######## block 1 ########
Figure 1. Gate families picked out (block 1).
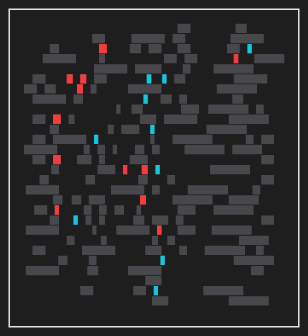

===== src/rtl/key_pkg.sv =====
// Shared key-interface constants: default widths/depth and the game key codes.
package key_pkg;

  localparam int KEYS_DEF   = 9;
  localparam int CODE_W_DEF = 4;
  localparam int DEPTH_DEF  = 4;

  typedef enum logic [3:0] {
    KEY_UP    = 4'd0,
    KEY_DOWN  = 4'd1,
    KEY_LEFT  = 4'd2,
    KEY_RIGHT = 4'd3,
    KEY_A     = 4'd4,
    KEY_B     = 4'd5,
    KEY_SEL   = 4'd6,
    KEY_START = 4'd7,
    KEY_FIRE  = 4'd8
  } key_code_e;

endpackage


===== src/rtl/key_fifo.sv =====
// DEPTH x W synchronous FIFO; head word is read straight from registered storage.
module key_fifo #(
  parameter int DEPTH = 4,
  parameter int W     = 4,
  parameter int CNT_W = $clog2(DEPTH) + 1
) (
  input  logic             clock,
  input  logic             reset,
  input  logic             push,
  input  logic [W-1:0]     push_data,
  input  logic             pop,
  output logic             full,
  output logic             empty,
  output logic [CNT_W-1:0] count,
  output logic [W-1:0]     head_data
);

  localparam int PW = $clog2(DEPTH);

  logic [W-1:0]  mem [DEPTH];
  logic [PW-1:0] wr_ptr, rd_ptr;
  logic          do_push, do_pop;

  assign empty = (count == '0);
  assign full  = (count == CNT_W'(DEPTH));

  // A push into a full FIFO is legal only when the head leaves in the same cycle.
  assign do_pop  = pop && !empty;
  assign do_push = push && (!full || do_pop);

  always_ff @(posedge clock or posedge reset) begin
    if (reset) begin
      wr_ptr <= '0;
      rd_ptr <= '0;
      count  <= '0;
    end else begin
      if (do_push) wr_ptr <= wr_ptr + 1'b1;
      if (do_pop)  rd_ptr <= rd_ptr + 1'b1;
      case ({do_push, do_pop})
        2'b10:   count <= count + 1'b1;
        2'b01:   count <= count - 1'b1;
        default: count <= count;
      endcase
    end
  end

  always_ff @(posedge clock) begin
    if (do_push) mem[wr_ptr] <= push_data;
  end

  assign head_data = empty ? '0 : mem[rd_ptr];

endmodule


===== src/rtl/key_cmd_queue.sv =====
// Turns one-cycle key press pulses into a queued stream of key codes,
// releasing simultaneous presses lowest index first.
module key_cmd_queue
  import key_pkg::*;
#(
  parameter int KEYS   = KEYS_DEF,
  parameter int CODE_W = CODE_W_DEF,
  parameter int DEPTH  = DEPTH_DEF
) (
  input  logic                       clock,
  input  logic                       reset,
  input  logic [KEYS-1:0]            key_p,
  input  logic                       cmd_ready,
  output logic                       cmd_valid,
  output logic [CODE_W-1:0]          cmd_code,
  output logic [$clog2(DEPTH):0]     cmd_count,
  output logic                       overflow
);

  logic [KEYS-1:0]   pending, grant_mask;
  logic [CODE_W-1:0] grant_idx;
  logic              grant_any, push_ok, pop, full, empty;

  assign cmd_valid = !empty;
  assign pop       = cmd_valid && cmd_ready;
  assign push_ok   = !full || pop;

  // Descending scan so the last hit is the lowest pending index.
  always_comb begin
    grant_idx = '0;
    grant_any = 1'b0;
    for (int i = KEYS - 1; i >= 0; i--) begin
      if (pending[i]) begin
        grant_idx = CODE_W'(i);
        grant_any = 1'b1;
      end
    end
  end

  assign grant_mask = (grant_any && push_ok) ? (KEYS'(1) << grant_idx) : '0;

  // A pulse on the bit being granted this cycle is a fresh event, not an overflow.
  always_ff @(posedge clock or posedge reset) begin
    if (reset) begin
      pending  <= '0;
      overflow <= 1'b0;
    end else begin
      pending  <= (pending & ~grant_mask) | key_p;
      overflow <= |(key_p & pending & ~grant_mask);
    end
  end

  key_fifo #(
    .DEPTH (DEPTH),
    .W     (CODE_W),
    .CNT_W ($clog2(DEPTH) + 1)
  ) u_fifo (
    .clock     (clock),
    .reset     (reset),
    .push      (grant_any && push_ok),
    .push_data (grant_idx),
    .pop       (pop),
    .full      (full),
    .empty     (empty),
    .count     (cmd_count),
    .head_data (cmd_code)
  );

endmodule


===== config.mk =====
export PLATFORM = sky130hd
export DESIGN_NAME = key_cmd_queue
export DESIGN_NICKNAME = d
export VERILOG_FILES = /design/src/rtl/key_pkg.sv /design/src/rtl/key_fifo.sv /design/src/rtl/key_cmd_queue.sv
export SDC_FILE = /design/constraint.sdc
export NUM_CORES = 1
export LEC_CHECK = 0
export CELL_PAD_IN_SITES_DETAIL_PLACEMENT = 2
export CELL_PAD_IN_SITES_GLOBAL_PLACEMENT = 2
export CORE_ASPECT_RATIO = 1.1
export CORE_UTILIZATION = 25
export DETAILED_ROUTE_END_ITERATION = 8
export PLACE_DENSITY = 0.55
export SYNTH_ARGS = -nofsm -noshare
export SYNTH_HDL_FRONTEND = slang
export SYNTH_SLANG_ARGS = --single-unit

===== constraint.sdc =====
create_clock -name clock -period 3.35 [get_ports clock]
set_input_delay 0.67 -clock clock [delete_from_list [all_inputs] [get_ports clock]]
set_output_delay 0.67 -clock clock [all_outputs]
set_load 0.02 [all_outputs]

######## block 2 ########
$ cat config.mk
export PLATFORM = sky130hd
export DESIGN_NAME = reg_dump_unit
export DESIGN_NICKNAME = d
export VERILOG_FILES = /design/src/rtl/reg_dump_unit.sv
export SDC_FILE = /design/constraint.sdc
export NUM_CORES = 1
export LEC_CHECK = 0
export ABC_AREA = 1
export CAP_MARGIN = 20
export CORE_ASPECT_RATIO = 0.6
export CORE_MARGIN = 5
export CORE_UTILIZATION = 49
export DETAILED_ROUTE_END_ITERATION = 6
export GPL_TIMING_DRIVEN = 0
export PLACE_DENSITY = 0.88
export SLEW_MARGIN = 25
export SYNTH_ARGS = -nofsm -noshare
export SYNTH_HDL_FRONTEND = slang
export SYNTH_SLANG_ARGS = --single-unit
$ cat constraint.sdc
create_clock -name clk -period 1.62 [get_ports clk]
set_input_delay 0.324 -clock clk [delete_from_list [all_inputs] [get_ports clk]]
set_output_delay 0.324 -clock clk [all_outputs]
set_load 0.01 [all_outputs]
$ cat src/rtl/reg_dump_unit.sv
// Register-file dump engine: walks every register through a combinational read
// port and streams each word, MSB byte first, over a valid/ready TX handshake.
module reg_dump_unit #(
    parameter int NB_DATA = 32,
    parameter int NB_ADDR = 5,
    parameter int NB_BYTE = 8
) (
    input  logic               clk,
    input  logic               i_reset,
    input  logic               i_start,
    output logic [NB_ADDR-1:0] o_rd_addr,
    input  logic [NB_DATA-1:0] i_rd_data,
    output logic [NB_BYTE-1:0] o_tx_data,
    output logic               o_tx_valid,
    input  logic               i_tx_ready,
    output logic               o_busy,
    output logic               o_done
);

    localparam int NB_WORD_BYTES = NB_DATA / 8;
    localparam int NB_BIDX       = (NB_WORD_BYTES > 1) ? $clog2(NB_WORD_BYTES) : 1;

    localparam logic [NB_BIDX-1:0] LAST_BYTE = NB_BIDX'(NB_WORD_BYTES - 1);
    localparam logic [NB_ADDR-1:0] LAST_REG  = {NB_ADDR{1'b1}};

    localparam logic [1:0] ST_IDLE = 2'd0;
    localparam logic [1:0] ST_LOAD = 2'd1;
    localparam logic [1:0] ST_SEND = 2'd2;
    localparam logic [1:0] ST_DONE = 2'd3;

    logic [1:0]         r_state;
    logic [NB_ADDR-1:0] r_reg_idx;
    logic [NB_BIDX-1:0] r_byte_idx;
    logic [NB_DATA-1:0] r_word;

    logic               w_transfer;
    logic               w_last_byte;
    logic [NB_BYTE-1:0] w_byte;

    assign w_transfer  = (r_state == ST_SEND) && i_tx_ready;
    assign w_last_byte = (r_byte_idx == LAST_BYTE);

    // Byte 0 is the most significant byte of the snapshot.
    always_comb begin
        w_byte = '0;
        for (int b = 0; b < NB_WORD_BYTES; b++) begin
            if (r_byte_idx == NB_BIDX'(b)) begin
                w_byte = r_word[NB_DATA-1-NB_BYTE*b -: NB_BYTE];
            end
        end
    end

    assign o_rd_addr  = r_reg_idx;
    assign o_tx_valid = (r_state == ST_SEND);
    assign o_tx_data  = (r_state == ST_SEND) ? w_byte : '0;
    assign o_busy     = (r_state != ST_IDLE);
    assign o_done     = (r_state == ST_DONE);

    // The last-register test is an equality compare so the index never wraps.
    always_ff @(posedge clk or negedge i_reset) begin
        if (!i_reset) begin
            r_state    <= ST_IDLE;
            r_reg_idx  <= '0;
            r_byte_idx <= '0;
            r_word     <= '0;
        end else begin
            case (r_state)
                ST_IDLE: begin
                    r_reg_idx  <= '0;
                    r_byte_idx <= '0;
                    if (i_start) begin
                        r_state <= ST_LOAD;
                    end
                end
                ST_LOAD: begin
                    r_word     <= i_rd_data;
                    r_byte_idx <= '0;
                    r_state    <= ST_SEND;
                end
                ST_SEND: begin
                    if (w_transfer) begin
                        if (!w_last_byte) begin
                            r_byte_idx <= r_byte_idx + NB_BIDX'(1);
                        end else if (r_reg_idx == LAST_REG) begin
                            r_state <= ST_DONE;
                        end else begin
                            r_reg_idx <= r_reg_idx + NB_ADDR'(1);
                            r_state   <= ST_LOAD;
                        end
                    end
                end
                default: begin
                    r_reg_idx <= '0;
                    r_state   <= ST_IDLE;
                end
            endcase
        end
    end

endmodule

######## block 3 ########
`config.mk`:
```
export PLATFORM = sky130hd
export DESIGN_NAME = toggle_burst_ctrl
export DESIGN_NICKNAME = d
export VERILOG_FILES = /design/src/rtl/toggle_burst_ctrl.sv
export SDC_FILE = /design/constraint.sdc
export NUM_CORES = 1
export LEC_CHECK = 0
export CORE_ASPECT_RATIO = 0.6
export CORE_MARGIN = 2
export CORE_UTILIZATION = 55
export DETAILED_ROUTE_END_ITERATION = 10
export PLACE_DENSITY = 0.88
export SYNTH_ARGS = -nofsm -noshare
export SYNTH_HDL_FRONTEND = slang
export SYNTH_SLANG_ARGS = --single-unit
export TNS_END_PERCENT = 1
```
`constraint.sdc`:
```
create_clock -name clk -period 8.17 [get_ports clk]
set_input_delay 1.2255 -clock clk [delete_from_list [all_inputs] [get_ports clk]]
set_output_delay 1.2255 -clock clk [all_outputs]
set_load 0.01 [all_outputs]
```
`src/rtl/toggle_burst_ctrl.sv`:
```
// toggle_burst_ctrl
// Generates a bounded burst of square pulses on y. Each pulse is high for
// max(high_len,1) cycles and low for max(low_len,1) cycles, repeated
// num_pulses times. A burst is started by start (in IDLE) and may be cut short
// by abort (in HIGH/LOW). All outputs are registered; burst parameters are
// shadowed at the accepted start so input changes mid-burst have no effect.
module toggle_burst_ctrl #(
    parameter int CNT_W = 8,
    parameter int NUM_W = 8
) (
    input  logic             clk,
    input  logic             rst,
    input  logic             start,
    input  logic             abort,
    input  logic [CNT_W-1:0] high_len,
    input  logic [CNT_W-1:0] low_len,
    input  logic [NUM_W-1:0] num_pulses,
    output logic             y,
    output logic             busy,
    output logic             done,
    output logic [NUM_W-1:0] pulse_cnt
);

    typedef enum logic [1:0] {
        S_IDLE = 2'd0,
        S_HIGH = 2'd1,
        S_LOW  = 2'd2,
        S_DONE = 2'd3
    } state_t;

    state_t           state;
    logic [CNT_W-1:0] period_cnt;
    logic [CNT_W-1:0] sh_high;
    logic [CNT_W-1:0] sh_low;
    logic [NUM_W-1:0] sh_num;

    logic [CNT_W-1:0] high_last_idx;
    logic [CNT_W-1:0] low_last_idx;
    logic             high_last;
    logic             low_last;
    logic [NUM_W-1:0] pulse_inc;
    logic             burst_end;

    // Index of the final cycle of a phase; a zero length behaves as one cycle,
    // so the last index saturates at zero instead of wrapping to all-ones.
    function automatic logic [CNT_W-1:0] last_idx(input logic [CNT_W-1:0] len);
        logic [CNT_W-1:0] idx;
        if (len == '0) begin
            idx = '0;
        end else begin
            idx = len - CNT_W'(1);
        end
        return idx;
    endfunction

    // Phase-end and burst-end decode from the shadowed parameters.
    always_comb begin
        high_last_idx = last_idx(sh_high);
        low_last_idx  = last_idx(sh_low);
        high_last     = (period_cnt == high_last_idx);
        low_last      = (period_cnt == low_last_idx);
        pulse_inc     = pulse_cnt + NUM_W'(1);
        burst_end     = low_last && (pulse_inc == sh_num);
    end

    // Burst sequencer: state, period counter, shadow registers and all outputs.
    always_ff @(posedge clk or posedge rst) begin
        if (rst) begin
            state      <= S_IDLE;
            period_cnt <= '0;
            sh_high    <= '0;
            sh_low     <= '0;
            sh_num     <= '0;
            y          <= 1'b0;
            busy       <= 1'b0;
            done       <= 1'b0;
            pulse_cnt  <= '0;
        end else begin
            case (state)
                S_IDLE: begin
                    if (start) begin
                        sh_high    <= high_len;
                        sh_low     <= low_len;
                        sh_num     <= num_pulses;
                        pulse_cnt  <= '0;
                        period_cnt <= '0;
                        if (num_pulses == '0) begin
                            // Empty burst: report completion without toggling.
                            state <= S_DONE;
                            done  <= 1'b1;
                        end else begin
                            state <= S_HIGH;
                            y     <= 1'b1;
                            busy  <= 1'b1;
                        end
                    end
                end

                S_HIGH: begin
                    if (abort) begin
                        state      <= S_DONE;
                        y          <= 1'b0;
                        busy       <= 1'b0;
                        done       <= 1'b1;
                        period_cnt <= '0;
                    end else if (high_last) begin
                        state      <= S_LOW;
                        y          <= 1'b0;
                        period_cnt <= '0;
                    end else begin
                        period_cnt <= period_cnt + CNT_W'(1);
                    end
                end

                S_LOW: begin
                    // A pulse completing on the same edge as abort still counts.
                    if (low_last) begin
                        pulse_cnt <= pulse_inc;
                    end
                    if (abort || burst_end) begin
                        state      <= S_DONE;
                        y          <= 1'b0;
                        busy       <= 1'b0;
                        done       <= 1'b1;
                        period_cnt <= '0;
                    end else if (low_last) begin
                        state      <= S_HIGH;
                        y          <= 1'b1;
                        period_cnt <= '0;
                    end else begin
                        period_cnt <= period_cnt + CNT_W'(1);
                    end
                end

                S_DONE: begin
                    // Single-cycle completion strobe; start is not accepted here.
                    state <= S_IDLE;
                    done  <= 1'b0;
                end

                default: begin
                    state      <= S_IDLE;
                    period_cnt <= '0;
                    y          <= 1'b0;
                    busy       <= 1'b0;
                    done       <= 1'b0;
                end
            endcase
        end
    end

endmodule

```
######## block 4 ########
$ cat src/rtl/conv_2d_ctrl.sv
// Sequencer for the 3x3 convolution core: optional kernel load, then column-per-cycle
// frame streaming band by band, with a 3-stage tag pipeline marking valid output pixels.
module conv_2d_ctrl #(
  parameter int unsigned IMG_W  = 16,
  parameter int unsigned IMG_H  = 16,
  parameter int unsigned NB_COL = 8,
  parameter int unsigned NB_ROW = 8
) (
  input  logic              clk,
  input  logic              i_nrst,
  input  logic              i_start,
  input  logic              i_load_kernel,
  input  logic              i_abort,
  output logic              o_rd_en,
  output logic              o_knl_sel,
  output logic [NB_COL-1:0] o_col_addr,
  output logic [NB_ROW-1:0] o_band_addr,
  output logic              o_load_knl,
  output logic              o_data_valid,
  output logic              o_en_conv,
  output logic              o_px_valid,
  output logic [NB_COL-1:0] o_px_col,
  output logic [NB_ROW-1:0] o_px_row,
  output logic              o_busy,
  output logic              o_done
);

  typedef enum logic [2:0] {StIdle, StKload, StKwait, StStream, StDrain} state_e;

  localparam logic [NB_COL-1:0] ColLast  = NB_COL'(IMG_W - 1);
  localparam logic [NB_ROW-1:0] BandLast = NB_ROW'(IMG_H - 3);
  localparam logic [NB_COL-1:0] ColTwo   = NB_COL'(2);

  state_e                  state_q, state_d;
  logic [NB_COL-1:0]       col_q, col_d;
  logic [NB_ROW-1:0]       band_q, band_d;
  logic [1:0]              cnt_q, cnt_d;     // kernel column / drain cycle counter
  logic                    done_q, done_d;
  logic [3:0]              ld_sr_q, ld_sr_d; // one-hot walk giving the 4-cycle load window
  logic [2:0]              tag_q, tag_d;     // tag at read+1, read+2, read+3
  logic [2:0][NB_COL-1:0]  pcol_q, pcol_d;
  logic [2:0][NB_ROW-1:0]  prow_q, prow_d;
  logic                    tag0;

  // State and counter next-state logic; abort overrides everything.
  always_comb begin
    state_d = state_q;
    col_d   = col_q;
    band_d  = band_q;
    cnt_d   = cnt_q;
    done_d  = 1'b0;
    unique case (state_q)
      StIdle: begin
        if (i_start) begin
          state_d = i_load_kernel ? StKload : StStream;
          col_d   = '0;
          band_d  = '0;
          cnt_d   = '0;
        end
      end
      StKload: begin
        cnt_d = cnt_q + 2'd1;
        if (cnt_q == 2'd2) begin
          state_d = StKwait;
          cnt_d   = '0;
        end
      end
      StKwait: state_d = StStream;
      StStream: begin
        if (col_q == ColLast) begin
          col_d = '0;
          if (band_q == BandLast) begin
            state_d = StDrain;
            band_d  = '0;
            cnt_d   = '0;
          end else begin
            band_d = band_q + NB_ROW'(1);
          end
        end else begin
          col_d = col_q + NB_COL'(1);
        end
      end
      StDrain: begin
        cnt_d = cnt_q + 2'd1;
        if (cnt_q == 2'd2) begin
          state_d = StIdle;
          cnt_d   = '0;
          done_d  = 1'b1;
        end
      end
      default: state_d = StIdle;
    endcase
    if (i_abort) begin
      state_d = StIdle;
      col_d   = '0;
      band_d  = '0;
      cnt_d   = '0;
      done_d  = 1'b0;
    end
  end

  // Load-window shifter and pixel tag/coordinate pipeline.
  always_comb begin
    tag0    = (state_q == StStream) && (col_q >= ColTwo);
    ld_sr_d = {ld_sr_q[2:0], (state_q == StKload) && (cnt_q == 2'd0)};
    tag_d   = {tag_q[1:0], tag0};
    pcol_d  = {pcol_q[1:0], tag0 ? (col_q - ColTwo) : NB_COL'(0)};
    prow_d  = {prow_q[1:0], tag0 ? band_q : NB_ROW'(0)};
    if (i_abort) begin
      ld_sr_d = '0;
      tag_d   = '0;
      pcol_d  = '0;
      prow_d  = '0;
    end
  end

  // State registers with asynchronous reset.
  always_ff @(posedge clk or negedge i_nrst) begin
    if (!i_nrst) begin
      state_q <= StIdle;
      col_q   <= '0;
      band_q  <= '0;
      cnt_q   <= '0;
      done_q  <= 1'b0;
      ld_sr_q <= '0;
      tag_q   <= '0;
      pcol_q  <= '0;
      prow_q  <= '0;
    end else begin
      state_q <= state_d;
      col_q   <= col_d;
      band_q  <= band_d;
      cnt_q   <= cnt_d;
      done_q  <= done_d;
      ld_sr_q <= ld_sr_d;
      tag_q   <= tag_d;
      pcol_q  <= pcol_d;
      prow_q  <= prow_d;
    end
  end

  // BRAM read port decode from the current state.
  always_comb begin
    o_rd_en     = 1'b0;
    o_knl_sel   = 1'b0;
    o_col_addr  = '0;
    o_band_addr = '0;
    unique case (state_q)
      StKload: begin
        o_rd_en    = 1'b1;
        o_knl_sel  = 1'b1;
        o_col_addr = NB_COL'(cnt_q);
      end
      StStream: begin
        o_rd_en     = 1'b1;
        o_col_addr  = col_q;
        o_band_addr = band_q;
      end
      default: ;
    endcase
  end

  assign o_load_knl   = |ld_sr_q;
  assign o_data_valid = tag_q[1];
  assign o_px_valid   = tag_q[2];
  assign o_px_col     = pcol_q[2];
  assign o_px_row     = prow_q[2];
  assign o_en_conv    = (state_q == StStream) || (state_q == StDrain);
  assign o_busy       = (state_q != StIdle);
  assign o_done       = done_q;

endmodule
$ cat config.mk
export PLATFORM = sky130hd
export DESIGN_NAME = conv_2d_ctrl
export DESIGN_NICKNAME = d
export VERILOG_FILES = /design/src/rtl/conv_2d_ctrl.sv
export SDC_FILE = /design/constraint.sdc
export NUM_CORES = 1
export LEC_CHECK = 0
export CAP_MARGIN = 30
export CORE_ASPECT_RATIO = 1.4
export CORE_UTILIZATION = 25
export DETAILED_ROUTE_END_ITERATION = 6
export PLACE_DENSITY = 0.51
export SLEW_MARGIN = 10
export SYNTH_ARGS = -nofsm -noshare
export SYNTH_HDL_FRONTEND = slang
export SYNTH_SLANG_ARGS = --single-unit
$ cat constraint.sdc
create_clock -name clk -period 2.33 [get_ports clk]
set_clock_uncertainty 0.2 [all_clocks]
set_input_delay 0.3495 -clock clk [delete_from_list [all_inputs] [get_ports clk]]
set_output_delay 0.3495 -clock clk [all_outputs]
set_load 0.1 [all_outputs]
Figure 2. Signal wires on met1 (block 1).
Supply wires on this layer in grey.
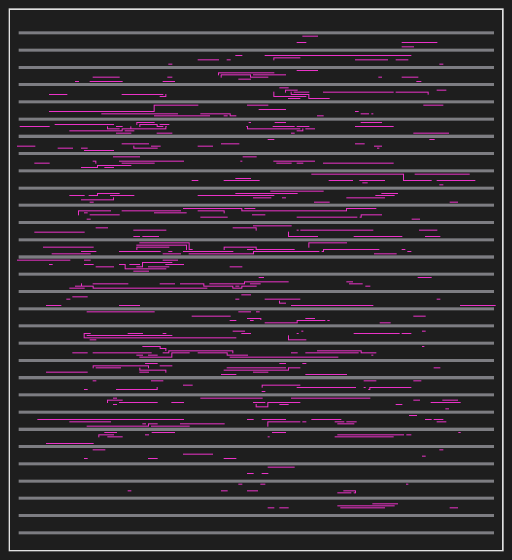
main direction = horizontal
nets with wire on the layer = 147
share of all routed wire = 39%
wire length on this layer = 1390 um
longest straight run = 23.9 um
GR Util met1: 0.130
WL final: 3530 um

Figure 3. Power grid (block 1).
Pins as bars on the die edge.
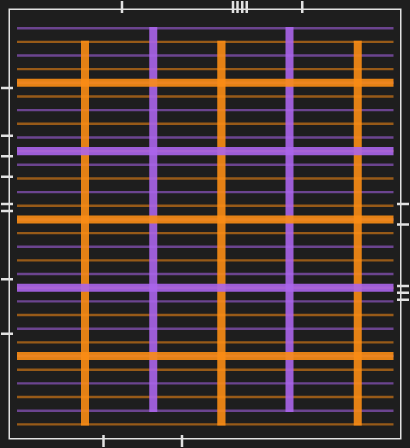
VSS -> orange
VDD -> purple
met1 rails = 30
met4 straps = 5
signal pins = 21
peak supply drop: 0.205 mV
Die W: 77.7 um
die span in y: 85.2 um

About Figure 1:
nand cells -> red  # cells 12, most used nand3_1
inv cells -> cyan  # cells 10, most used inv_1
Comb area share: 0.312
non-filler cells in the finished layout: 227
Top cell excl fill/tap: clkdlybuf4s50_1

==> GITHUB_STEP_SUMMARY, block 1 <==
### Metrics collected by this job

| Metric | Value |
|---|---|
| Outcome | `finished, final reports clean` |
| CORE AREA | `5910 um2` |
| Final worst slack | `0.553 ns` |
| Biggest regs | `u_fifo.mem (16), pending (9), u_fifo.count (3)` |
| EDFF count, synth | `16` |
| Req. time, crit path | `3.56 ns` |
| Post-DR wirelength/cell | `15.5 um` |
| Share of layout cells above drive strength 1 | `0.133` |
| Hold Vio Cnt, Final | `0` |
| Worst-skew pair later-pin latency | `0.28 ns` |
| Post-route cell area | `1960 um2` |
| Clock transition at path regs | `0.07 ns` |
| Max reg flops | `16` |
| WL met1 | `1390 um` |
| Synth Instances | `123` |
| Initial DRC Count | `51` |
| Switching Fraction | `0.339` |
| CP Capture Type | `register` |
| Biggest register | `u_fifo.mem` |
Figure 4. Clock routing (block 3).
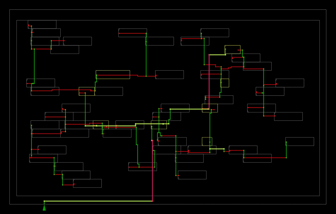
clock tree sinks: 45
clock group power: 0.174 mW
CTS Buf Count: 5
Worst Skew: 0.00254 ns
worst-skew pair later-pin latency: 0.30 ns

==> GITHUB_STEP_SUMMARY, block 3 <==
### Metrics collected by this job

| Metric | Value |
|---|---|
| Top layer in use | `met4` |
| Post-CTS Setup Inserts | `0` |
| Worst path max stage delay | `0.49 ns` |
| Area Growth Syn to Fin | `15.9%` |
| Top cell excl fill/tap | `dfrtp_1` |
| Fmax achieved | `0.310 GHz` |
| Complex Gates by Area | `0.167` |
| Sequential Power Share | `0.340` |
| Placer's final routability congestion estimate | `0.924` |
| Post-CTS Resized | `0` |
| ANT cells | `0` |
| First-pass GRT wire length | `12300 um` |
| Outcome | `finished, final reports clean` |
| Count of pins over their slew limit | `0` |
| Asr flop ratio synth | `1.00` |
| Hold Vio Cnt, Final | `0` |
| Post-Route Utilization | `0.665` |
| Ys flops | `45` |
| Clock share of power | `0.140` |
| Non-filler cells in the finished layout | `449` |
| Area post-placement | `3630 um2` |
| PortBufs | `38` |
| Flop2flop setup slack | `4.95 ns` |
| Setup violators final | `0` |
| Worst min-delay path startpoint | `y` |
| Worst path slowest cell | `dfrtp_1` |
| Combinational power | `0.642 mW` |
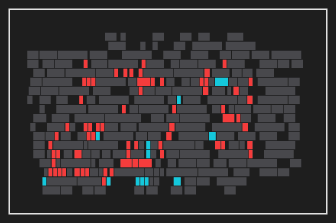
Figure 5: block 2, gate families picked out.
nand cells -> red  # cells 65, most used nand2_1
inv cells -> cyan  # cells 12, most used inv_1
Comb area share: 0.366
non-filler cells in the finished layout: 329
Top cell excl fill/tap: nand2_1

==> GITHUB_STEP_SUMMARY, block 2 <==
### Metrics collected by this job

| Metric | Value |
|---|---|
| Post-synth area from yosys stat | `2130 um2` |
| Final worst slack | `-0.439 ns` |
| CTS tree | `built` |
| Cell count in the Yosys report | `194` |
| Pwr Total | `5.81 mW` |
| Outcome | `complete, but fails checks` |
| Post-CTS Hold Fix Bufs | `1` |
| Setup violators final | `8` |
| Synthesized net count | `236` |
| Worst path max stage delay | `0.43 ns` |
| Sequential Power Share | `0.324` |
| CORE AREA | `4140 um2` |
| Met3 usage | `0.0586` |
| Placer's final routability congestion estimate | `0.824` |
| Failing checks | `setup timing` |
| Bufs w/o clock | `72` |
Figure 6. Signal wires on met1 (block 4).
Supply wires on this layer in grey.
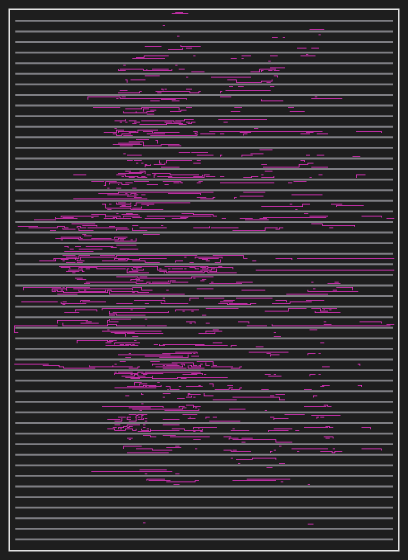
longest straight run = 35.4 um
wire length on this layer = 2910 um
main direction = horizontal
share of all routed wire = 43%
nets with wire on the layer = 310
WL final: 6810 um
GR Util met1: 0.128
Via Count: 2238

Figure 7. Clock routing (block 4).
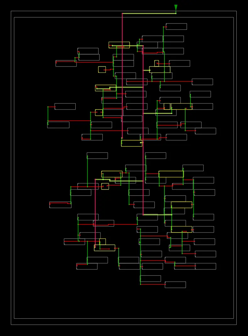
clock tree sinks: 77
worst-skew pair later-pin latency: 0.34 ns

==> GITHUB_STEP_SUMMARY, block 4 <==
### Metrics collected by this job

| Metric | Value |
|---|---|
| Outcome | `finished, final reports clean` |
| CORE AREA | `12900 um2` |
| Synthesized net count | `314` |
| Fillers | `1282` |
| FF+latch count | `77` |
| Seq. cell area | `1930 um2` |
| Worst Setup SP | `state_q[1]` |
| Largest net degree at the start of global routing | `69` |
| Top layer in use | `met4` |
| Non-filler cells in the finished layout | `539` |
| Mux share | `0.0101` |
| Seq/Total Area, Yosys | `0.577` |
| Minimum clock period | `2.22 ns` |
| CTS tree | `built` |
| Count leader, synth | `dfrtp_1` |
| CTS root buf | `clkbuf_16` |
| Post-CTS Hold Fix Bufs | `1` |
| Drt first pass iters | `4` |
| Worst path max stage delay | `0.51 ns` |
| Initial DRC Count | `116` |
| Req. time, crit path | `1.78 ns` |
| Post-synth area from yosys stat | `3340 um2` |
| Logic pwr share | `0.295` |
| Post-route cell area | `4560 um2` |

######## block 5 ########
Figure 8. Signal wires on met1 (block 5).
Supply wires on this layer in grey.
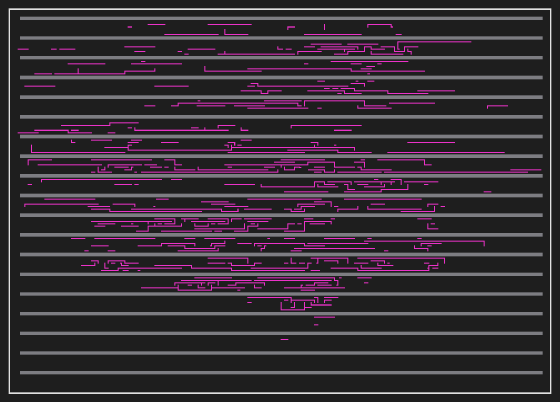

[config.mk]
export PLATFORM = sky130hd
export DESIGN_NAME = dpll_phase_filter_flat
export DESIGN_NICKNAME = d
export VERILOG_FILES = /design/src/rtl/dpll_pkg.sv /design/src/rtl/dpll_phase_filter_if.sv /design/src/rtl/dpll_sync_edge.sv /design/src/rtl/dpll_phase_filter.sv /design/src/flat_wrapper.sv
export SDC_FILE = /design/constraint.sdc
export NUM_CORES = 1
export LEC_CHECK = 0
export ABC_AREA = 1
export CORE_ASPECT_RATIO = 0.7
export CORE_UTILIZATION = 35
export CTS_CLUSTER_DIAMETER = 100
export DETAILED_ROUTE_END_ITERATION = 8
export PLACE_DENSITY = 0.66
export RECOVER_POWER = 100
export SLEW_MARGIN = 15
export SYNTH_ARGS = -nofsm -noshare
export SYNTH_HDL_FRONTEND = slang
export SYNTH_SLANG_ARGS = --single-unit
[constraint.sdc]
create_clock -name clk -period 2.4 [get_ports clk]
set_input_delay 0.72 -clock clk [delete_from_list [all_inputs] [get_ports clk]]
set_output_delay 0.72 -clock clk [all_outputs]
set_load 0.1 [all_outputs]
[src/rtl/dpll_pkg.sv]
// Shared types and defaults for the DPLL phase detector / loop filter front end.
package dpll_pkg;

  typedef enum logic [2:0] {
    ST_WAIT      = 3'd0,
    ST_EVAL      = 3'd1,
    ST_PULSE_ADD = 3'd2,
    ST_PULSE_SUB = 3'd3,
    ST_HOLD      = 3'd4
  } state_e;

  localparam int unsigned SYNC_STAGES_DEF = 2;
  localparam int unsigned K_DEF           = 8;
  localparam int unsigned ACC_W_DEF       = 8;
  localparam int unsigned HOLDOFF_DEF     = 4;
  localparam int unsigned LOCK_EDGES_DEF  = 16;

  // Narrowest signed accumulator width able to hold +/-k.
  function automatic int unsigned acc_w_for(input int unsigned k);
    return $clog2(k + 1) + 1;
  endfunction

endpackage

[src/rtl/dpll_phase_filter_if.sv]
// Bundle between the reference/DCO side and the phase filter's correction outputs.
interface dpll_phase_filter_if
  import dpll_pkg::*;
#(
  parameter int unsigned ACC_W = ACC_W_DEF
);

  logic                    ref_in;
  logic                    dco_clk;
  logic                    add;
  logic                    sub;
  logic signed [ACC_W-1:0] acc_mon;
  logic                    lock;

  modport master (
    output ref_in, dco_clk,
    input  add, sub, acc_mon, lock
  );

  modport slave (
    input  ref_in, dco_clk,
    output add, sub, acc_mon, lock
  );

endinterface

[src/rtl/dpll_sync_edge.sv]
// N-flop synchronizer for an asynchronous input with a one-cycle rising-edge strobe.
module dpll_sync_edge #(
  parameter int unsigned N = 2
) (
  input  logic clk,
  input  logic rst,
  input  logic d_i,
  output logic rise_c_o
);

  logic [N-1:0] sync_q;
  logic         prev_q;

  always_ff @(posedge clk or posedge rst) begin
    if (rst) begin
      sync_q <= '0;
      prev_q <= 1'b0;
    end else begin
      sync_q <= {sync_q[N-2:0], d_i};
      prev_q <= sync_q[N-1];
    end
  end

  assign rise_c_o = sync_q[N-1] & ~prev_q;

endmodule

[src/rtl/dpll_phase_filter.sv]
// Bang-bang phase detector + K-counter loop filter driving DCO add/sub pulses.
// Optional lock detector built when DPLL_LOCK_DET_EN is defined.
module dpll_phase_filter
  import dpll_pkg::*;
#(
  parameter int unsigned SYNC_STAGES = SYNC_STAGES_DEF,
  parameter int unsigned K           = K_DEF,
  parameter int unsigned ACC_W       = ACC_W_DEF,
  parameter int unsigned HOLDOFF     = HOLDOFF_DEF,
  parameter int unsigned LOCK_EDGES  = LOCK_EDGES_DEF
) (
  input  logic                clk,
  input  logic                rst,
  dpll_phase_filter_if.slave  bus
);

  localparam int unsigned DLY_W     = SYNC_STAGES + 1;
  localparam int unsigned HOLD_W    = (HOLDOFF > 1) ? $clog2(HOLDOFF) : 1;
  localparam int unsigned HOLD_LOAD = (HOLDOFF > 0) ? HOLDOFF - 1 : 0;
  localparam logic signed [ACC_W-1:0] K_POS   = ACC_W'(K);
  localparam logic signed [ACC_W-1:0] K_NEG   = -K_POS;
  localparam logic signed [ACC_W-1:0] ACC_ONE = ACC_W'(1);

  logic                    ref_rise_c;
  logic [DLY_W-1:0]        dco_dly_q;
  logic                    dco_d_c;

  state_e                  state_q, state_d;
  logic signed [ACC_W-1:0] acc_q, acc_d, acc_step_c;
  logic                    lead_q, lead_d;
  logic [HOLD_W-1:0]       hold_q, hold_d;
  logic                    add_q, add_d;
  logic                    sub_q, sub_d;

  dpll_sync_edge #(.N(SYNC_STAGES)) u_ref_sync (
    .clk      (clk),
    .rst      (rst),
    .d_i      (bus.ref_in),
    .rise_c_o (ref_rise_c)
  );

  // dco_clk delay line aligning its sample with the synchronized ref edge
  always_ff @(posedge clk or posedge rst) begin
    if (rst) dco_dly_q <= '0;
    else     dco_dly_q <= {dco_dly_q[DLY_W-2:0], bus.dco_clk};
  end

  assign dco_d_c = dco_dly_q[DLY_W-1];

  always_ff @(posedge clk or posedge rst) begin
    if (rst) begin
      state_q <= ST_WAIT;
      acc_q   <= '0;
      lead_q  <= 1'b0;
      hold_q  <= '0;
      add_q   <= 1'b0;
      sub_q   <= 1'b0;
    end else begin
      state_q <= state_d;
      acc_q   <= acc_d;
      lead_q  <= lead_d;
      hold_q  <= hold_d;
      add_q   <= add_d;
      sub_q   <= sub_d;
    end
  end

  assign acc_step_c = lead_q ? (acc_q - ACC_ONE) : (acc_q + ACC_ONE);

  // Next state plus filter datapath; ref edges outside WAIT are dropped.
  always_comb begin
    state_d = state_q;
    acc_d   = acc_q;
    lead_d  = lead_q;
    hold_d  = hold_q;
    case (state_q)
      ST_WAIT: begin
        if (ref_rise_c) begin
          state_d = ST_EVAL;
          lead_d  = dco_d_c;
        end
      end
      ST_EVAL: begin
        acc_d = acc_step_c;
        if (acc_step_c == K_POS) begin
          acc_d   = '0;
          state_d = ST_PULSE_ADD;
        end else if (acc_step_c == K_NEG) begin
          acc_d   = '0;
          state_d = ST_PULSE_SUB;
        end else begin
          state_d = ST_WAIT;
        end
      end
      ST_PULSE_ADD, ST_PULSE_SUB: begin
        if (HOLDOFF > 0) begin
          state_d = ST_HOLD;
          hold_d  = HOLD_W'(HOLD_LOAD);
        end else begin
          state_d = ST_WAIT;
        end
      end
      ST_HOLD: begin
        if (hold_q == '0) state_d = ST_WAIT;
        else              hold_d  = hold_q - HOLD_W'(1);
      end
      default: state_d = ST_WAIT;
    endcase
  end

  // Pulses registered so they line up exactly with the PULSE_* state cycle
  always_comb begin
    add_d = 1'b0;
    sub_d = 1'b0;
    if (state_d == ST_PULSE_ADD) add_d = 1'b1;
    if (state_d == ST_PULSE_SUB) sub_d = 1'b1;
  end

`ifdef DPLL_LOCK_DET_EN
  localparam int unsigned CNT_W = $clog2(LOCK_EDGES + 1);

  logic [CNT_W-1:0] cnt_q, cnt_d;
  logic             lock_q, lock_d;

  // Quiet edges build toward lock; any correction pulse restarts the count.
  always_comb begin
    cnt_d = cnt_q;
    if (add_d || sub_d) begin
      cnt_d = '0;
    end else if ((state_q == ST_EVAL) && (cnt_q != CNT_W'(LOCK_EDGES))) begin
      cnt_d = cnt_q + CNT_W'(1);
    end
    lock_d = (cnt_d == CNT_W'(LOCK_EDGES));
  end

  always_ff @(posedge clk or posedge rst) begin
    if (rst) begin
      cnt_q  <= '0;
      lock_q <= 1'b0;
    end else begin
      cnt_q  <= cnt_d;
      lock_q <= lock_d;
    end
  end

  assign bus.lock = lock_q;
`else
  assign bus.lock = 1'b0;
`endif

  assign bus.add     = add_q;
  assign bus.sub     = sub_q;
  assign bus.acc_mon = acc_q;

endmodule

[src/flat_wrapper.sv]
// flat-port wrapper written by rule: the top's interface ports become plain ports
module dpll_phase_filter_flat import dpll_pkg::*;
#(
  parameter int unsigned SYNC_STAGES = SYNC_STAGES_DEF,
  parameter int unsigned K           = K_DEF,
  parameter int unsigned ACC_W       = ACC_W_DEF,
  parameter int unsigned HOLDOFF     = HOLDOFF_DEF,
  parameter int unsigned LOCK_EDGES  = LOCK_EDGES_DEF
)
  (clk, rst, bus_ref_in, bus_dco_clk, bus_add, bus_sub, bus_acc_mon, bus_lock);
  dpll_phase_filter_if #(.ACC_W(ACC_W)) bus_i ();
  input  logic clk;
  input  logic rst;
  input wire logic [$bits(bus_i.ref_in)-1:0] bus_ref_in;
  input wire logic [$bits(bus_i.dco_clk)-1:0] bus_dco_clk;
  output wire logic [$bits(bus_i.add)-1:0] bus_add;
  output wire logic [$bits(bus_i.sub)-1:0] bus_sub;
  output wire logic [$bits(bus_i.acc_mon)-1:0] bus_acc_mon;
  output wire logic [$bits(bus_i.lock)-1:0] bus_lock;
  assign bus_i.ref_in = bus_ref_in;
  assign bus_i.dco_clk = bus_dco_clk;
  assign bus_add = bus_i.add;
  assign bus_sub = bus_i.sub;
  assign bus_acc_mon = bus_i.acc_mon;
  assign bus_lock = bus_i.lock;
  dpll_phase_filter #(.SYNC_STAGES(SYNC_STAGES), .K(K), .ACC_W(ACC_W), .HOLDOFF(HOLDOFF), .LOCK_EDGES(LOCK_EDGES)) u_core (.clk(clk), .rst(rst), .bus(bus_i));
endmodule
######## block 6 ########
## src/rtl/acc_icb_if.sv

```systemverilog
// ICB command/response channel between the E203 core and the accelerator slave.
interface acc_icb_if;
   logic        icb_cmd_valid;
   logic        icb_cmd_ready;
   logic        icb_cmd_read;
   logic [31:0] icb_cmd_addr;
   logic [31:0] icb_cmd_wdata;
   logic [3:0]  icb_cmd_wmask;
   logic        icb_rsp_valid;
   logic        icb_rsp_ready;
   logic [31:0] icb_rsp_rdata;
   logic        icb_rsp_err;

   modport master (
      output icb_cmd_valid, icb_cmd_read, icb_cmd_addr, icb_cmd_wdata, icb_cmd_wmask,
      output icb_rsp_ready,
      input  icb_cmd_ready, icb_rsp_valid, icb_rsp_rdata, icb_rsp_err
   );

   modport slave (
      input  icb_cmd_valid, icb_cmd_read, icb_cmd_addr, icb_cmd_wdata, icb_cmd_wmask,
      input  icb_rsp_ready,
      output icb_cmd_ready, icb_rsp_valid, icb_rsp_rdata, icb_rsp_err
   );
endinterface

```

## src/rtl/acc_icb_slave.sv

```systemverilog
// ICB responder for the accelerator: CTRL/MODE registers plus a word-indexed data
// window onto the shared buffer. One transaction outstanding at a time.
module acc_icb_slave #(
   parameter logic [31:0] BASE_ADDR = 32'h1004_2000,
   parameter int unsigned BUF_DEPTH = 4096,
   parameter int unsigned IDX_W     = $clog2(BUF_DEPTH)
) (
   input  logic             clk,
   input  logic             rst,
   acc_icb_if.slave         icb,
   output logic             buf_en,
   output logic             buf_we,
   output logic [IDX_W-1:0] buf_addr,
   output logic [31:0]      buf_wdata,
   output logic [3:0]       buf_wmask,
   input  logic [31:0]      buf_rdata,
   output logic [1:0]       mode,
   output logic             start,
   input  logic             acc_done,
   input  logic             acc_busy
);

   localparam logic [1:0] IDLE    = 2'd0;
   localparam logic [1:0] RD_WAIT = 2'd1;
   localparam logic [1:0] RSP     = 2'd2;

   localparam logic [12:0] DEPTH_OFF = 13'(BUF_DEPTH);

   logic [1:0]  state_q, state_d;
   logic [31:0] rdata_q, rdata_d;
   logic        err_q, err_d;
   logic [1:0]  mode_q, mode_d;
   logic        start_q, start_d;
   logic        done_q, done_d;

   logic [12:0] off;
   logic [12:0] idx;
   logic        base_hit, is_ctrl, is_mode, is_data, cmd_err;
   logic        hs, data_acc;

   // Address decode of the command currently presented.
   always_comb begin
      off      = icb.icb_cmd_addr[12:0];
      idx      = off - 13'd8;
      base_hit = (icb.icb_cmd_addr[31:13] == BASE_ADDR[31:13]);
      is_ctrl  = (off == 13'd0);
      is_mode  = (off == 13'd4);
      is_data  = (off >= 13'd8);
      cmd_err  = !base_hit || (is_data && (idx >= DEPTH_OFF)) || (!is_data && !is_ctrl && !is_mode);
   end

   // Handshake only in IDLE; a reset cycle never accepts a command.
   assign icb.icb_cmd_ready = (state_q == IDLE);
   assign hs                = icb.icb_cmd_valid && icb.icb_cmd_ready && !rst;
   assign data_acc          = hs && is_data && !cmd_err;

   // Buffer strobe is driven combinationally in the handshake cycle only.
   always_comb begin
      buf_en    = data_acc;
      buf_we    = data_acc && !icb.icb_cmd_read;
      buf_addr  = data_acc ? idx[IDX_W-1:0] : '0;
      buf_wdata = (data_acc && !icb.icb_cmd_read) ?
                  {icb.icb_cmd_wdata[31:16], icb.icb_cmd_wdata[15:0]} : 32'd0;
      buf_wmask = (data_acc && !icb.icb_cmd_read) ? icb.icb_cmd_wmask : 4'd0;
   end

   // Transaction FSM, response register and register-file writes.
   always_comb begin
      state_d = state_q;
      rdata_d = rdata_q;
      err_d   = err_q;
      mode_d  = mode_q;
      start_d = 1'b0;
      case (state_q)
         IDLE: begin
            if (hs) begin
               rdata_d = 32'd0;
               err_d   = cmd_err;
               state_d = RSP;
               if (!cmd_err) begin
                  if (icb.icb_cmd_read) begin
                     if (is_ctrl) rdata_d = {30'd0, acc_busy, done_q};
                     if (is_mode) rdata_d = {30'd0, mode_q};
                     if (is_data) state_d = RD_WAIT;
                  end else begin
                     if (is_ctrl) start_d = icb.icb_cmd_wdata[0];
                     if (is_mode && icb.icb_cmd_wmask[0]) mode_d = icb.icb_cmd_wdata[1:0];
                  end
               end
            end
         end
         RD_WAIT: begin
            rdata_d = buf_rdata;
            state_d = RSP;
         end
         RSP: begin
            if (icb.icb_rsp_ready) state_d = IDLE;
         end
         default: state_d = IDLE;
      endcase
   end

   // Completion flag: acc_done sets, the start pulse clears, set has priority.
   always_comb begin
      done_d = done_q;
      if (start_q) done_d = 1'b0;
      if (acc_done) done_d = 1'b1;
   end

   // State registers with synchronous reset.
   always_ff @(posedge clk) begin
      if (rst) begin
         state_q <= IDLE;
         rdata_q <= 32'd0;
         err_q   <= 1'b0;
         mode_q  <= 2'd0;
         start_q <= 1'b0;
         done_q  <= 1'b0;
      end else begin
         state_q <= state_d;
         rdata_q <= rdata_d;
         err_q   <= err_d;
         mode_q  <= mode_d;
         start_q <= start_d;
         done_q  <= done_d;
      end
   end

   assign icb.icb_rsp_valid = (state_q == RSP);
   assign icb.icb_rsp_rdata = rdata_q;
   assign icb.icb_rsp_err   = err_q;
   assign mode              = mode_q;
   assign start             = start_q;

endmodule

```

## src/flat_wrapper.sv

```systemverilog
// flat-port wrapper written by rule: the top's interface ports become plain ports
module acc_icb_slave_flat 
#(
   parameter logic [31:0] BASE_ADDR = 32'h1004_2000,
   parameter int unsigned BUF_DEPTH = 4096,
   parameter int unsigned IDX_W     = $clog2(BUF_DEPTH)
)
  (clk, rst, buf_en, buf_we, buf_addr, buf_wdata, buf_wmask, buf_rdata, mode, start, acc_done, acc_busy, icb_icb_cmd_valid, icb_icb_cmd_read, icb_icb_cmd_addr, icb_icb_cmd_wdata, icb_icb_cmd_wmask, icb_icb_rsp_ready, icb_icb_cmd_ready, icb_icb_rsp_valid, icb_icb_rsp_rdata, icb_icb_rsp_err);
  acc_icb_if icb_i ();
  input  logic clk;
  input  logic rst;
  output logic buf_en;
  output logic buf_we;
  output logic [IDX_W-1:0] buf_addr;
  output logic [31:0] buf_wdata;
  output logic [3:0] buf_wmask;
  input  logic [31:0] buf_rdata;
  output logic [1:0] mode;
  output logic start;
  input  logic acc_done;
  input  logic acc_busy;
  input wire logic [$bits(icb_i.icb_cmd_valid)-1:0] icb_icb_cmd_valid;
  input wire logic [$bits(icb_i.icb_cmd_read)-1:0] icb_icb_cmd_read;
  input wire logic [$bits(icb_i.icb_cmd_addr)-1:0] icb_icb_cmd_addr;
  input wire logic [$bits(icb_i.icb_cmd_wdata)-1:0] icb_icb_cmd_wdata;
  input wire logic [$bits(icb_i.icb_cmd_wmask)-1:0] icb_icb_cmd_wmask;
  input wire logic [$bits(icb_i.icb_rsp_ready)-1:0] icb_icb_rsp_ready;
  output wire logic [$bits(icb_i.icb_cmd_ready)-1:0] icb_icb_cmd_ready;
  output wire logic [$bits(icb_i.icb_rsp_valid)-1:0] icb_icb_rsp_valid;
  output wire logic [$bits(icb_i.icb_rsp_rdata)-1:0] icb_icb_rsp_rdata;
  output wire logic [$bits(icb_i.icb_rsp_err)-1:0] icb_icb_rsp_err;
  assign icb_i.icb_cmd_valid = icb_icb_cmd_valid;
  assign icb_i.icb_cmd_read = icb_icb_cmd_read;
  assign icb_i.icb_cmd_addr = icb_icb_cmd_addr;
  assign icb_i.icb_cmd_wdata = icb_icb_cmd_wdata;
  assign icb_i.icb_cmd_wmask = icb_icb_cmd_wmask;
  assign icb_i.icb_rsp_ready = icb_icb_rsp_ready;
  assign icb_icb_cmd_ready = icb_i.icb_cmd_ready;
  assign icb_icb_rsp_valid = icb_i.icb_rsp_valid;
  assign icb_icb_rsp_rdata = icb_i.icb_rsp_rdata;
  assign icb_icb_rsp_err = icb_i.icb_rsp_err;
  acc_icb_slave #(.BASE_ADDR(BASE_ADDR), .BUF_DEPTH(BUF_DEPTH), .IDX_W(IDX_W)) u_core (.clk(clk), .rst(rst), .icb(icb_i), .buf_en(buf_en), .buf_we(buf_we), .buf_addr(buf_addr), .buf_wdata(buf_wdata), .buf_wmask(buf_wmask), .buf_rdata(buf_rdata), .mode(mode), .start(start), .acc_done(acc_done), .acc_busy(acc_busy));
endmodule
```

## config.mk

```make
export PLATFORM = sky130hd
export DESIGN_NAME = acc_icb_slave_flat
export DESIGN_NICKNAME = d
export VERILOG_FILES = /design/src/rtl/acc_icb_if.sv /design/src/rtl/acc_icb_slave.sv /design/src/flat_wrapper.sv
export SDC_FILE = /design/constraint.sdc
export NUM_CORES = 1
export LEC_CHECK = 0
export CAP_MARGIN = 20
export CORE_ASPECT_RATIO = 0.75
export CORE_MARGIN = 5
export CORE_UTILIZATION = 35
export CTS_BUF_LIST = sky130_fd_sc_hd__clkbuf_16
export DETAILED_ROUTE_END_ITERATION = 10
export GPL_ROUTABILITY_DRIVEN = 0
export HOLD_SLACK_MARGIN = 0.02
export PLACE_DENSITY_LB_ADDON = 0.15
export SLEW_MARGIN = 25
export SYNTH_ARGS = -nofsm -noshare
export SYNTH_HDL_FRONTEND = slang
export SYNTH_SLANG_ARGS = --single-unit
```

## constraint.sdc

```tcl
create_clock -name clk -period 3.2 [get_ports clk]
set_clock_uncertainty 0.1 [all_clocks]
set_input_delay 0.64 -clock clk [delete_from_list [all_inputs] [get_ports clk]]
set_output_delay 0.64 -clock clk [all_outputs]
set_load 0.005 [all_outputs]
```

######## block 7 ########
<file path="src/rtl/lifo_stack.sv">
// Data-holding LIFO stack with occupancy count, full/empty status and sticky error flags.
// Pop data is registered onto dout with a one-cycle dout_valid pulse.
module lifo_stack #(
   parameter int DATA_W = 8,
   parameter int DEPTH  = 8,
   parameter int CNT_W  = 4
) (
   input  logic              clk,
   input  logic              reset,
   input  logic              push,
   input  logic              pop,
   input  logic [DATA_W-1:0] din,
   output logic [DATA_W-1:0] dout,
   output logic              dout_valid,
   output logic [CNT_W-1:0]  cnt,
   output logic              empty,
   output logic              full,
   output logic              err_overflow,
   output logic              err_underflow
);

   typedef enum logic [1:0] {S_EMPTY, S_PARTIAL, S_FULL} state_t;

   localparam int                IDX_W   = CNT_W - 1;
   localparam logic [CNT_W-1:0]  CNT_ONE = CNT_W'(1);
   localparam logic [CNT_W-1:0]  DEPTH_C = CNT_W'(DEPTH);
   localparam logic [IDX_W-1:0]  IDX_ONE = IDX_W'(1);

   state_t             state, state_nxt;
   logic [CNT_W-1:0]   cnt_nxt, cnt_inc, cnt_dec;
   logic [IDX_W-1:0]   wr_idx, rd_idx, mem_waddr;
   logic               mem_we, dout_load, valid_nxt, ovf_set, udf_set;
   logic [DATA_W-1:0]  dout_nxt;
   logic [DATA_W-1:0]  mem [DEPTH];

   assign cnt_inc = cnt + CNT_ONE;
   assign cnt_dec = cnt - CNT_ONE;
   // Top-of-stack index is (cnt-1) truncated, which equals the low bits of cnt minus one.
   assign wr_idx  = cnt[IDX_W-1:0];
   assign rd_idx  = cnt[IDX_W-1:0] - IDX_ONE;

   assign empty = (state == S_EMPTY);
   assign full  = (state == S_FULL);

   always_comb begin
      // NOTE: every signal gets a default first so no path leaves one unassigned (no latches).
      state_nxt = state;
      cnt_nxt   = cnt;
      mem_we    = 1'b0;
      mem_waddr = wr_idx;
      dout_load = 1'b0;
      dout_nxt  = mem[rd_idx];
      valid_nxt = 1'b0;
      ovf_set   = 1'b0;
      udf_set   = 1'b0;
      unique case ({push, pop})
         2'b10: begin
            if (state != S_FULL) begin
               mem_we    = 1'b1;
               cnt_nxt   = cnt_inc;
               state_nxt = (cnt_inc == DEPTH_C) ? S_FULL : S_PARTIAL;
            end else begin
               ovf_set = 1'b1;
            end
         end
         2'b01: begin
            if (state != S_EMPTY) begin
               dout_load = 1'b1;
               valid_nxt = 1'b1;
               cnt_nxt   = cnt_dec;
               state_nxt = (cnt == CNT_ONE) ? S_EMPTY : S_PARTIAL;
            end else begin
               udf_set = 1'b1;
            end
         end
         2'b11: begin
            dout_load = 1'b1;
            valid_nxt = 1'b1;
            if (state != S_EMPTY) begin
               mem_we    = 1'b1;
               mem_waddr = rd_idx;
            end else begin
               dout_nxt = din;
            end
         end
         default: ;
      endcase
   end

   // NOTE: sequential state uses non-blocking assignments so all registers update together.
   always_ff @(posedge clk or posedge reset) begin
      if (reset) begin
         state         <= S_EMPTY;
         cnt           <= '0;
         dout          <= '0;
         dout_valid    <= 1'b0;
         err_overflow  <= 1'b0;
         err_underflow <= 1'b0;
      end else begin
         state      <= state_nxt;
         cnt        <= cnt_nxt;
         dout_valid <= valid_nxt;
         if (dout_load) dout <= dout_nxt;
         if (ovf_set) err_overflow <= 1'b1;
         if (udf_set) err_underflow <= 1'b1;
      end
   end

   // NOTE: storage is deliberately not reset; contents are meaningless while cnt is 0.
   always_ff @(posedge clk) begin
      if (mem_we) mem[mem_waddr] <= din;
   end

endmodule

</file>
<file path="config.mk">
export PLATFORM = sky130hd
export DESIGN_NAME = lifo_stack
export DESIGN_NICKNAME = d
export VERILOG_FILES = /design/src/rtl/lifo_stack.sv
export SDC_FILE = /design/constraint.sdc
export NUM_CORES = 1
export LEC_CHECK = 0
export ABC_AREA = 1
export CORE_MARGIN = 2
export CORE_UTILIZATION = 50
export DETAILED_ROUTE_END_ITERATION = 10
export GPL_TIMING_DRIVEN = 1
export PLACE_DENSITY = 0.7
export SLEW_MARGIN = 20
export SYNTH_ARGS = -nofsm -noshare
export SYNTH_HDL_FRONTEND = slang
export SYNTH_SLANG_ARGS = --single-unit
</file>
<file path="constraint.sdc">
create_clock -name clk -period 2.8 [get_ports clk]
set_input_delay 0.56 -clock clk [delete_from_list [all_inputs] [get_ports clk]]
set_output_delay 0.56 -clock clk [all_outputs]
set_load 0.01 [all_outputs]
</file>
Figure 9. Sequential cells grouped by signal name (block 7).
Other sequential cells in the stronger grey, the rest of the logic in the fainter grey.
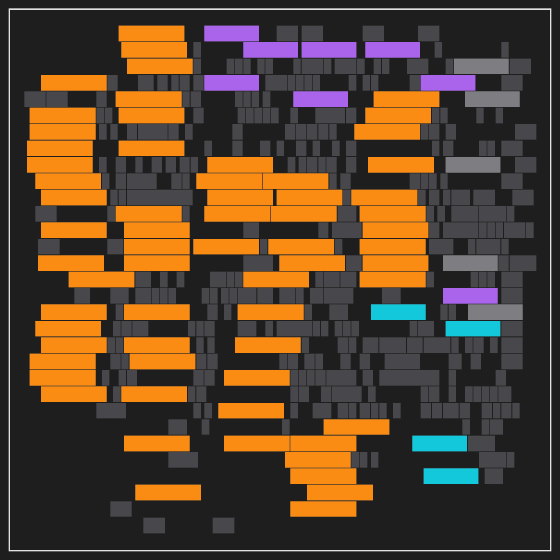
cnt -> cyan  # flops 4
dout -> purple  # flops 8
mem -> orange  # flops 64, where all over the die
not coloured = 5
flop share of the area: 0.547
Post-Route Utilization: 0.598
Seq. cell area: 2350 um2

==> GITHUB_STEP_SUMMARY, block 7 <==
### Metrics collected by this job

| Metric | Value |
|---|---|
| CTS Buf Count | `9` |
| Final clock-cell share | `0.0469` |
| Setup_tns | `0 ns` |
| Fillers | `587` |
| Outcome | `finished, final reports clean` |
| Worst Skew | `0.0174 ns` |
| Main area contributors | `edfxtp_1, dfrtp_1, nand2_1, nand3_1, nor2_1` |
| WP buf/inv | `2` |
| Post-DR wirelength/cell | `15.4 um` |
| Post-synthesis simple-gate area fraction | `0.238` |
| Number of I/O pins | `29` |
| Antenna Violating Nets Remaining | `0` |
| Setup Crit Path Kind | `reg2out` |
| Cell type with the largest total area | `edfxtp_1` |
| Flop2flop setup slack | `0.55 ns` |
| WHS | `0.472 ns` |
| Final period utilization | `0.818` |
| R2R cell count | `8` |
| Signal buf overhead | `0.0933` |
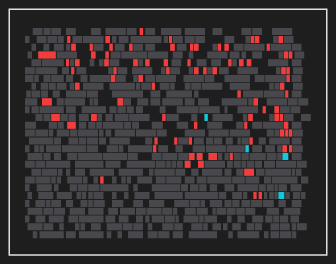
Figure 10: block 6, gate families picked out.
nand cells -> red  # cells 83, most used nand2_1
inv cells -> cyan  # cells 4, where east
Comb area share: 0.352
Top cell excl fill/tap: clkdlybuf4s50_1
non-filler cells in the finished layout: 660

Figure 11. Signal wires on met1 (block 6).
Supply wires on this layer in grey.
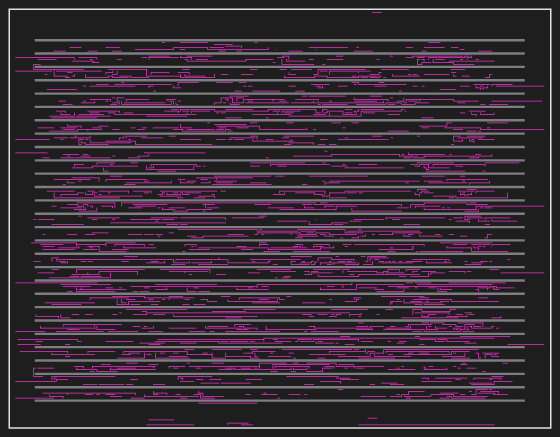
nets with wire on the layer = 578
longest straight run = 46.9 um
GR Util met1: 0.290
Via Count: 3327
WL final: 11800 um

==> GITHUB_STEP_SUMMARY, block 6 <==
### Metrics collected by this job

| Metric | Value |
|---|---|
| Synth Warn # | `0` |
| CTS root buf | `clkbuf_16` |
| Fmax achieved | `0.316 GHz` |
| Row count | `27` |
| Gate Area | `2000 um2` |
| Signal buf overhead | `0.452` |
| Clock transition at path regs | `0.06 ns` |
| WHS | `0.364 ns` |
| WP buf/inv | `6` |
| Die area | `9360 um2` |
| Busiest grt layer | `met2` |
| Unrepaired setup endpoints after global routing | `true` |
| Dpl ws | `-0.822 ns` |
| Floorplan utilization | `0.358` |
| EDFF count, synth | `0` |
| Area post-placement | `4840 um2` |
| Worst Setup SP | `icb_icb_cmd_addr[6]` |
| Initial DRC Count | `159` |
| Gr ovfl total | `0` |
| Met3 usage | `0.0722` |
| FF+latch count | `39` |
| Worst path slowest cell | `a22o_4` |
| Worst path max stage delay | `0.29 ns` |
| Die W | `110 um` |
| Outcome | `finished, final reports clean` |
| Nets@finish | `667` |
| Count of pins over their slew limit | `0` |
| Setup_tns | `0 ns` |
| CP Launch Type | `primary input` |
Figure 12. Power grid (block 5).
Pins as bars on the die edge.
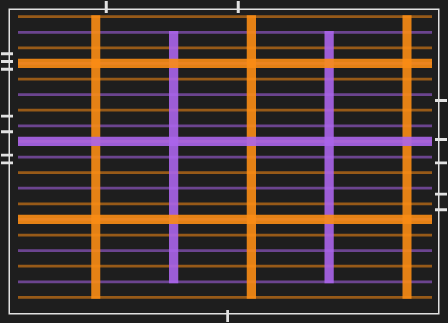
VSS -> orange
VDD -> purple
met4 straps = 5
met5 straps = 3
met1 rails = 19
signal pins = 15
rows = 18
CORE AREA: 3540 um2
Die W: 74.6 um
die span in y: 52.8 um

Notes on Figure 8 above:
share of all routed wire = 57%
longest straight run = 19.8 um
wire length on this layer = 1300 um
nets with wire on the layer = 175
main direction = horizontal
GR Util met1: 0.210
Via Count: 1014

==> GITHUB_STEP_SUMMARY, block 5 <==
### Metrics collected by this job

| Metric | Value |
|---|---|
| Met2 Usage GRT | `0.158` |
| Post-DR wirelength/cell | `9.77 um` |
| WP buf/inv | `2` |
| Worst Skew | `0.00143 ns` |
| Busiest grt layer | `met1` |
| Met3 usage | `0.0462` |
| Final clock-cell share | `0.0307` |
| Area share, top type | `0.426` |
| WP data arrival | `2.34 ns` |
| Seq/Total Area, Yosys | `0.426` |
| Multi-input gates | `114` |
| Outcome | `finished, final reports clean` |
| Worst min-delay path startpoint | `u_core.dco_dly_q[0]` |
| Gate Area | `614 um2` |
| Cell type with the largest total area | `dfrtp_1` |

######## block 8 ########
Figure 13. Power grid (block 8).
Pins as bars on the die edge.
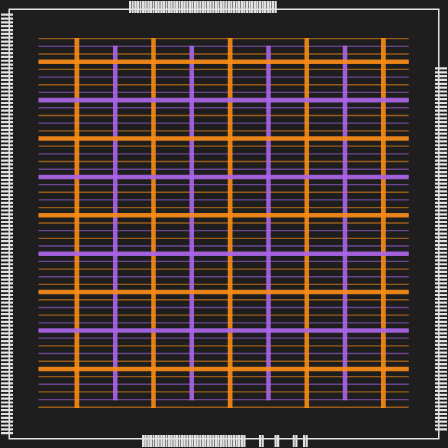

**src/rtl/dmem_arbiter.sv**
```systemverilog
// Two-port round-robin arbiter in front of a word-addressed data memory, with sub-word store lane
// steering and sign/zero-extending loads. Defining DMEM_ARB_FIXED_PRIO_EN gives port 0 fixed priority.
module dmem_arbiter #(
    parameter int WIDTH = 32
) (
    input  logic             clk,
    input  logic             rst_n,
    input  logic             p0_req,
    input  logic             p0_we,
    input  logic [WIDTH-1:0] p0_addr,
    input  logic [WIDTH-1:0] p0_wdata,
    input  logic [1:0]       p0_size,
    input  logic             p0_unsigned,
    output logic             p0_gnt,
    output logic             p0_rvalid,
    output logic [WIDTH-1:0] p0_rdata,
    output logic             p0_err,
    input  logic             p1_req,
    input  logic             p1_we,
    input  logic [WIDTH-1:0] p1_addr,
    input  logic [WIDTH-1:0] p1_wdata,
    input  logic [1:0]       p1_size,
    input  logic             p1_unsigned,
    output logic             p1_gnt,
    output logic             p1_rvalid,
    output logic [WIDTH-1:0] p1_rdata,
    output logic             p1_err,
    output logic             mem_read,
    output logic             mem_write,
    output logic [WIDTH-3:0] mem_addr,
    output logic [WIDTH-1:0] mem_wdata,
    output logic [3:0]       mem_byteen,
    input  logic [WIDTH-1:0] mem_rdata
);

    // state  | meaning
    // IDLE   | waiting for a request; grant is combinational here
    // ACCESS | txn regs drive the memory port; load data captured at the edge
    // RESP   | owner sees rvalid with the captured response
    typedef enum logic [1:0] {IDLE, ACCESS, RESP} state_t;

    state_t           state_q, state_d;
    logic             last_owner_q;
    logic             win;
    logic             grant;
    logic             txn_we, txn_unsigned, txn_owner;
    logic [WIDTH-1:0] txn_addr, txn_wdata;
    logic [1:0]       txn_size;
    logic [WIDTH-1:0] resp_rdata_q;
    logic             resp_err_q;
    logic             txn_err;
    logic             in_access;
    logic [3:0]       byteen_c;
    logic [WIDTH-1:0] wdata_c;
    logic [WIDTH-1:0] shifted;
    logic [WIDTH-1:0] load_c;

    always_comb begin
        state_d = state_q;
        grant   = 1'b0;
        win     = 1'b0;
        case (state_q)
            IDLE: begin
                if (p0_req || p1_req) begin
                    grant   = 1'b1;
`ifdef DMEM_ARB_FIXED_PRIO_EN
                    win     = !p0_req;
`else
                    win     = (p0_req && p1_req) ? !last_owner_q : p1_req;
`endif
                    state_d = ACCESS;
                end
            end
            ACCESS:  state_d = RESP;
            RESP:    state_d = IDLE;
            default: state_d = IDLE;
        endcase
    end

    assign p0_gnt = rst_n && grant && !win;
    assign p1_gnt = rst_n && grant && win;

    assign txn_err = (txn_size == 2'b11)
                  || (txn_size == 2'b01 && txn_addr[0])
                  || (txn_size == 2'b10 && txn_addr[1:0] != 2'b00);

    always_comb begin
        byteen_c = 4'b0000;
        wdata_c  = txn_wdata;
        load_c   = shifted;
        case (txn_size)
            2'b00: begin
                byteen_c = 4'b0001 << txn_addr[1:0];
                wdata_c  = {4{txn_wdata[7:0]}};
                load_c   = txn_unsigned ? {{(WIDTH-8){1'b0}}, shifted[7:0]}
                                        : {{(WIDTH-8){shifted[7]}}, shifted[7:0]};
            end
            2'b01: begin
                byteen_c = 4'b0011 << {txn_addr[1], 1'b0};
                wdata_c  = {2{txn_wdata[15:0]}};
                load_c   = txn_unsigned ? {{(WIDTH-16){1'b0}}, shifted[15:0]}
                                        : {{(WIDTH-16){shifted[15]}}, shifted[15:0]};
            end
            default: byteen_c = 4'b1111;
        endcase
    end

    assign shifted = mem_rdata >> {txn_addr[1:0], 3'b000};

    // Strobes are gated by rst_n so a store caught by reset in ACCESS never commits
    assign in_access  = rst_n && (state_q == ACCESS) && !txn_err;
    assign mem_read   = in_access && !txn_we;
    assign mem_write  = in_access && txn_we;
    assign mem_byteen = in_access ? byteen_c : 4'b0000;
    assign mem_addr   = txn_addr[WIDTH-1:2];
    assign mem_wdata  = wdata_c;

    always_ff @(posedge clk) begin
        if (!rst_n) begin
            state_q      <= IDLE;
            last_owner_q <= 1'b1;
            txn_we       <= 1'b0;
            txn_unsigned <= 1'b0;
            txn_owner    <= 1'b0;
            txn_addr     <= '0;
            txn_wdata    <= '0;
            txn_size     <= 2'b00;
            resp_rdata_q <= '0;
            resp_err_q   <= 1'b0;
        end else begin
            state_q <= state_d;
            if (grant) begin
                last_owner_q <= win;
                txn_owner    <= win;
                txn_we       <= win ? p1_we       : p0_we;
                txn_addr     <= win ? p1_addr     : p0_addr;
                txn_wdata    <= win ? p1_wdata    : p0_wdata;
                txn_size     <= win ? p1_size     : p0_size;
                txn_unsigned <= win ? p1_unsigned : p0_unsigned;
            end
            if (state_q == ACCESS) begin
                resp_err_q   <= txn_err;
                resp_rdata_q <= (txn_err || txn_we) ? '0 : load_c;
            end
        end
    end

    assign p0_rvalid = rst_n && (state_q == RESP) && !txn_owner;
    assign p1_rvalid = rst_n && (state_q == RESP) && txn_owner;
    assign p0_rdata  = p0_rvalid ? resp_rdata_q : '0;
    assign p1_rdata  = p1_rvalid ? resp_rdata_q : '0;
    assign p0_err    = p0_rvalid && resp_err_q;
    assign p1_err    = p1_rvalid && resp_err_q;

endmodule
```
**config.mk**
```make
export PLATFORM = sky130hd
export DESIGN_NAME = dmem_arbiter
export DESIGN_NICKNAME = d
export VERILOG_FILES = /design/src/rtl/dmem_arbiter.sv
export SDC_FILE = /design/constraint.sdc
export NUM_CORES = 1
export LEC_CHECK = 0
export CAP_MARGIN = 20
export CORE_MARGIN = 10
export CORE_UTILIZATION = 34
export DETAILED_ROUTE_END_ITERATION = 10
export PLACE_DENSITY = 0.81
export SLEW_MARGIN = 40
export SYNTH_ARGS = -nofsm -noshare
export SYNTH_HDL_FRONTEND = slang
export SYNTH_SLANG_ARGS = --single-unit
```
**constraint.sdc**
```tcl
create_clock -name clk -period 2.5 [get_ports clk]
set_input_delay 0.625 -clock clk [delete_from_list [all_inputs] [get_ports clk]]
set_output_delay 0.625 -clock clk [all_outputs]
set_load 0.005 [all_outputs]
```
######## block 9 ########
$ cat src/rtl/selector_d_pkg.sv
// Shared constants for the selector_d 4:1 data selector.
package selector_d_pkg;

  localparam int unsigned SELECTOR_D_WIDTH = 4;

  localparam logic [1:0] SEL_IN0 = 2'b00;
  localparam logic [1:0] SEL_IN1 = 2'b01;
  localparam logic [1:0] SEL_IN2 = 2'b10;
  localparam logic [1:0] SEL_IN3 = 2'b11;

endpackage

$ cat src/rtl/selector_d_mux4.sv
// Purely combinational 4:1 WIDTH-bit multiplexer.
module selector_d_mux4
  import selector_d_pkg::*;
#(
  parameter int unsigned WIDTH = SELECTOR_D_WIDTH
) (
  input  logic [1:0]       sel,
  input  logic [WIDTH-1:0] in0,
  input  logic [WIDTH-1:0] in1,
  input  logic [WIDTH-1:0] in2,
  input  logic [WIDTH-1:0] in3,
  output logic [WIDTH-1:0] y
);

  always_comb begin
    y = in0;
    case (sel)
      SEL_IN0: y = in0;
      SEL_IN1: y = in1;
      SEL_IN2: y = in2;
      SEL_IN3: y = in3;
      default: y = in0;
    endcase
  end

endmodule

$ cat src/rtl/selector_d_sync.sv
// 4:1 data selector with combinational and registered outputs.
// Define SELECTOR_D_PARITY_EN to add the registered parity output par_q.
module selector_d_sync
  import selector_d_pkg::*;
#(
  parameter int unsigned WIDTH = SELECTOR_D_WIDTH
) (
  input  logic             clk,
  input  logic             rst,
  input  logic             s0,
  input  logic             s1,
  input  logic [WIDTH-1:0] in0,
  input  logic [WIDTH-1:0] in1,
  input  logic [WIDTH-1:0] in2,
  input  logic [WIDTH-1:0] in3,
  output logic [WIDTH-1:0] out,
  output logic [WIDTH-1:0] out_q,
  output logic [1:0]       sel_q
`ifdef SELECTOR_D_PARITY_EN
  ,
  output logic             par_q
`endif
);

  logic [1:0] sel;

  assign sel = {s1, s0};

  selector_d_mux4 #(
    .WIDTH(WIDTH)
  ) u_mux (
    .sel(sel),
    .in0(in0),
    .in1(in1),
    .in2(in2),
    .in3(in3),
    .y  (out)
  );

  always_ff @(posedge clk) begin
    if (rst) begin
      out_q <= '0;
      sel_q <= SEL_IN0;
    end else begin
      out_q <= out;
      sel_q <= sel;
    end
  end

`ifdef SELECTOR_D_PARITY_EN
  always_ff @(posedge clk) begin
    if (rst) par_q <= 1'b0;
    else     par_q <= ^out;
  end
`endif

endmodule

$ cat config.mk
export PLATFORM = sky130hd
export DESIGN_NAME = selector_d_sync
export DESIGN_NICKNAME = d
export VERILOG_FILES = /design/src/rtl/selector_d_pkg.sv /design/src/rtl/selector_d_mux4.sv /design/src/rtl/selector_d_sync.sv
export SDC_FILE = /design/constraint.sdc
export NUM_CORES = 1
export LEC_CHECK = 0
export CAP_MARGIN = 10
export CORE_AREA = 3 3 40 42
export DETAILED_ROUTE_END_ITERATION = 10
export DIE_AREA = 0 0 43 45
export GPL_TIMING_DRIVEN = 0
export SKIP_CTS_REPAIR_TIMING = 1
export SLEW_MARGIN = 15
export SYNTH_ARGS = -nofsm -noshare
export SYNTH_HDL_FRONTEND = slang
export SYNTH_SLANG_ARGS = --single-unit
$ cat constraint.sdc
create_clock -name clk -period 1.14 [get_ports clk]
set_input_delay 0.228 -clock clk [delete_from_list [all_inputs] [get_ports clk]]
set_output_delay 0.228 -clock clk [all_outputs]
set_load 0.01 [all_outputs]

## Gallery

Gate families picked out.
picture 1
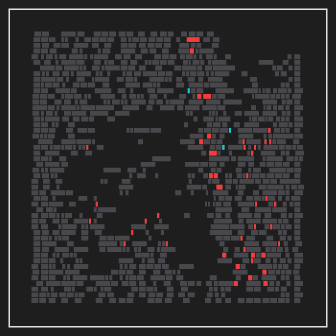
picture 2
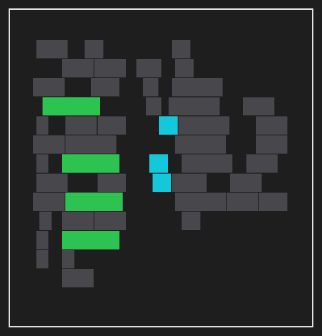
The one with the most cells is picture 1.
picture 1 -> block 8
picture 2 -> block 9

Figure 14. Signal wires on met1 (block 9).
Supply wires on this layer in grey.
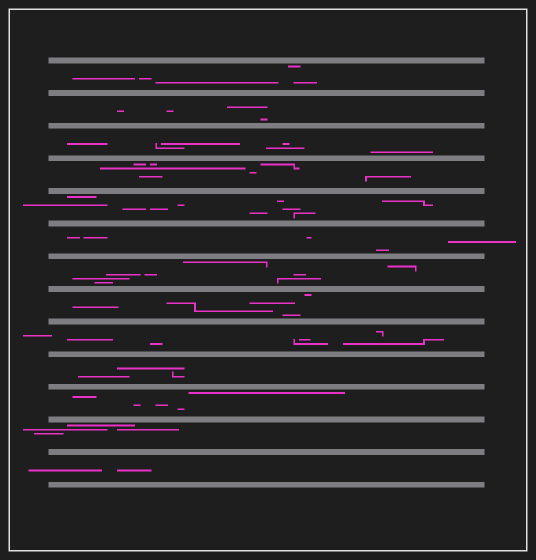
longest straight run = 12.9 um
main direction = horizontal
nets with wire on the layer = 48
WL final: 784 um
Via Count: 273
GR Util met1: 0.0619

Figure 15. Sequential cells grouped by signal name (block 9).
Other cells in grey.
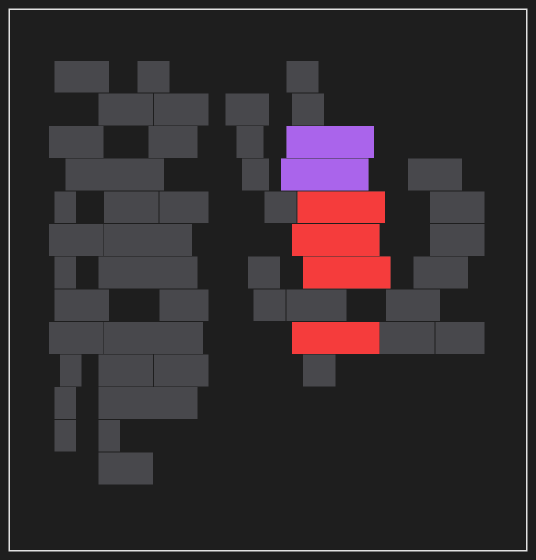
sel_q -> purple  # flops 2
out_q -> red  # flops 4
Seq power: 0.228 mW
Post-Route Utilization: 0.487
flop share of the area: 0.192
Seq. cell area: 120 um2

==> GITHUB_STEP_SUMMARY, block 9 <==
### Metrics collected by this job

| Metric | Value |
|---|---|
| Initial DRC Count | `1` |
| Number of H-tree levels | `1` |
| PortBufs | `29` |
| Levels on crit path | `3` |
| Final worst slack | `-0.0781 ns` |
| Met3 usage | `0.0637` |
| CP Launch Type | `primary input` |
| Sequential Power Share | `0.383` |
| Final period utilization | `1.07` |
| Failing checks | `setup timing` |
| Req. time, crit path | `0.91 ns` |
| Minimum clock period | `1.22 ns` |
| Outcome | `complete, but fails checks` |
| Setup violators final | `4` |
| Clock share of power | `0.307` |
| First-pass GRT wire length | `1060 um` |
| Post-DR wirelength/cell | `12.3 um` |
| Seq/Total Area, Yosys | `0.464` |
| Dominant comb cell | `multiplexers` |
| Tightest Pin Transition | `0.216 ns` |
| WL met2 | `362 um` |
Figure 16. Clock routing (block 8).
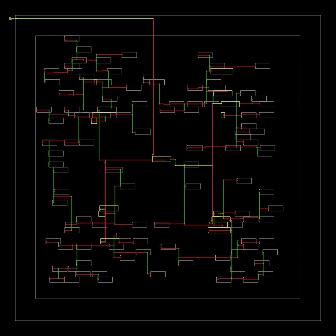
clock group power: 1.54 mW
Worst Skew: 0.00913 ns
worst-skew pair later-pin latency: 0.35 ns

Notes on Figure 13 above:
VSS -> orange
VDD -> purple
met4 straps = 9
met5 straps = 9
die span in y: 152 um
Die W: 152 um

==> GITHUB_STEP_SUMMARY, block 8 <==
### Metrics collected by this job

| Metric | Value |
|---|---|
| Met3 usage | `0.0843` |
| Placer's final routability congestion estimate | `0.834` |
| Signal buf overhead | `0.365` |
| Post-DR wirelength/cell | `20.1 um` |
| Outcome | `finished, final reports clean` |
| R2R Path Start | `txn_addr[1]` |
| Bufs w/o clock | `349` |
| Logic pwr share | `0.302` |
| Cell family with most CP delay | `buffers and inverters` |
| Synth Warn # | `0` |
| Area Growth Syn to Fin | `62.9%` |
| Initial DRC Count | `212` |
| WL met1 | `8900 um` |
| Top cell category | `buffers` |
| Leak | `4.59 nW` |
| CTS root buf | `clkbuf_16` |
| WL met2 | `11500 um` |
| EDFF count, synth | `0` |
| Adder Share, Synth | `0` |
| WHS | `0.471 ns` |
| R2R cell count | `5` |
| Post-synth area from yosys stat | `5890 um2` |
| Clkbuf count | `10` |
| Setup_tns | `0 ns` |
| Cell type with the largest total area | `dfxtp_1` |
| Peak supply drop | `0.376 mV` |
| Crit-path cells | `buf_12, mux2_2, clkdlybuf4s50_1` |

######## block 10 ########
## src/rtl/reg_desp_universal_pkg.sv

```systemverilog
// Shared mode/direction encodings for the universal shift register and its bit cells.
package reg_desp_universal_pkg;

    localparam logic [1:0] MODO_SHIFT = 2'b00;
    localparam logic [1:0] MODO_ROT   = 2'b01;
    localparam logic [1:0] MODO_LOAD  = 2'b10;

    localparam logic DIR_MSB = 1'b1;
    localparam logic DIR_LSB = 1'b0;

    // Any MODO with the high bit set is a parallel load.
    function automatic logic is_load(input logic [1:0] modo);
        return modo[1];
    endfunction

endpackage

```

## src/rtl/reg_desp_universal_celda_desp.sv

```systemverilog
// One bit cell: next-value selector (load / neighbour / serial-in) plus its storage flop.
module celda_desp
    import reg_desp_universal_pkg::*;
#(
    parameter bit IS_LSB = 1'b0,
    parameter bit IS_MSB = 1'b0
) (
    input  logic       CLK,
    input  logic       RESET_L,
    input  logic       ENB,
    input  logic       DIR,
    input  logic [1:0] MODO,
    input  logic       Di,
    input  logic       S_IN,
    input  logic       izq,
    input  logic       der,
    output logic       Q
);

    logic q_q;
    logic q_d;
    logic edge_cell;

    // At the end the data enters from, serial shift takes S_IN instead of the wrapped neighbour.
    assign edge_cell = (DIR == DIR_MSB) ? IS_LSB : IS_MSB;

    always_comb begin
        q_d = q_q;
        if (ENB) begin
            if (is_load(MODO)) begin
                q_d = Di;
            end else if ((MODO == MODO_SHIFT) && edge_cell) begin
                q_d = S_IN;
            end else begin
                q_d = (DIR == DIR_MSB) ? izq : der;
            end
        end
    end

    always_ff @(posedge CLK or negedge RESET_L) begin
        if (!RESET_L) begin
            q_q <= 1'b0;
        end else begin
            q_q <= q_d;
        end
    end

    assign Q = q_q;

endmodule

```

## src/rtl/reg_desp_universal.sv

```systemverilog
// Universal shift register (shift/rotate/load/hold) with shift counter and full-shift pulse.
module reg_desp_universal
    import reg_desp_universal_pkg::*;
#(
    parameter int unsigned WIDTH = 4,
    parameter int unsigned CNT_W = 3
) (
    input  logic             CLK,
    input  logic             RESET_L,
    input  logic             ENB,
    input  logic             DIR,
    input  logic [1:0]       MODO,
    input  logic             S_IN,
    input  logic [WIDTH-1:0] D,
    output logic [WIDTH-1:0] Q,
    output logic             S_OUT,
    output logic [CNT_W-1:0] CNT,
    output logic             FULL_SHIFT
);

    localparam logic [CNT_W-1:0] CNT_MAX = CNT_W'(WIDTH);
    localparam logic [CNT_W-1:0] CNT_PRE = CNT_W'(WIDTH - 1);

    logic [WIDTH-1:0] q_w;

    // Bit cells; the end cells wrap to the opposite end for rotate.
    for (genvar i = 0; i < int'(WIDTH); i++) begin : g_cell
        logic izq;
        logic der;

        if (i == 0) begin : g_izq_wrap
            assign izq = q_w[WIDTH-1];
        end else begin : g_izq
            assign izq = q_w[i-1];
        end

        if (i == int'(WIDTH) - 1) begin : g_der_wrap
            assign der = q_w[0];
        end else begin : g_der
            assign der = q_w[i+1];
        end

        celda_desp #(
            .IS_LSB (i == 0),
            .IS_MSB (i == int'(WIDTH) - 1)
        ) u_celda (
            .CLK     (CLK),
            .RESET_L (RESET_L),
            .ENB     (ENB),
            .DIR     (DIR),
            .MODO    (MODO),
            .Di      (D[i]),
            .S_IN    (S_IN),
            .izq     (izq),
            .der     (der),
            .Q       (q_w[i])
        );
    end

    logic [CNT_W-1:0] cnt_q, cnt_d;
    logic             s_out_q, s_out_d;
    logic             full_q, full_d;
    logic             move_c;
    logic             load_c;

    assign load_c = ENB && is_load(MODO);
    assign move_c = ENB && !is_load(MODO);

    // Counter, serial output and full-shift pulse next-state.
    always_comb begin
        cnt_d   = cnt_q;
        s_out_d = s_out_q;
        full_d  = 1'b0;
        if (load_c) begin
            cnt_d   = '0;
            s_out_d = 1'b0;
        end else if (move_c) begin
            s_out_d = (DIR == DIR_MSB) ? q_w[WIDTH-1] : q_w[0];
            if (cnt_q < CNT_MAX) begin
                cnt_d = cnt_q + CNT_W'(1);
            end
            full_d = (cnt_q == CNT_PRE);
        end
    end

    always_ff @(posedge CLK or negedge RESET_L) begin
        if (!RESET_L) begin
            cnt_q   <= '0;
            s_out_q <= 1'b0;
            full_q  <= 1'b0;
        end else begin
            cnt_q   <= cnt_d;
            s_out_q <= s_out_d;
            full_q  <= full_d;
        end
    end

    assign Q          = q_w;
    assign S_OUT      = s_out_q;
    assign CNT        = cnt_q;
    assign FULL_SHIFT = full_q;

endmodule
```

## config.mk

```make
export PLATFORM = sky130hd
export DESIGN_NAME = reg_desp_universal
export DESIGN_NICKNAME = d
export VERILOG_FILES = /design/src/rtl/reg_desp_universal_pkg.sv /design/src/rtl/reg_desp_universal_celda_desp.sv /design/src/rtl/reg_desp_universal.sv
export SDC_FILE = /design/constraint.sdc
export NUM_CORES = 1
export LEC_CHECK = 0
export CORE_MARGIN = 3
export CORE_UTILIZATION = 42
export DETAILED_ROUTE_END_ITERATION = 7
export HOLD_SLACK_MARGIN = 0.12
export PLACE_DENSITY = 0.76
export SLEW_MARGIN = 10
export SYNTH_ARGS = -nofsm -noshare
export SYNTH_HDL_FRONTEND = slang
export SYNTH_HIERARCHICAL = 1
export SYNTH_SLANG_ARGS = --single-unit
export TNS_END_PERCENT = 1
```

## constraint.sdc

```tcl
create_clock -name CLK -period 2.11 [get_ports CLK]
set_clock_uncertainty 0.2 [all_clocks]
set_input_delay 0.3165 -clock CLK [delete_from_list [all_inputs] [get_ports CLK]]
set_output_delay 0.3165 -clock CLK [all_outputs]
set_load 0.02 [all_outputs]
```

######## block 11 ########
## config.mk

```make
export PLATFORM = sky130hd
export DESIGN_NAME = pc_sequencer
export DESIGN_NICKNAME = d
export VERILOG_FILES = /design/src/rtl/pc_seq_pkg.sv /design/src/rtl/pc_ret_stack.sv /design/src/rtl/pc_sequencer.sv
export SDC_FILE = /design/constraint.sdc
export NUM_CORES = 1
export LEC_CHECK = 0
export ABC_AREA = 1
export CORE_MARGIN = 2
export CORE_UTILIZATION = 42
export CTS_BUF_LIST = sky130_fd_sc_hd__clkbuf_2 sky130_fd_sc_hd__clkbuf_4 sky130_fd_sc_hd__clkbuf_8
export DETAILED_ROUTE_END_ITERATION = 8
export PLACE_DENSITY_LB_ADDON = 0.12
export SLEW_MARGIN = 0
export SYNTH_ARGS = -nofsm -noshare
export SYNTH_HDL_FRONTEND = slang
export SYNTH_SLANG_ARGS = --single-unit
```

## constraint.sdc

```tcl
create_clock -name clk -period 4.6 [get_ports clk]
set_input_delay 0.92 -clock clk [delete_from_list [all_inputs] [get_ports clk]]
set_output_delay 0.92 -clock clk [all_outputs]
set_load 0.02 [all_outputs]
```

## src/rtl/pc_seq_pkg.sv

```systemverilog
// pc_seq_pkg: shared types, defaults and the next-PC helper for pc_sequencer.
// Contents:
//   pc_op_e   - the single operation resolved for each step cycle
//   pc_word_t - wide word the helper works in; callers truncate to AW bits
//   next_pc() - selects the next program address for a resolved operation
package pc_seq_pkg;

   localparam int unsigned PC_SEQ_AW_DEF    = 4;
   localparam int unsigned PC_SEQ_DIV_DEF   = 4;
   localparam int unsigned PC_SEQ_DEPTH_DEF = 4;
   localparam int unsigned PC_MAX_W         = 32;

   typedef enum logic [2:0] {
      OP_INC,
      OP_JMP,
      OP_CALL,
      OP_RET,
      OP_HOLD
   } pc_op_e;

   typedef logic [PC_MAX_W-1:0] pc_word_t;

   // Carries out of the caller's AW bits are dropped when the caller
   // truncates, which gives the modulo-2^AW wrap.
   function automatic pc_word_t next_pc(input pc_op_e   op,
                                        input pc_word_t pc,
                                        input pc_word_t addr,
                                        input pc_word_t top);
      pc_word_t r;
      r = pc;
      case (op)
         OP_INC:  r = pc + 1'b1;
         OP_JMP:  r = addr;
         OP_CALL: r = addr;
         OP_RET:  r = top;
         default: r = pc;
      endcase
      return r;
   endfunction

endpackage

```

## src/rtl/pc_ret_stack.sv

```systemverilog
// pc_ret_stack: synchronous LIFO holding return addresses.
// Ports:
//   clk, rst - clock, synchronous active-high reset (clears the level only)
//   push     - write din on top (ignored when full)
//   pop      - drop the top entry (ignored when empty; wins over push)
//   din      - return address to push
//   top      - current top entry ('0 when empty)
//   lvl      - number of occupied entries
//   full     - lvl == STACK_DEPTH
//   empty    - lvl == 0
module pc_ret_stack
   import pc_seq_pkg::*;
#(
   parameter int unsigned AW          = PC_SEQ_AW_DEF,
   parameter int unsigned STACK_DEPTH = PC_SEQ_DEPTH_DEF
) (
   input  logic                               clk,
   input  logic                               rst,
   input  logic                               push,
   input  logic                               pop,
   input  logic [AW-1:0]                      din,
   output logic [AW-1:0]                      top,
   output logic [$clog2(STACK_DEPTH+1)-1:0]   lvl,
   output logic                               full,
   output logic                               empty
);

   localparam int unsigned LW = $clog2(STACK_DEPTH + 1);
   localparam int unsigned IW = (STACK_DEPTH > 1) ? $clog2(STACK_DEPTH) : 1;

   logic [AW-1:0] mem [STACK_DEPTH];
   logic [LW-1:0] top_idx;
   logic          do_push;
   logic          do_pop;

   assign full    = (lvl == LW'(STACK_DEPTH));
   assign empty   = (lvl == '0);
   assign do_pop  = pop & ~empty;
   assign do_push = push & ~pop & ~full;
   assign top_idx = lvl - 1'b1;

   always_comb begin
      top = '0;
      if (!empty)
         top = mem[top_idx[IW-1:0]];
   end

   // Entries need no reset: only entries below lvl are ever read.
   always_ff @(posedge clk) begin
      if (do_push)
         mem[lvl[IW-1:0]] <= din;
   end

   always_ff @(posedge clk) begin
      if (rst)
         lvl <= '0;
      else if (do_push)
         lvl <= lvl + 1'b1;
      else if (do_pop)
         lvl <= lvl - 1'b1;
   end

endmodule

```

## src/rtl/pc_sequencer.sv

```systemverilog
// pc_sequencer: parametrised program counter with prescaled step strobe,
// conditional jump, call/return through a hardware return stack.
// Ports:
//   clk, rst  - clock, synchronous active-high reset
//   halt      - freeze prescaler and PC, suppress step
//   jmp_req   - jump request, taken only with jmp_cond=1
//   jmp_cond  - jump condition flag
//   jmp_addr  - jump/call target
//   call_req  - push pc+1 and load jmp_addr
//   ret_req   - pop return address into pc
//   ss_mode, ss_pulse - single-step controls (only with PC_SEQ_SINGLE_STEP_EN)
//   pc        - current program address
//   step      - one-cycle strobe; requests are sampled in this cycle
//   stack_lvl - occupied return-stack entries
//   stack_err - sticky overflow/underflow flag
// Optional feature macro: PC_SEQ_SINGLE_STEP_EN adds ss_mode/ss_pulse.
module pc_sequencer
   import pc_seq_pkg::*;
#(
   parameter int unsigned AW          = PC_SEQ_AW_DEF,
   parameter int unsigned DIV         = PC_SEQ_DIV_DEF,
   parameter int unsigned STACK_DEPTH = PC_SEQ_DEPTH_DEF
) (
   input  logic                               clk,
   input  logic                               rst,
   input  logic                               halt,
   input  logic                               jmp_req,
   input  logic                               jmp_cond,
   input  logic [AW-1:0]                      jmp_addr,
   input  logic                               call_req,
   input  logic                               ret_req,
`ifdef PC_SEQ_SINGLE_STEP_EN
   input  logic                               ss_mode,
   input  logic                               ss_pulse,
`endif
   output logic [AW-1:0]                      pc,
   output logic                               step,
   output logic [$clog2(STACK_DEPTH+1)-1:0]   stack_lvl,
   output logic                               stack_err
);

   localparam int unsigned PW = (DIV > 1) ? $clog2(DIV) : 1;

   logic [PW-1:0] presc;
   logic          presc_wrap;
   pc_op_e        op;
   logic          err_set;
   logic [AW-1:0] pc_nxt;
   logic [AW-1:0] ret_addr;
   logic [AW-1:0] stk_top;
   logic          stk_full;
   logic          stk_empty;

   assign presc_wrap = (presc == PW'(DIV - 1));
   assign ret_addr   = pc + 1'b1;

   // Prescaler and step strobe
`ifdef PC_SEQ_SINGLE_STEP_EN
   always_comb begin
      step = presc_wrap & ~halt;
      if (ss_mode)
         step = ss_pulse & ~halt;
   end

   // Holding the count at 0 while in single-step mode also makes every
   // mode switch restart the prescaler from 0.
   always_ff @(posedge clk) begin
      if (rst || ss_mode)
         presc <= '0;
      else if (!halt)
         presc <= presc_wrap ? '0 : presc + 1'b1;
   end
`else
   always_comb begin
      step = presc_wrap & ~halt;
   end

   always_ff @(posedge clk) begin
      if (rst)
         presc <= '0;
      else if (!halt)
         presc <= presc_wrap ? '0 : presc + 1'b1;
   end
`endif

   // Priority resolve: ret > call > jmp > increment. Rejected stack
   // operations fall back to a plain increment and raise the error flag.
   always_comb begin
      op      = OP_HOLD;
      err_set = 1'b0;
      if (step) begin
         if (ret_req) begin
            if (!stk_empty) begin
               op = OP_RET;
            end else begin
               op      = OP_INC;
               err_set = 1'b1;
            end
         end else if (call_req) begin
            if (!stk_full) begin
               op = OP_CALL;
            end else begin
               op      = OP_INC;
               err_set = 1'b1;
            end
         end else if (jmp_req && jmp_cond) begin
            op = OP_JMP;
         end else begin
            op = OP_INC;
         end
      end
   end

   assign pc_nxt = AW'(next_pc(op, pc_word_t'(pc), pc_word_t'(jmp_addr),
                               pc_word_t'(stk_top)));

   pc_ret_stack #(
      .AW          (AW),
      .STACK_DEPTH (STACK_DEPTH)
   ) u_stack (
      .clk   (clk),
      .rst   (rst),
      .push  (op == OP_CALL),
      .pop   (op == OP_RET),
      .din   (ret_addr),
      .top   (stk_top),
      .lvl   (stack_lvl),
      .full  (stk_full),
      .empty (stk_empty)
   );

   always_ff @(posedge clk) begin
      if (rst) begin
         pc        <= '0;
         stack_err <= 1'b0;
      end else begin
         pc <= pc_nxt;
         if (err_set)
            stack_err <= 1'b1;
      end
   end

endmodule

```

######## block 12 ########
===== src/rtl/fifo_stream_drain_if.sv =====
// Signal bundle between the FIFO read port, the drain engine and the downstream stream consumer.
// master is the drain engine; slave is the FIFO/consumer side.
interface fifo_stream_drain_if #(
    parameter int unsigned BUS_WIDTH = 8
);
    logic                 FIFO_EMPTY;
    logic                 FIFO_FULL;
    logic                 FIFO_WR_EN;
    logic [BUS_WIDTH-1:0] FIFO_DATA;
    logic                 FIFO_RD_EN;
    logic [BUS_WIDTH-1:0] M_DATA;
    logic                 M_VALID;
    logic                 M_LAST;
    logic                 M_READY;
    logic [15:0]          PKT_CNT;

    modport master (
        input  FIFO_EMPTY, FIFO_FULL, FIFO_WR_EN, FIFO_DATA, M_READY,
        output FIFO_RD_EN, M_DATA, M_VALID, M_LAST, PKT_CNT
    );

    modport slave (
        output FIFO_EMPTY, FIFO_FULL, FIFO_WR_EN, FIFO_DATA, M_READY,
        input  FIFO_RD_EN, M_DATA, M_VALID, M_LAST, PKT_CNT
    );
endinterface


===== src/rtl/fifo_stream_drain.sv =====
// Drains a one-cycle-latency FIFO read port into a 2-entry buffer and presents it as a
// valid/ready stream with a last-beat marker every PKT_LEN words.
module fifo_stream_drain #(
    parameter int unsigned BUS_WIDTH = 8,
    parameter int unsigned PKT_LEN   = 4
) (
    input logic                 CLK,
    input logic                 RSTn,
    fifo_stream_drain_if.master bus
);
    localparam int unsigned    BeatW    = (PKT_LEN > 1) ? $clog2(PKT_LEN) : 1;
    localparam logic [BeatW-1:0] LastBeat = BeatW'(PKT_LEN - 1);

    logic [1:0]           occ_q, occ_d;
    logic                 inflight_q;
    logic [BUS_WIDTH-1:0] head_q, head_d;
    logic [BUS_WIDTH-1:0] tail_q, tail_d;
    logic [BeatW-1:0]     beat_q;
    logic [15:0]          pkt_q;

    logic       m_valid;
    logic       m_last;
    logic       fire;
    logic       rd_en;
    logic       pop;
    logic [2:0] committed;

    always_comb begin
        m_valid   = (occ_q != 2'd0);
        m_last    = m_valid & (beat_q == LastBeat);
        fire      = m_valid & bus.M_READY;
        // Words held or in flight after this edge; fire implies occ >= 1, so no underflow.
        committed = {1'b0, occ_q} + {2'b00, inflight_q} - {2'b00, fire};
        rd_en     = RSTn & ~bus.FIFO_EMPTY & (committed < 3'd2);
        pop       = rd_en & ~bus.FIFO_EMPTY & ~(bus.FIFO_WR_EN & ~bus.FIFO_FULL);
        occ_d     = committed[1:0];

        head_d = head_q;
        tail_d = tail_q;
        if (fire) begin
            head_d = tail_q;
            tail_d = '0;
        end
        if (inflight_q) begin
            // The arriving word lands in whichever slot is the tail after any fire.
            if ((occ_q == 2'd0) || ((occ_q == 2'd1) && fire)) begin
                head_d = bus.FIFO_DATA;
            end else begin
                tail_d = bus.FIFO_DATA;
            end
        end
    end

    always_ff @(posedge CLK) begin
        if (!RSTn) begin
            occ_q      <= 2'd0;
            inflight_q <= 1'b0;
            head_q     <= '0;
            tail_q     <= '0;
            beat_q     <= '0;
            pkt_q      <= 16'd0;
        end else begin
            occ_q      <= occ_d;
            inflight_q <= pop;
            head_q     <= head_d;
            tail_q     <= tail_d;
            if (fire) begin
                beat_q <= (beat_q == LastBeat) ? '0 : beat_q + 1'b1;
                if (m_last) begin
                    pkt_q <= pkt_q + 16'd1;
                end
            end
        end
    end

    assign bus.FIFO_RD_EN = rd_en;
    assign bus.M_VALID    = m_valid;
    assign bus.M_DATA     = m_valid ? head_q : '0;
    assign bus.M_LAST     = m_last;
    assign bus.PKT_CNT    = pkt_q;
endmodule


===== src/flat_wrapper.sv =====
// flat-port wrapper written by rule: the top's interface ports become plain ports
module fifo_stream_drain_flat 
#(
    parameter int unsigned BUS_WIDTH = 8,
    parameter int unsigned PKT_LEN   = 4
)
  (CLK, RSTn, bus_FIFO_EMPTY, bus_FIFO_FULL, bus_FIFO_WR_EN, bus_FIFO_DATA, bus_M_READY, bus_FIFO_RD_EN, bus_M_DATA, bus_M_VALID, bus_M_LAST, bus_PKT_CNT);
  fifo_stream_drain_if #(.BUS_WIDTH(BUS_WIDTH)) bus_i ();
  input logic CLK;
  input logic RSTn;
  input wire logic [$bits(bus_i.FIFO_EMPTY)-1:0] bus_FIFO_EMPTY;
  input wire logic [$bits(bus_i.FIFO_FULL)-1:0] bus_FIFO_FULL;
  input wire logic [$bits(bus_i.FIFO_WR_EN)-1:0] bus_FIFO_WR_EN;
  input wire logic [$bits(bus_i.FIFO_DATA)-1:0] bus_FIFO_DATA;
  input wire logic [$bits(bus_i.M_READY)-1:0] bus_M_READY;
  output wire logic [$bits(bus_i.FIFO_RD_EN)-1:0] bus_FIFO_RD_EN;
  output wire logic [$bits(bus_i.M_DATA)-1:0] bus_M_DATA;
  output wire logic [$bits(bus_i.M_VALID)-1:0] bus_M_VALID;
  output wire logic [$bits(bus_i.M_LAST)-1:0] bus_M_LAST;
  output wire logic [$bits(bus_i.PKT_CNT)-1:0] bus_PKT_CNT;
  assign bus_i.FIFO_EMPTY = bus_FIFO_EMPTY;
  assign bus_i.FIFO_FULL = bus_FIFO_FULL;
  assign bus_i.FIFO_WR_EN = bus_FIFO_WR_EN;
  assign bus_i.FIFO_DATA = bus_FIFO_DATA;
  assign bus_i.M_READY = bus_M_READY;
  assign bus_FIFO_RD_EN = bus_i.FIFO_RD_EN;
  assign bus_M_DATA = bus_i.M_DATA;
  assign bus_M_VALID = bus_i.M_VALID;
  assign bus_M_LAST = bus_i.M_LAST;
  assign bus_PKT_CNT = bus_i.PKT_CNT;
  fifo_stream_drain #(.BUS_WIDTH(BUS_WIDTH), .PKT_LEN(PKT_LEN)) u_core (.CLK(CLK), .RSTn(RSTn), .bus(bus_i));
endmodule

===== config.mk =====
export PLATFORM = sky130hd
export DESIGN_NAME = fifo_stream_drain_flat
export DESIGN_NICKNAME = d
export VERILOG_FILES = /design/src/rtl/fifo_stream_drain_if.sv /design/src/rtl/fifo_stream_drain.sv /design/src/flat_wrapper.sv
export SDC_FILE = /design/constraint.sdc
export NUM_CORES = 1
export LEC_CHECK = 0
export CORE_UTILIZATION = 45
export CTS_BUF_LIST = sky130_fd_sc_hd__clkbuf_8
export CTS_CLUSTER_DIAMETER = 150
export DETAILED_ROUTE_END_ITERATION = 7
export PLACE_DENSITY = 0.74
export SLEW_MARGIN = 0
export SYNTH_ARGS = -nofsm -noshare
export SYNTH_HDL_FRONTEND = slang
export SYNTH_SLANG_ARGS = --single-unit

===== constraint.sdc =====
create_clock -name CLK -period 2.75 [get_ports CLK]
set_input_delay 0.55 -clock CLK [delete_from_list [all_inputs] [get_ports CLK]]
set_output_delay 0.55 -clock CLK [all_outputs]
set_load 0.02 [all_outputs]

######## block 13 ########
===== src/rtl/pipe_addsub_if.sv =====
// Operand/result handshake bundle for the pipelined add/subtract unit.
interface pipe_addsub_if #(
   parameter int unsigned WIDTH = 32
);
   logic             in_valid;
   logic             in_ready;
   logic [WIDTH-1:0] op_a;
   logic [WIDTH-1:0] op_b;
   logic             op_sub;
   logic             out_valid;
   logic             out_ready;
   logic [WIDTH-1:0] sum;
   logic             carry;
   logic             ovf;
   logic             zero;

   modport master (
      output in_valid, op_a, op_b, op_sub, out_ready,
      input  in_ready, out_valid, sum, carry, ovf, zero
   );

   modport slave (
      input  in_valid, op_a, op_b, op_sub, out_ready,
      output in_ready, out_valid, sum, carry, ovf, zero
   );
endinterface


===== src/rtl/pipe_addsub.sv =====
// Pipelined add/subtract: the carry chain is cut into STAGES equal slices,
// one register stage per slice, with a valid/ready handshake on both sides.
module pipe_addsub #(
   parameter int unsigned WIDTH  = 32,
   parameter int unsigned STAGES = 2
) (
   input logic          clk,
   input logic          rst,
   pipe_addsub_if.slave bus
);
   localparam int unsigned SW   = WIDTH / STAGES;
   localparam int unsigned LAST = STAGES - 1;

   logic             advance;
   logic [WIDTH-1:0] b_eff;

   // The whole pipe moves together whenever the output slot is free or being drained.
   assign advance      = !g_stage[LAST].q_vld || bus.out_ready;
   assign bus.in_ready = advance || rst;
   assign b_eff        = bus.op_sub ? ~bus.op_b : bus.op_b;

   for (genvar k = 0; k < STAGES; k++) begin : g_stage
      localparam int unsigned RI = WIDTH - k * SW;
      localparam int unsigned LO = (k + 1) * SW;

      logic [RI-1:0] sa;
      logic [RI-1:0] sb;
      logic          sc;
      logic          sv;
      logic [SW:0]   part;
      logic [LO-1:0] ns;
      logic          q_vld;
      logic          q_cy;
      logic [LO-1:0] q_sum;

      // Stage inputs: fresh beat for slice 0, previous stage register otherwise.
      if (k == 0) begin : g_src
         assign sa = bus.op_a;
         assign sb = b_eff;
         assign sc = bus.op_sub;
         assign sv = bus.in_valid;
         assign ns = part[SW-1:0];
      end else begin : g_src
         assign sa = g_stage[k-1].g_rem.q_a;
         assign sb = g_stage[k-1].g_rem.q_b;
         assign sc = g_stage[k-1].q_cy;
         assign sv = g_stage[k-1].q_vld;
         assign ns = {part[SW-1:0], g_stage[k-1].q_sum};
      end

      assign part = {1'b0, sa[SW-1:0]} + {1'b0, sb[SW-1:0]} + (SW+1)'(sc);

      always_ff @(posedge clk) begin
         if (rst) begin
            q_vld <= 1'b0;
            q_cy  <= 1'b0;
            q_sum <= '0;
         end else if (advance) begin
            q_vld <= sv;
            q_cy  <= part[SW];
            q_sum <= ns;
         end
      end

      if (k < LAST) begin : g_rem
         // Only the operand bits still to be summed travel down the pipe.
         logic [RI-SW-1:0] q_a;
         logic [RI-SW-1:0] q_b;

         always_ff @(posedge clk) begin
            if (rst) begin
               q_a <= '0;
               q_b <= '0;
            end else if (advance) begin
               q_a <= sa[RI-1:SW];
               q_b <= sb[RI-1:SW];
            end
         end
      end else begin : g_flags
         // Top slice still holds the A and B' sign bits, so flags register with the sum.
         logic q_ovf;
         logic q_zero;

         always_ff @(posedge clk) begin
            if (rst) begin
               q_ovf  <= 1'b0;
               q_zero <= 1'b0;
            end else if (advance) begin
               q_ovf  <= (sa[RI-1] == sb[RI-1]) && (ns[LO-1] != sa[RI-1]);
               q_zero <= (ns == '0);
            end
         end
      end
   end

   assign bus.out_valid = g_stage[LAST].q_vld;
   assign bus.sum       = g_stage[LAST].q_sum;
   assign bus.carry     = g_stage[LAST].q_cy;
   assign bus.ovf       = g_stage[LAST].g_flags.q_ovf;
   assign bus.zero      = g_stage[LAST].g_flags.q_zero;
endmodule


===== src/flat_wrapper.sv =====
// flat-port wrapper written by rule: the top's interface ports become plain ports
module pipe_addsub_flat 
#(
   parameter int unsigned WIDTH  = 32,
   parameter int unsigned STAGES = 2
)
  (clk, rst, bus_in_valid, bus_op_a, bus_op_b, bus_op_sub, bus_out_ready, bus_in_ready, bus_out_valid, bus_sum, bus_carry, bus_ovf, bus_zero);
  pipe_addsub_if #(.WIDTH(WIDTH)) bus_i ();
  input logic clk;
  input logic rst;
  input wire logic [$bits(bus_i.in_valid)-1:0] bus_in_valid;
  input wire logic [$bits(bus_i.op_a)-1:0] bus_op_a;
  input wire logic [$bits(bus_i.op_b)-1:0] bus_op_b;
  input wire logic [$bits(bus_i.op_sub)-1:0] bus_op_sub;
  input wire logic [$bits(bus_i.out_ready)-1:0] bus_out_ready;
  output wire logic [$bits(bus_i.in_ready)-1:0] bus_in_ready;
  output wire logic [$bits(bus_i.out_valid)-1:0] bus_out_valid;
  output wire logic [$bits(bus_i.sum)-1:0] bus_sum;
  output wire logic [$bits(bus_i.carry)-1:0] bus_carry;
  output wire logic [$bits(bus_i.ovf)-1:0] bus_ovf;
  output wire logic [$bits(bus_i.zero)-1:0] bus_zero;
  assign bus_i.in_valid = bus_in_valid;
  assign bus_i.op_a = bus_op_a;
  assign bus_i.op_b = bus_op_b;
  assign bus_i.op_sub = bus_op_sub;
  assign bus_i.out_ready = bus_out_ready;
  assign bus_in_ready = bus_i.in_ready;
  assign bus_out_valid = bus_i.out_valid;
  assign bus_sum = bus_i.sum;
  assign bus_carry = bus_i.carry;
  assign bus_ovf = bus_i.ovf;
  assign bus_zero = bus_i.zero;
  pipe_addsub #(.WIDTH(WIDTH), .STAGES(STAGES)) u_core (.clk(clk), .rst(rst), .bus(bus_i));
endmodule

===== config.mk =====
export PLATFORM = sky130hd
export DESIGN_NAME = pipe_addsub_flat
export DESIGN_NICKNAME = d
export VERILOG_FILES = /design/src/rtl/pipe_addsub_if.sv /design/src/rtl/pipe_addsub.sv /design/src/flat_wrapper.sv
export SDC_FILE = /design/constraint.sdc
export NUM_CORES = 1
export LEC_CHECK = 0
export ABC_AREA = 0
export CAP_MARGIN = 20
export CELL_PAD_IN_SITES_DETAIL_PLACEMENT = 1
export CELL_PAD_IN_SITES_GLOBAL_PLACEMENT = 2
export CORE_ASPECT_RATIO = 0.9
export CORE_MARGIN = 3
export CORE_UTILIZATION = 25
export CTS_CLUSTER_DIAMETER = 30
export CTS_CLUSTER_SIZE = 12
export DETAILED_ROUTE_END_ITERATION = 10
export GPL_ROUTABILITY_DRIVEN = 0
export PLACE_DENSITY = 0.82
export SLEW_MARGIN = 20
export SYNTH_ARGS = -nofsm -noshare
export SYNTH_HDL_FRONTEND = slang
export SYNTH_SLANG_ARGS = --single-unit

===== constraint.sdc =====
create_clock -name clk -period 5.3 [get_ports clk]
set_input_delay 1.06 -clock clk [delete_from_list [all_inputs] [get_ports clk]]
set_output_delay 1.06 -clock clk [all_outputs]
set_load 0.05 [all_outputs]

Figure 17. Signal wires on met1 (block 13).
Supply wires on this layer in grey.
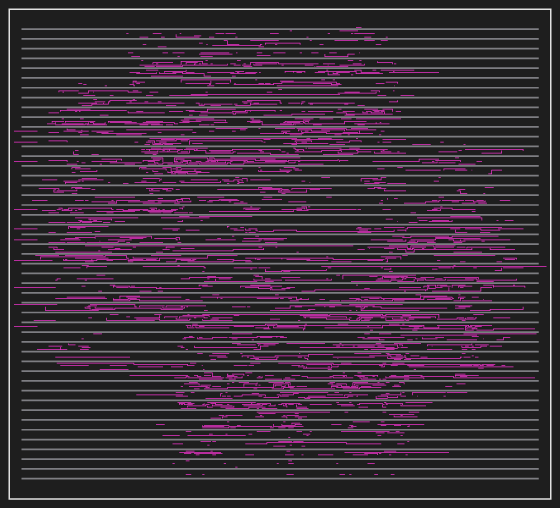
nets with wire on the layer = 699
main direction = horizontal
wire length on this layer = 6900 um
share of all routed wire = 48%
Via Count: 4337
WL final: 14400 um
GR Util met1: 0.189

==> GITHUB_STEP_SUMMARY, block 13 <==
### Metrics collected by this job

| Metric | Value |
|---|---|
| Outcome | `finished, final reports clean` |
| Minimum clock period | `3.84 ns` |
| Cell type with the largest total area | `dfxtp_1` |
| WHS Path Cells | `2` |
| Final period utilization | `0.725` |
| EDFF count, synth | `0` |
| Top layer in use | `met4` |
| Final clock-cell share | `0.0464` |
| Top cells excl fill/tap | `nand2_1, clkdlybuf4s50_1, dfxtp_1, a21oi_1, nor2_1` |
| Clock tree sinks | `86` |
| Max-Slew Margin vs Limit | `0.355` |
| Unrepaired setup endpoints after global routing | `false` |
| Max power group | `registers` |
| Pwr dens | `325 nW/um2` |
| Die W | `150 um` |
| Worst Setup SP | `bus_op_sub` |
| Clkbuf count | `10` |
| Busiest grt layer | `met2` |
| Setup_tns | `0 ns` |
| Drt drc | `0` |
| Flop share of the area | `0.276` |
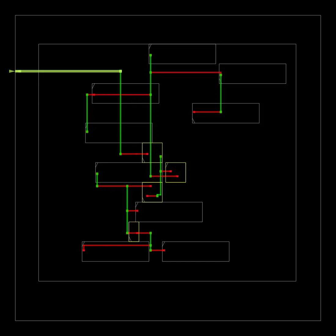
Figure 18: block 10, clock routing.
FF+latch count: 9
clock tree sinks: 9
worst-skew pair later-pin latency: 0.25 ns
clock group power: 0.132 mW

Figure 19. Power grid (block 10).
Pins as bars on the die edge.
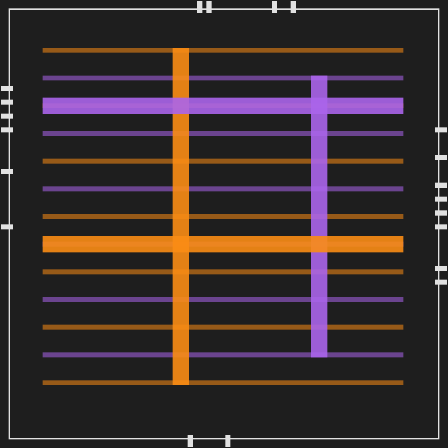
VSS -> orange
VDD -> purple
met4 straps = 2
rows = 12
met5 straps = 2
signal pins = 20
met1 rails = 13
peak supply drop: 0.595 mV
die span in y: 42.0 um

==> GITHUB_STEP_SUMMARY, block 10 <==
### Metrics collected by this job

| Metric | Value |
|---|---|
| Outcome | `finished, final reports clean` |
| Log Warnings | `26` |
| CTS Buf Count | `3` |
| Setup violators final | `0` |
| Cell family with most CP delay | `buffers and inverters` |
| Number of H-tree levels | `1` |
| Critical-path maximum fanout | `5` |
| Synthesized net count | `67` |
| Tightest Pin Transition | `0.418 ns` |
| EDFF count, synth | `0` |
| First-pass GRT wire length | `2020 um` |
| Mapped Area | `546 um2` |
| R2R Path Start | `CNT[0]` |
| Worst path slowest cell | `clkdlybuf4s50_1` |
| Max-Slew Margin vs Limit | `0.720` |
| Seq power | `0.264 mW` |
| Placer's final routability congestion estimate | `0.697` |
| Dominant comb cell | `simple AND/OR/NAND/NOR gates` |
| Top layer in use | `met3` |
Figure 20. Sequential cells grouped by signal name (block 11).
Other sequential cells in the stronger grey, the rest of the logic in the fainter grey.
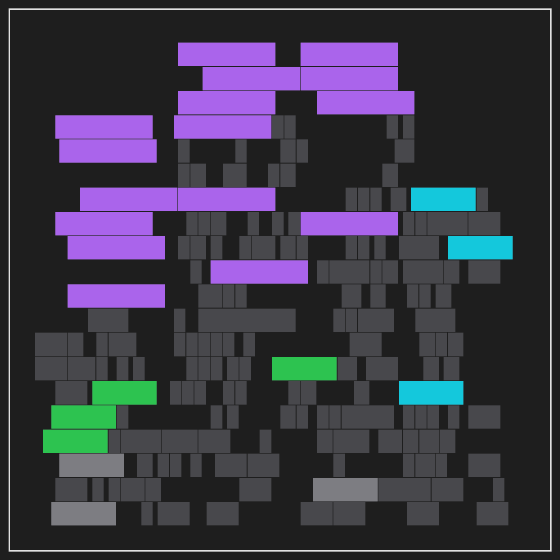
u_stack.lvl -> cyan  # flops 3
pc -> green  # flops 4, where south-west
u_stack.mem -> purple  # flops 16
not coloured = 3
Seq. cell area: 681 um2
Post-Route Utilization: 0.539
Seq power: 0.250 mW
flop share of the area: 0.414

Figure 21. Gate families picked out (block 11).
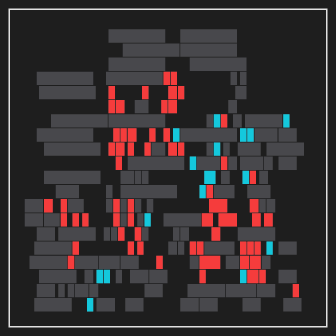
inv cells -> cyan  # cells 16, most used inv_1
nand cells -> red  # cells 61, most used nand2_1
Comb area share: 0.367
Top cell excl fill/tap: nand2_1
non-filler cells in the finished layout: 222

==> GITHUB_STEP_SUMMARY, block 11 <==
### Metrics collected by this job

| Metric | Value |
|---|---|
| Outcome | `finished, final reports clean` |
| WHS | `0.485 ns` |
| Hold Vio Cnt, Final | `0` |
| Max reg flops | `16` |
| Pwr dens | `269 nW/um2` |
| Row count | `20` |
| Post-synth area from yosys stat | `1350 um2` |
| Bufs w/o clock | `19` |
| Log Warnings | `30` |
| First-pass GRT wire length | `4350 um` |
| Post-CTS Hold Fix Bufs | `0` |
| Worst min-delay path startpoint | `stack_err` |
| Area post-placement | `1590 um2` |
| Inverters excl. clock | `16` |
| Setup violators final | `0` |
| Gate Area | `604 um2` |
Figure 22. Signal wires on met1 (block 12).
Supply wires on this layer in grey.
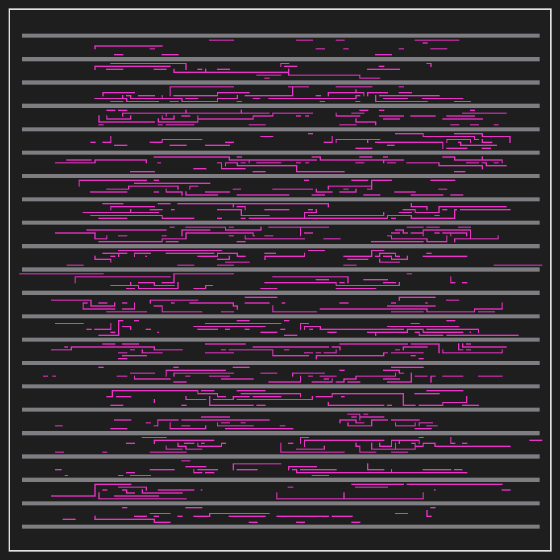
main direction = horizontal
wire length on this layer = 1750 um
nets with wire on the layer = 252
longest straight run = 19.8 um
share of all routed wire = 45%
WL final: 3880 um
Via Count: 1616
GR Util met1: 0.275

Figure 23. Power grid (block 12).
Pins as bars on the die edge.
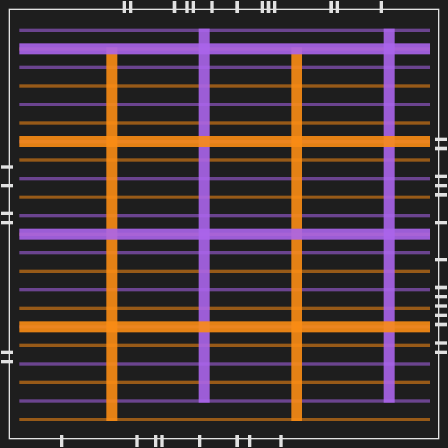
VDD -> purple
VSS -> orange
rows = 21
signal pins = 41
met1 rails = 22
met4 straps = 4
met5 straps = 4
peak supply drop: 0.471 mV
Die W: 62.8 um

==> GITHUB_STEP_SUMMARY, block 12 <==
### Metrics collected by this job

| Metric | Value |
|---|---|
| CP Capture Type | `primary output` |
| Minimum clock period | `2.65 ns` |
| Count of pins over their slew limit | `0` |
| Area post-placement | `2170 um2` |
| Cell family with most CP delay | `adder cells` |
| Met2 Usage GRT | `0.376` |
| Bufs w/o clock | `62` |
| Clock tree sinks | `37` |
| Worst Skew | `0.00789 ns` |
| Clock transition at path regs | `0.07 ns` |
| Max power group | `combinational logic` |
| Final worst slack | `0.0966 ns` |
| Final clock-cell share | `0.0367` |
| R2R Path Start | `u_core.occ_q[0]` |
| Outcome | `finished, final reports clean` |
| HP Class | `reg2reg` |
| Drt drc | `0` |
| Req. time, crit path | `2.20 ns` |
| CTS root buf | `clkbuf_8` |
| WP buf/inv | `1` |

######## block 14 ########
==> src/rtl/stopwatch_pkg.sv <==
// Shared types and constants for the lap stopwatch: FSM state encoding and BCD digit type.
package stopwatch_pkg;

   localparam int unsigned BCD_W = 4;

   typedef enum logic [1:0] {
      IDLE  = 2'd0,
      RUN   = 2'd1,
      PAUSE = 2'd2,
      LAP   = 2'd3
   } state_e;

   typedef logic [BCD_W-1:0] bcd_t;

   localparam bcd_t BCD_MAX      = 4'd9;
   localparam bcd_t SEC_TENS_MAX = 4'd5;

   // Prescaler and count advance only while the clock is live.
   function automatic logic is_counting(input state_e s);
      return (s == RUN) || (s == LAP);
   endfunction

endpackage

==> src/rtl/bcd_digit.sv <==
// One BCD counter digit rolling over at MAX; carry is combinational so a
// whole chain of digits can ripple within a single clock edge.
module bcd_digit
   import stopwatch_pkg::*;
#(
   parameter bcd_t MAX = BCD_MAX
) (
   input  logic clk,
   input  logic rst_n,
   input  logic inc_i,
   input  logic clr_i,
   output bcd_t value_o,
   output logic carry_c_o
);

   bcd_t value_q, value_d;

   always_comb begin
      value_d = value_q;
      if (clr_i) begin
         value_d = '0;
      end else if (inc_i) begin
         value_d = (value_q == MAX) ? bcd_t'(0) : value_q + 4'd1;
      end
   end

   always_ff @(posedge clk or negedge rst_n) begin
      if (!rst_n) begin
         value_q <= '0;
      end else begin
         value_q <= value_d;
      end
   end

   assign value_o   = value_q;
   assign carry_c_o = inc_i & (value_q == MAX);

endmodule

==> src/rtl/stopwatch_lap.sv <==
// BCD stopwatch with run/pause, clear and lap-freeze display plus integrated tick prescaler.
// Optional macro STOPWATCH_LAP_SPLIT_EN adds a saturating lap counter output (lap_cnt).
module stopwatch_lap
   import stopwatch_pkg::*;
#(
   parameter int unsigned TICK_DIV   = 5000000,
   parameter int unsigned MIN_DIGITS = 1
) (
   input  logic                    clk,
   input  logic                    rst_n,
   input  logic                    play,
   input  logic                    stop,
   input  logic                    lap,
   output bcd_t                    decimo,
   output bcd_t                    uni_segundo,
   output bcd_t                    dec_segundo,
   output logic [4*MIN_DIGITS-1:0] minuto,
   output logic                    running,
   output logic                    lap_frozen,
   output logic                    wrap
`ifdef STOPWATCH_LAP_SPLIT_EN
   ,
   output logic [3:0]              lap_cnt
`endif
);

   localparam int unsigned NDIG  = 3 + MIN_DIGITS;
   localparam int unsigned CW    = BCD_W * NDIG;
   localparam int unsigned PRE_W = $clog2(TICK_DIV);
   localparam logic [PRE_W-1:0] PRE_LAST = PRE_W'(TICK_DIV - 1);

   logic             play_q, stop_q, lap_q;
   logic             play_e, stop_e, lap_e, lap_ok;
   state_e           state_q, state_d;
   logic [PRE_W-1:0] presc_q, presc_d;
   logic             counting, tick;
   logic [NDIG-1:0]  inc, carry;
   logic [CW-1:0]    cnt;
   logic [CW-1:0]    disp_q, disp_d;
   logic             running_q, lap_frozen_q, wrap_q;

   assign play_e = play & ~play_q;
   assign stop_e = stop & ~stop_q;
   assign lap_e  = lap & ~lap_q;

`ifdef STOPWATCH_LAP_SPLIT_EN
   // A lap edge colliding with play never counts as an accepted lap.
   assign lap_ok = lap_e & ~play_e;
`else
   assign lap_ok = lap_e;
`endif

   assign counting = is_counting(state_q);
   assign tick     = counting & (presc_q == PRE_LAST);

   // Next state: stop beats play beats lap.
   always_comb begin
      state_d = state_q;
      if (stop_e) begin
         state_d = IDLE;
      end else if (play_e) begin
         state_d = counting ? PAUSE : RUN;
      end else if (lap_ok) begin
         if (state_q == RUN) begin
            state_d = LAP;
         end else if (state_q == LAP) begin
            state_d = RUN;
         end
      end
   end

   always_comb begin
      presc_d = presc_q;
      if (stop_e) begin
         presc_d = '0;
      end else if (counting) begin
         presc_d = tick ? '0 : presc_q + PRE_W'(1);
      end
   end

   // Digit chain: tenths, seconds units, seconds tens, then minutes.
   assign inc = {carry[NDIG-2:0], tick & ~stop_e};

   for (genvar i = 0; i < NDIG; i++) begin : g_dig
      localparam bcd_t DMAX = (i == 2) ? SEC_TENS_MAX : BCD_MAX;
      bcd_digit #(.MAX(DMAX)) u_digit (
         .clk       (clk),
         .rst_n     (rst_n),
         .inc_i     (inc[i]),
         .clr_i     (stop_e),
         .value_o   (cnt[BCD_W*i +: BCD_W]),
         .carry_c_o (carry[i])
      );
   end

   // Display follows the count except while staying in LAP; entering LAP latches the current count.
   always_comb begin
      disp_d = cnt;
      if (stop_e) begin
         disp_d = '0;
      end else if ((state_q == LAP) && (state_d == LAP)) begin
         disp_d = disp_q;
      end
   end

   always_ff @(posedge clk or negedge rst_n) begin
      if (!rst_n) begin
         play_q       <= 1'b0;
         stop_q       <= 1'b0;
         lap_q        <= 1'b0;
         state_q      <= IDLE;
         presc_q      <= '0;
         disp_q       <= '0;
         running_q    <= 1'b0;
         lap_frozen_q <= 1'b0;
         wrap_q       <= 1'b0;
      end else begin
         play_q       <= play;
         stop_q       <= stop;
         lap_q        <= lap;
         state_q      <= state_d;
         presc_q      <= presc_d;
         disp_q       <= disp_d;
         running_q    <= is_counting(state_d);
         lap_frozen_q <= (state_d == LAP);
         wrap_q       <= carry[NDIG-1];
      end
   end

`ifdef STOPWATCH_LAP_SPLIT_EN
   logic [3:0] lap_cnt_q, lap_cnt_d;
   logic       lap_acc;

   assign lap_acc = lap_ok & ~stop_e & counting;

   always_comb begin
      lap_cnt_d = lap_cnt_q;
      if (stop_e) begin
         lap_cnt_d = '0;
      end else if (lap_acc && (lap_cnt_q != 4'hF)) begin
         lap_cnt_d = lap_cnt_q + 4'd1;
      end
   end

   always_ff @(posedge clk or negedge rst_n) begin
      if (!rst_n) begin
         lap_cnt_q <= '0;
      end else begin
         lap_cnt_q <= lap_cnt_d;
      end
   end

   assign lap_cnt = lap_cnt_q;
`endif

   assign decimo      = disp_q[3:0];
   assign uni_segundo = disp_q[7:4];
   assign dec_segundo = disp_q[11:8];
   assign minuto      = disp_q[CW-1:12];
   assign running     = running_q;
   assign lap_frozen  = lap_frozen_q;
   assign wrap        = wrap_q;

endmodule

==> config.mk <==
export PLATFORM = sky130hd
export DESIGN_NAME = stopwatch_lap
export DESIGN_NICKNAME = d
export VERILOG_FILES = /design/src/rtl/stopwatch_pkg.sv /design/src/rtl/bcd_digit.sv /design/src/rtl/stopwatch_lap.sv
export SDC_FILE = /design/constraint.sdc
export NUM_CORES = 1
export LEC_CHECK = 0
export ABC_AREA = 1
export CELL_PAD_IN_SITES_DETAIL_PLACEMENT = 1
export CELL_PAD_IN_SITES_GLOBAL_PLACEMENT = 1
export CORE_ASPECT_RATIO = 1.25
export CORE_UTILIZATION = 40
export CTS_CLUSTER_DIAMETER = 30
export CTS_CLUSTER_SIZE = 10
export DETAILED_ROUTE_END_ITERATION = 7
export PLACE_DENSITY = 0.79
export SYNTH_ARGS = -nofsm -noshare
export SYNTH_HDL_FRONTEND = slang
export SYNTH_HIERARCHICAL = 1
export SYNTH_SLANG_ARGS = --single-unit
==> constraint.sdc <==
create_clock -name clk -period 3.1 [get_ports clk]
set_clock_uncertainty 0.1 [all_clocks]
set_input_delay 0.775 -clock clk [delete_from_list [all_inputs] [get_ports clk]]
set_output_delay 0.775 -clock clk [all_outputs]
set_load 0.02 [all_outputs]
Figure 24. Sequential cells grouped by signal name (block 14).
Other sequential cells in the stronger grey, the rest of the logic in the fainter grey.
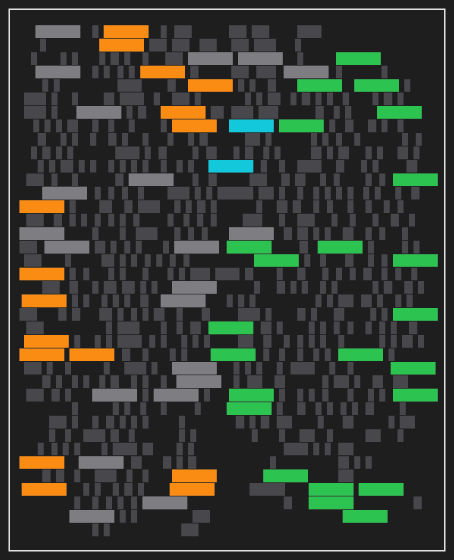
disp_q -> orange  # flops 16
state_q -> cyan  # flops 2
presc_q -> green  # flops 23
not coloured = 21
Post-Route Utilization: 0.477
Seq power: 0.857 mW
flop share of the area: 0.370
Seq. cell area: 1550 um2

Figure 25. Gate families picked out (block 14).
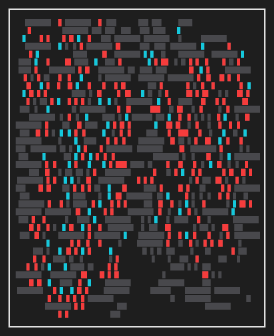
nand cells -> red  # cells 239, most used nand2_1, where all over the die
inv cells -> cyan  # cells 75, most used inv_1, where all over the die
non-filler cells in the finished layout: 674
Top cell excl fill/tap: nand2_1
Comb area share: 0.424

Figure 26. Signal wires on met1 (block 14).
Supply wires on this layer in grey.
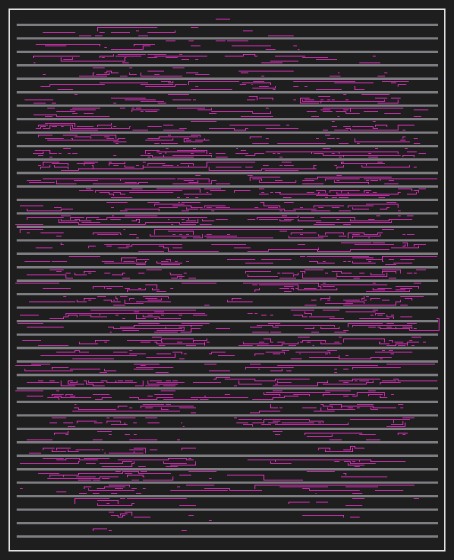
nets with wire on the layer = 512
longest straight run = 32.2 um
share of all routed wire = 43%
Via Count: 3337
GR Util met1: 0.254

==> GITHUB_STEP_SUMMARY <==
### Metrics collected by this job

| Metric | Value |
|---|---|
| Outcome | `finished, final reports clean` |
| Clkbuf count | `11` |
| Pwr Total | `1.69 mW` |
| Number of I/O pins | `24` |
| Multi-input gates | `374` |
| Cell type with the largest total area | `dfrtp_1` |
| R2R Path End | `g_dig[3].u_digit/value_o[0]` |
| Max reg flops | `23` |
| Row count | `38` |
| Floorplan utilization | `0.417` |
| Combinational power | `0.197 mW` |
| R2R cell count | `16` |
| Critical-path maximum fanout | `5` |
| Logic pwr share | `0.117` |
| Post-DR wirelength/cell | `14.1 um` |
| Pwr dens | `403 nW/um2` |
| Worst path max stage delay | `0.42 ns` |
| Clock share of power | `0.376` |
| Flop2flop setup slack | `0.45 ns` |
| Top cells excl fill/tap | `nand2_1, nor2_1, inv_1, dfrtp_1, nand3_1` |
| Primary FF master, synth | `dfrtp_1` |
| Vias in the first global route | `3500` |
| Bufs w/o clock | `27` |


## Gallery

Gate families picked out.
shot_01.png
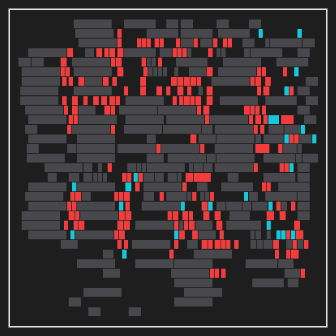
shot_02.png
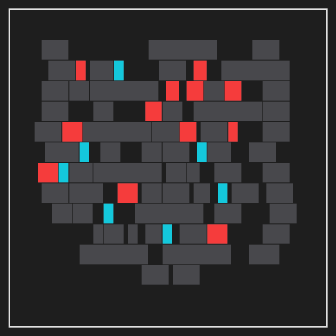
shot_03.png
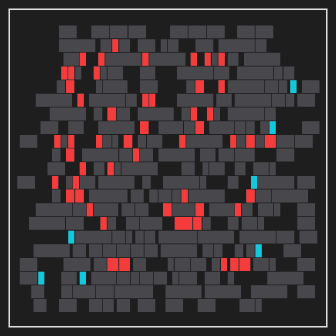
shot_04.png
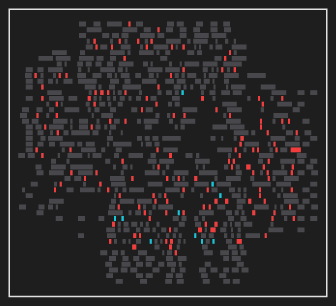
shot_05.png
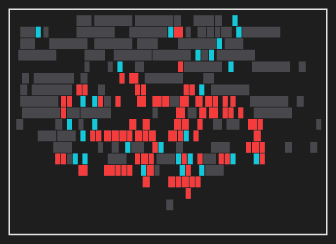
shot_06.png
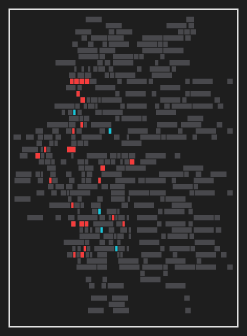
- block 12 = shot_03.png
- block 13 = shot_04.png
- block 4 = shot_06.png
- block 10 = shot_02.png
- block 7 = shot_01.png
- block 5 = shot_05.png
- fewest cells: shot_02.png
- most cells: shot_04.png


==> screenshots <==
Power grid.
Pins as bars on the die edge.
(a)
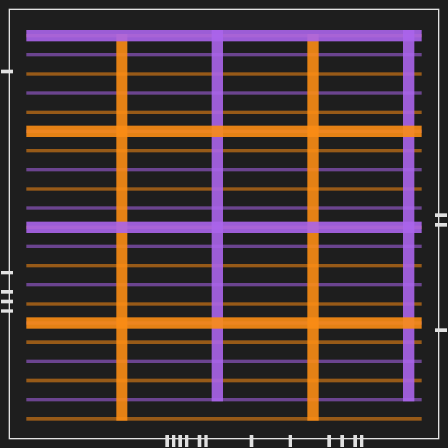
(b)
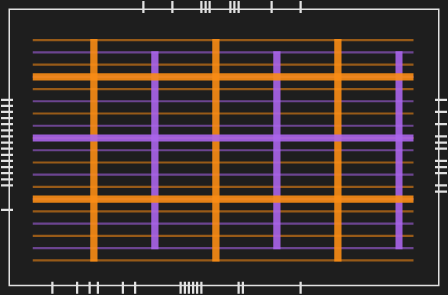
(c)
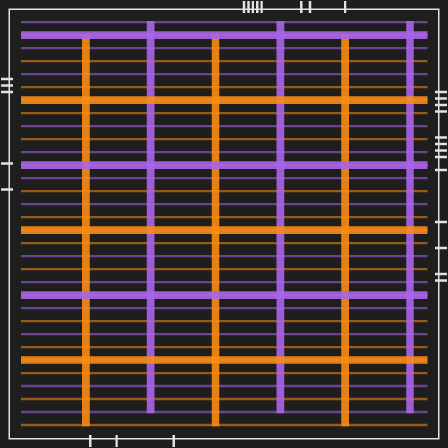
(d)
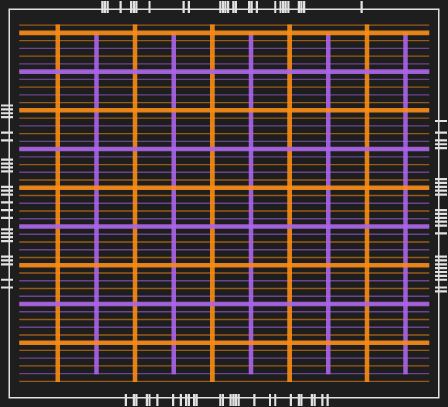
(e)
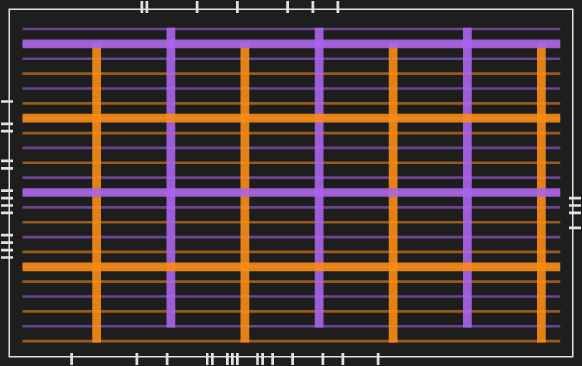
(f)
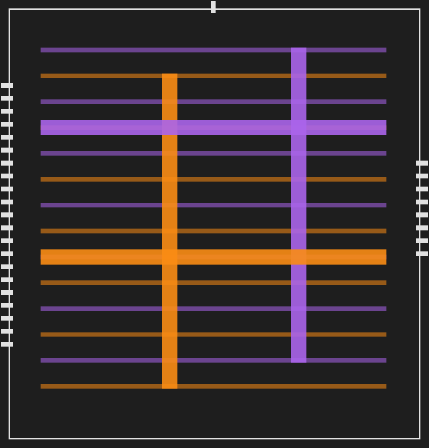
(e): block 3
(a): block 11
(f): block 9
(b): block 2
(d): block 13
(c): block 7
- most pins: (d)

Power and IR drop assume default switching activity.
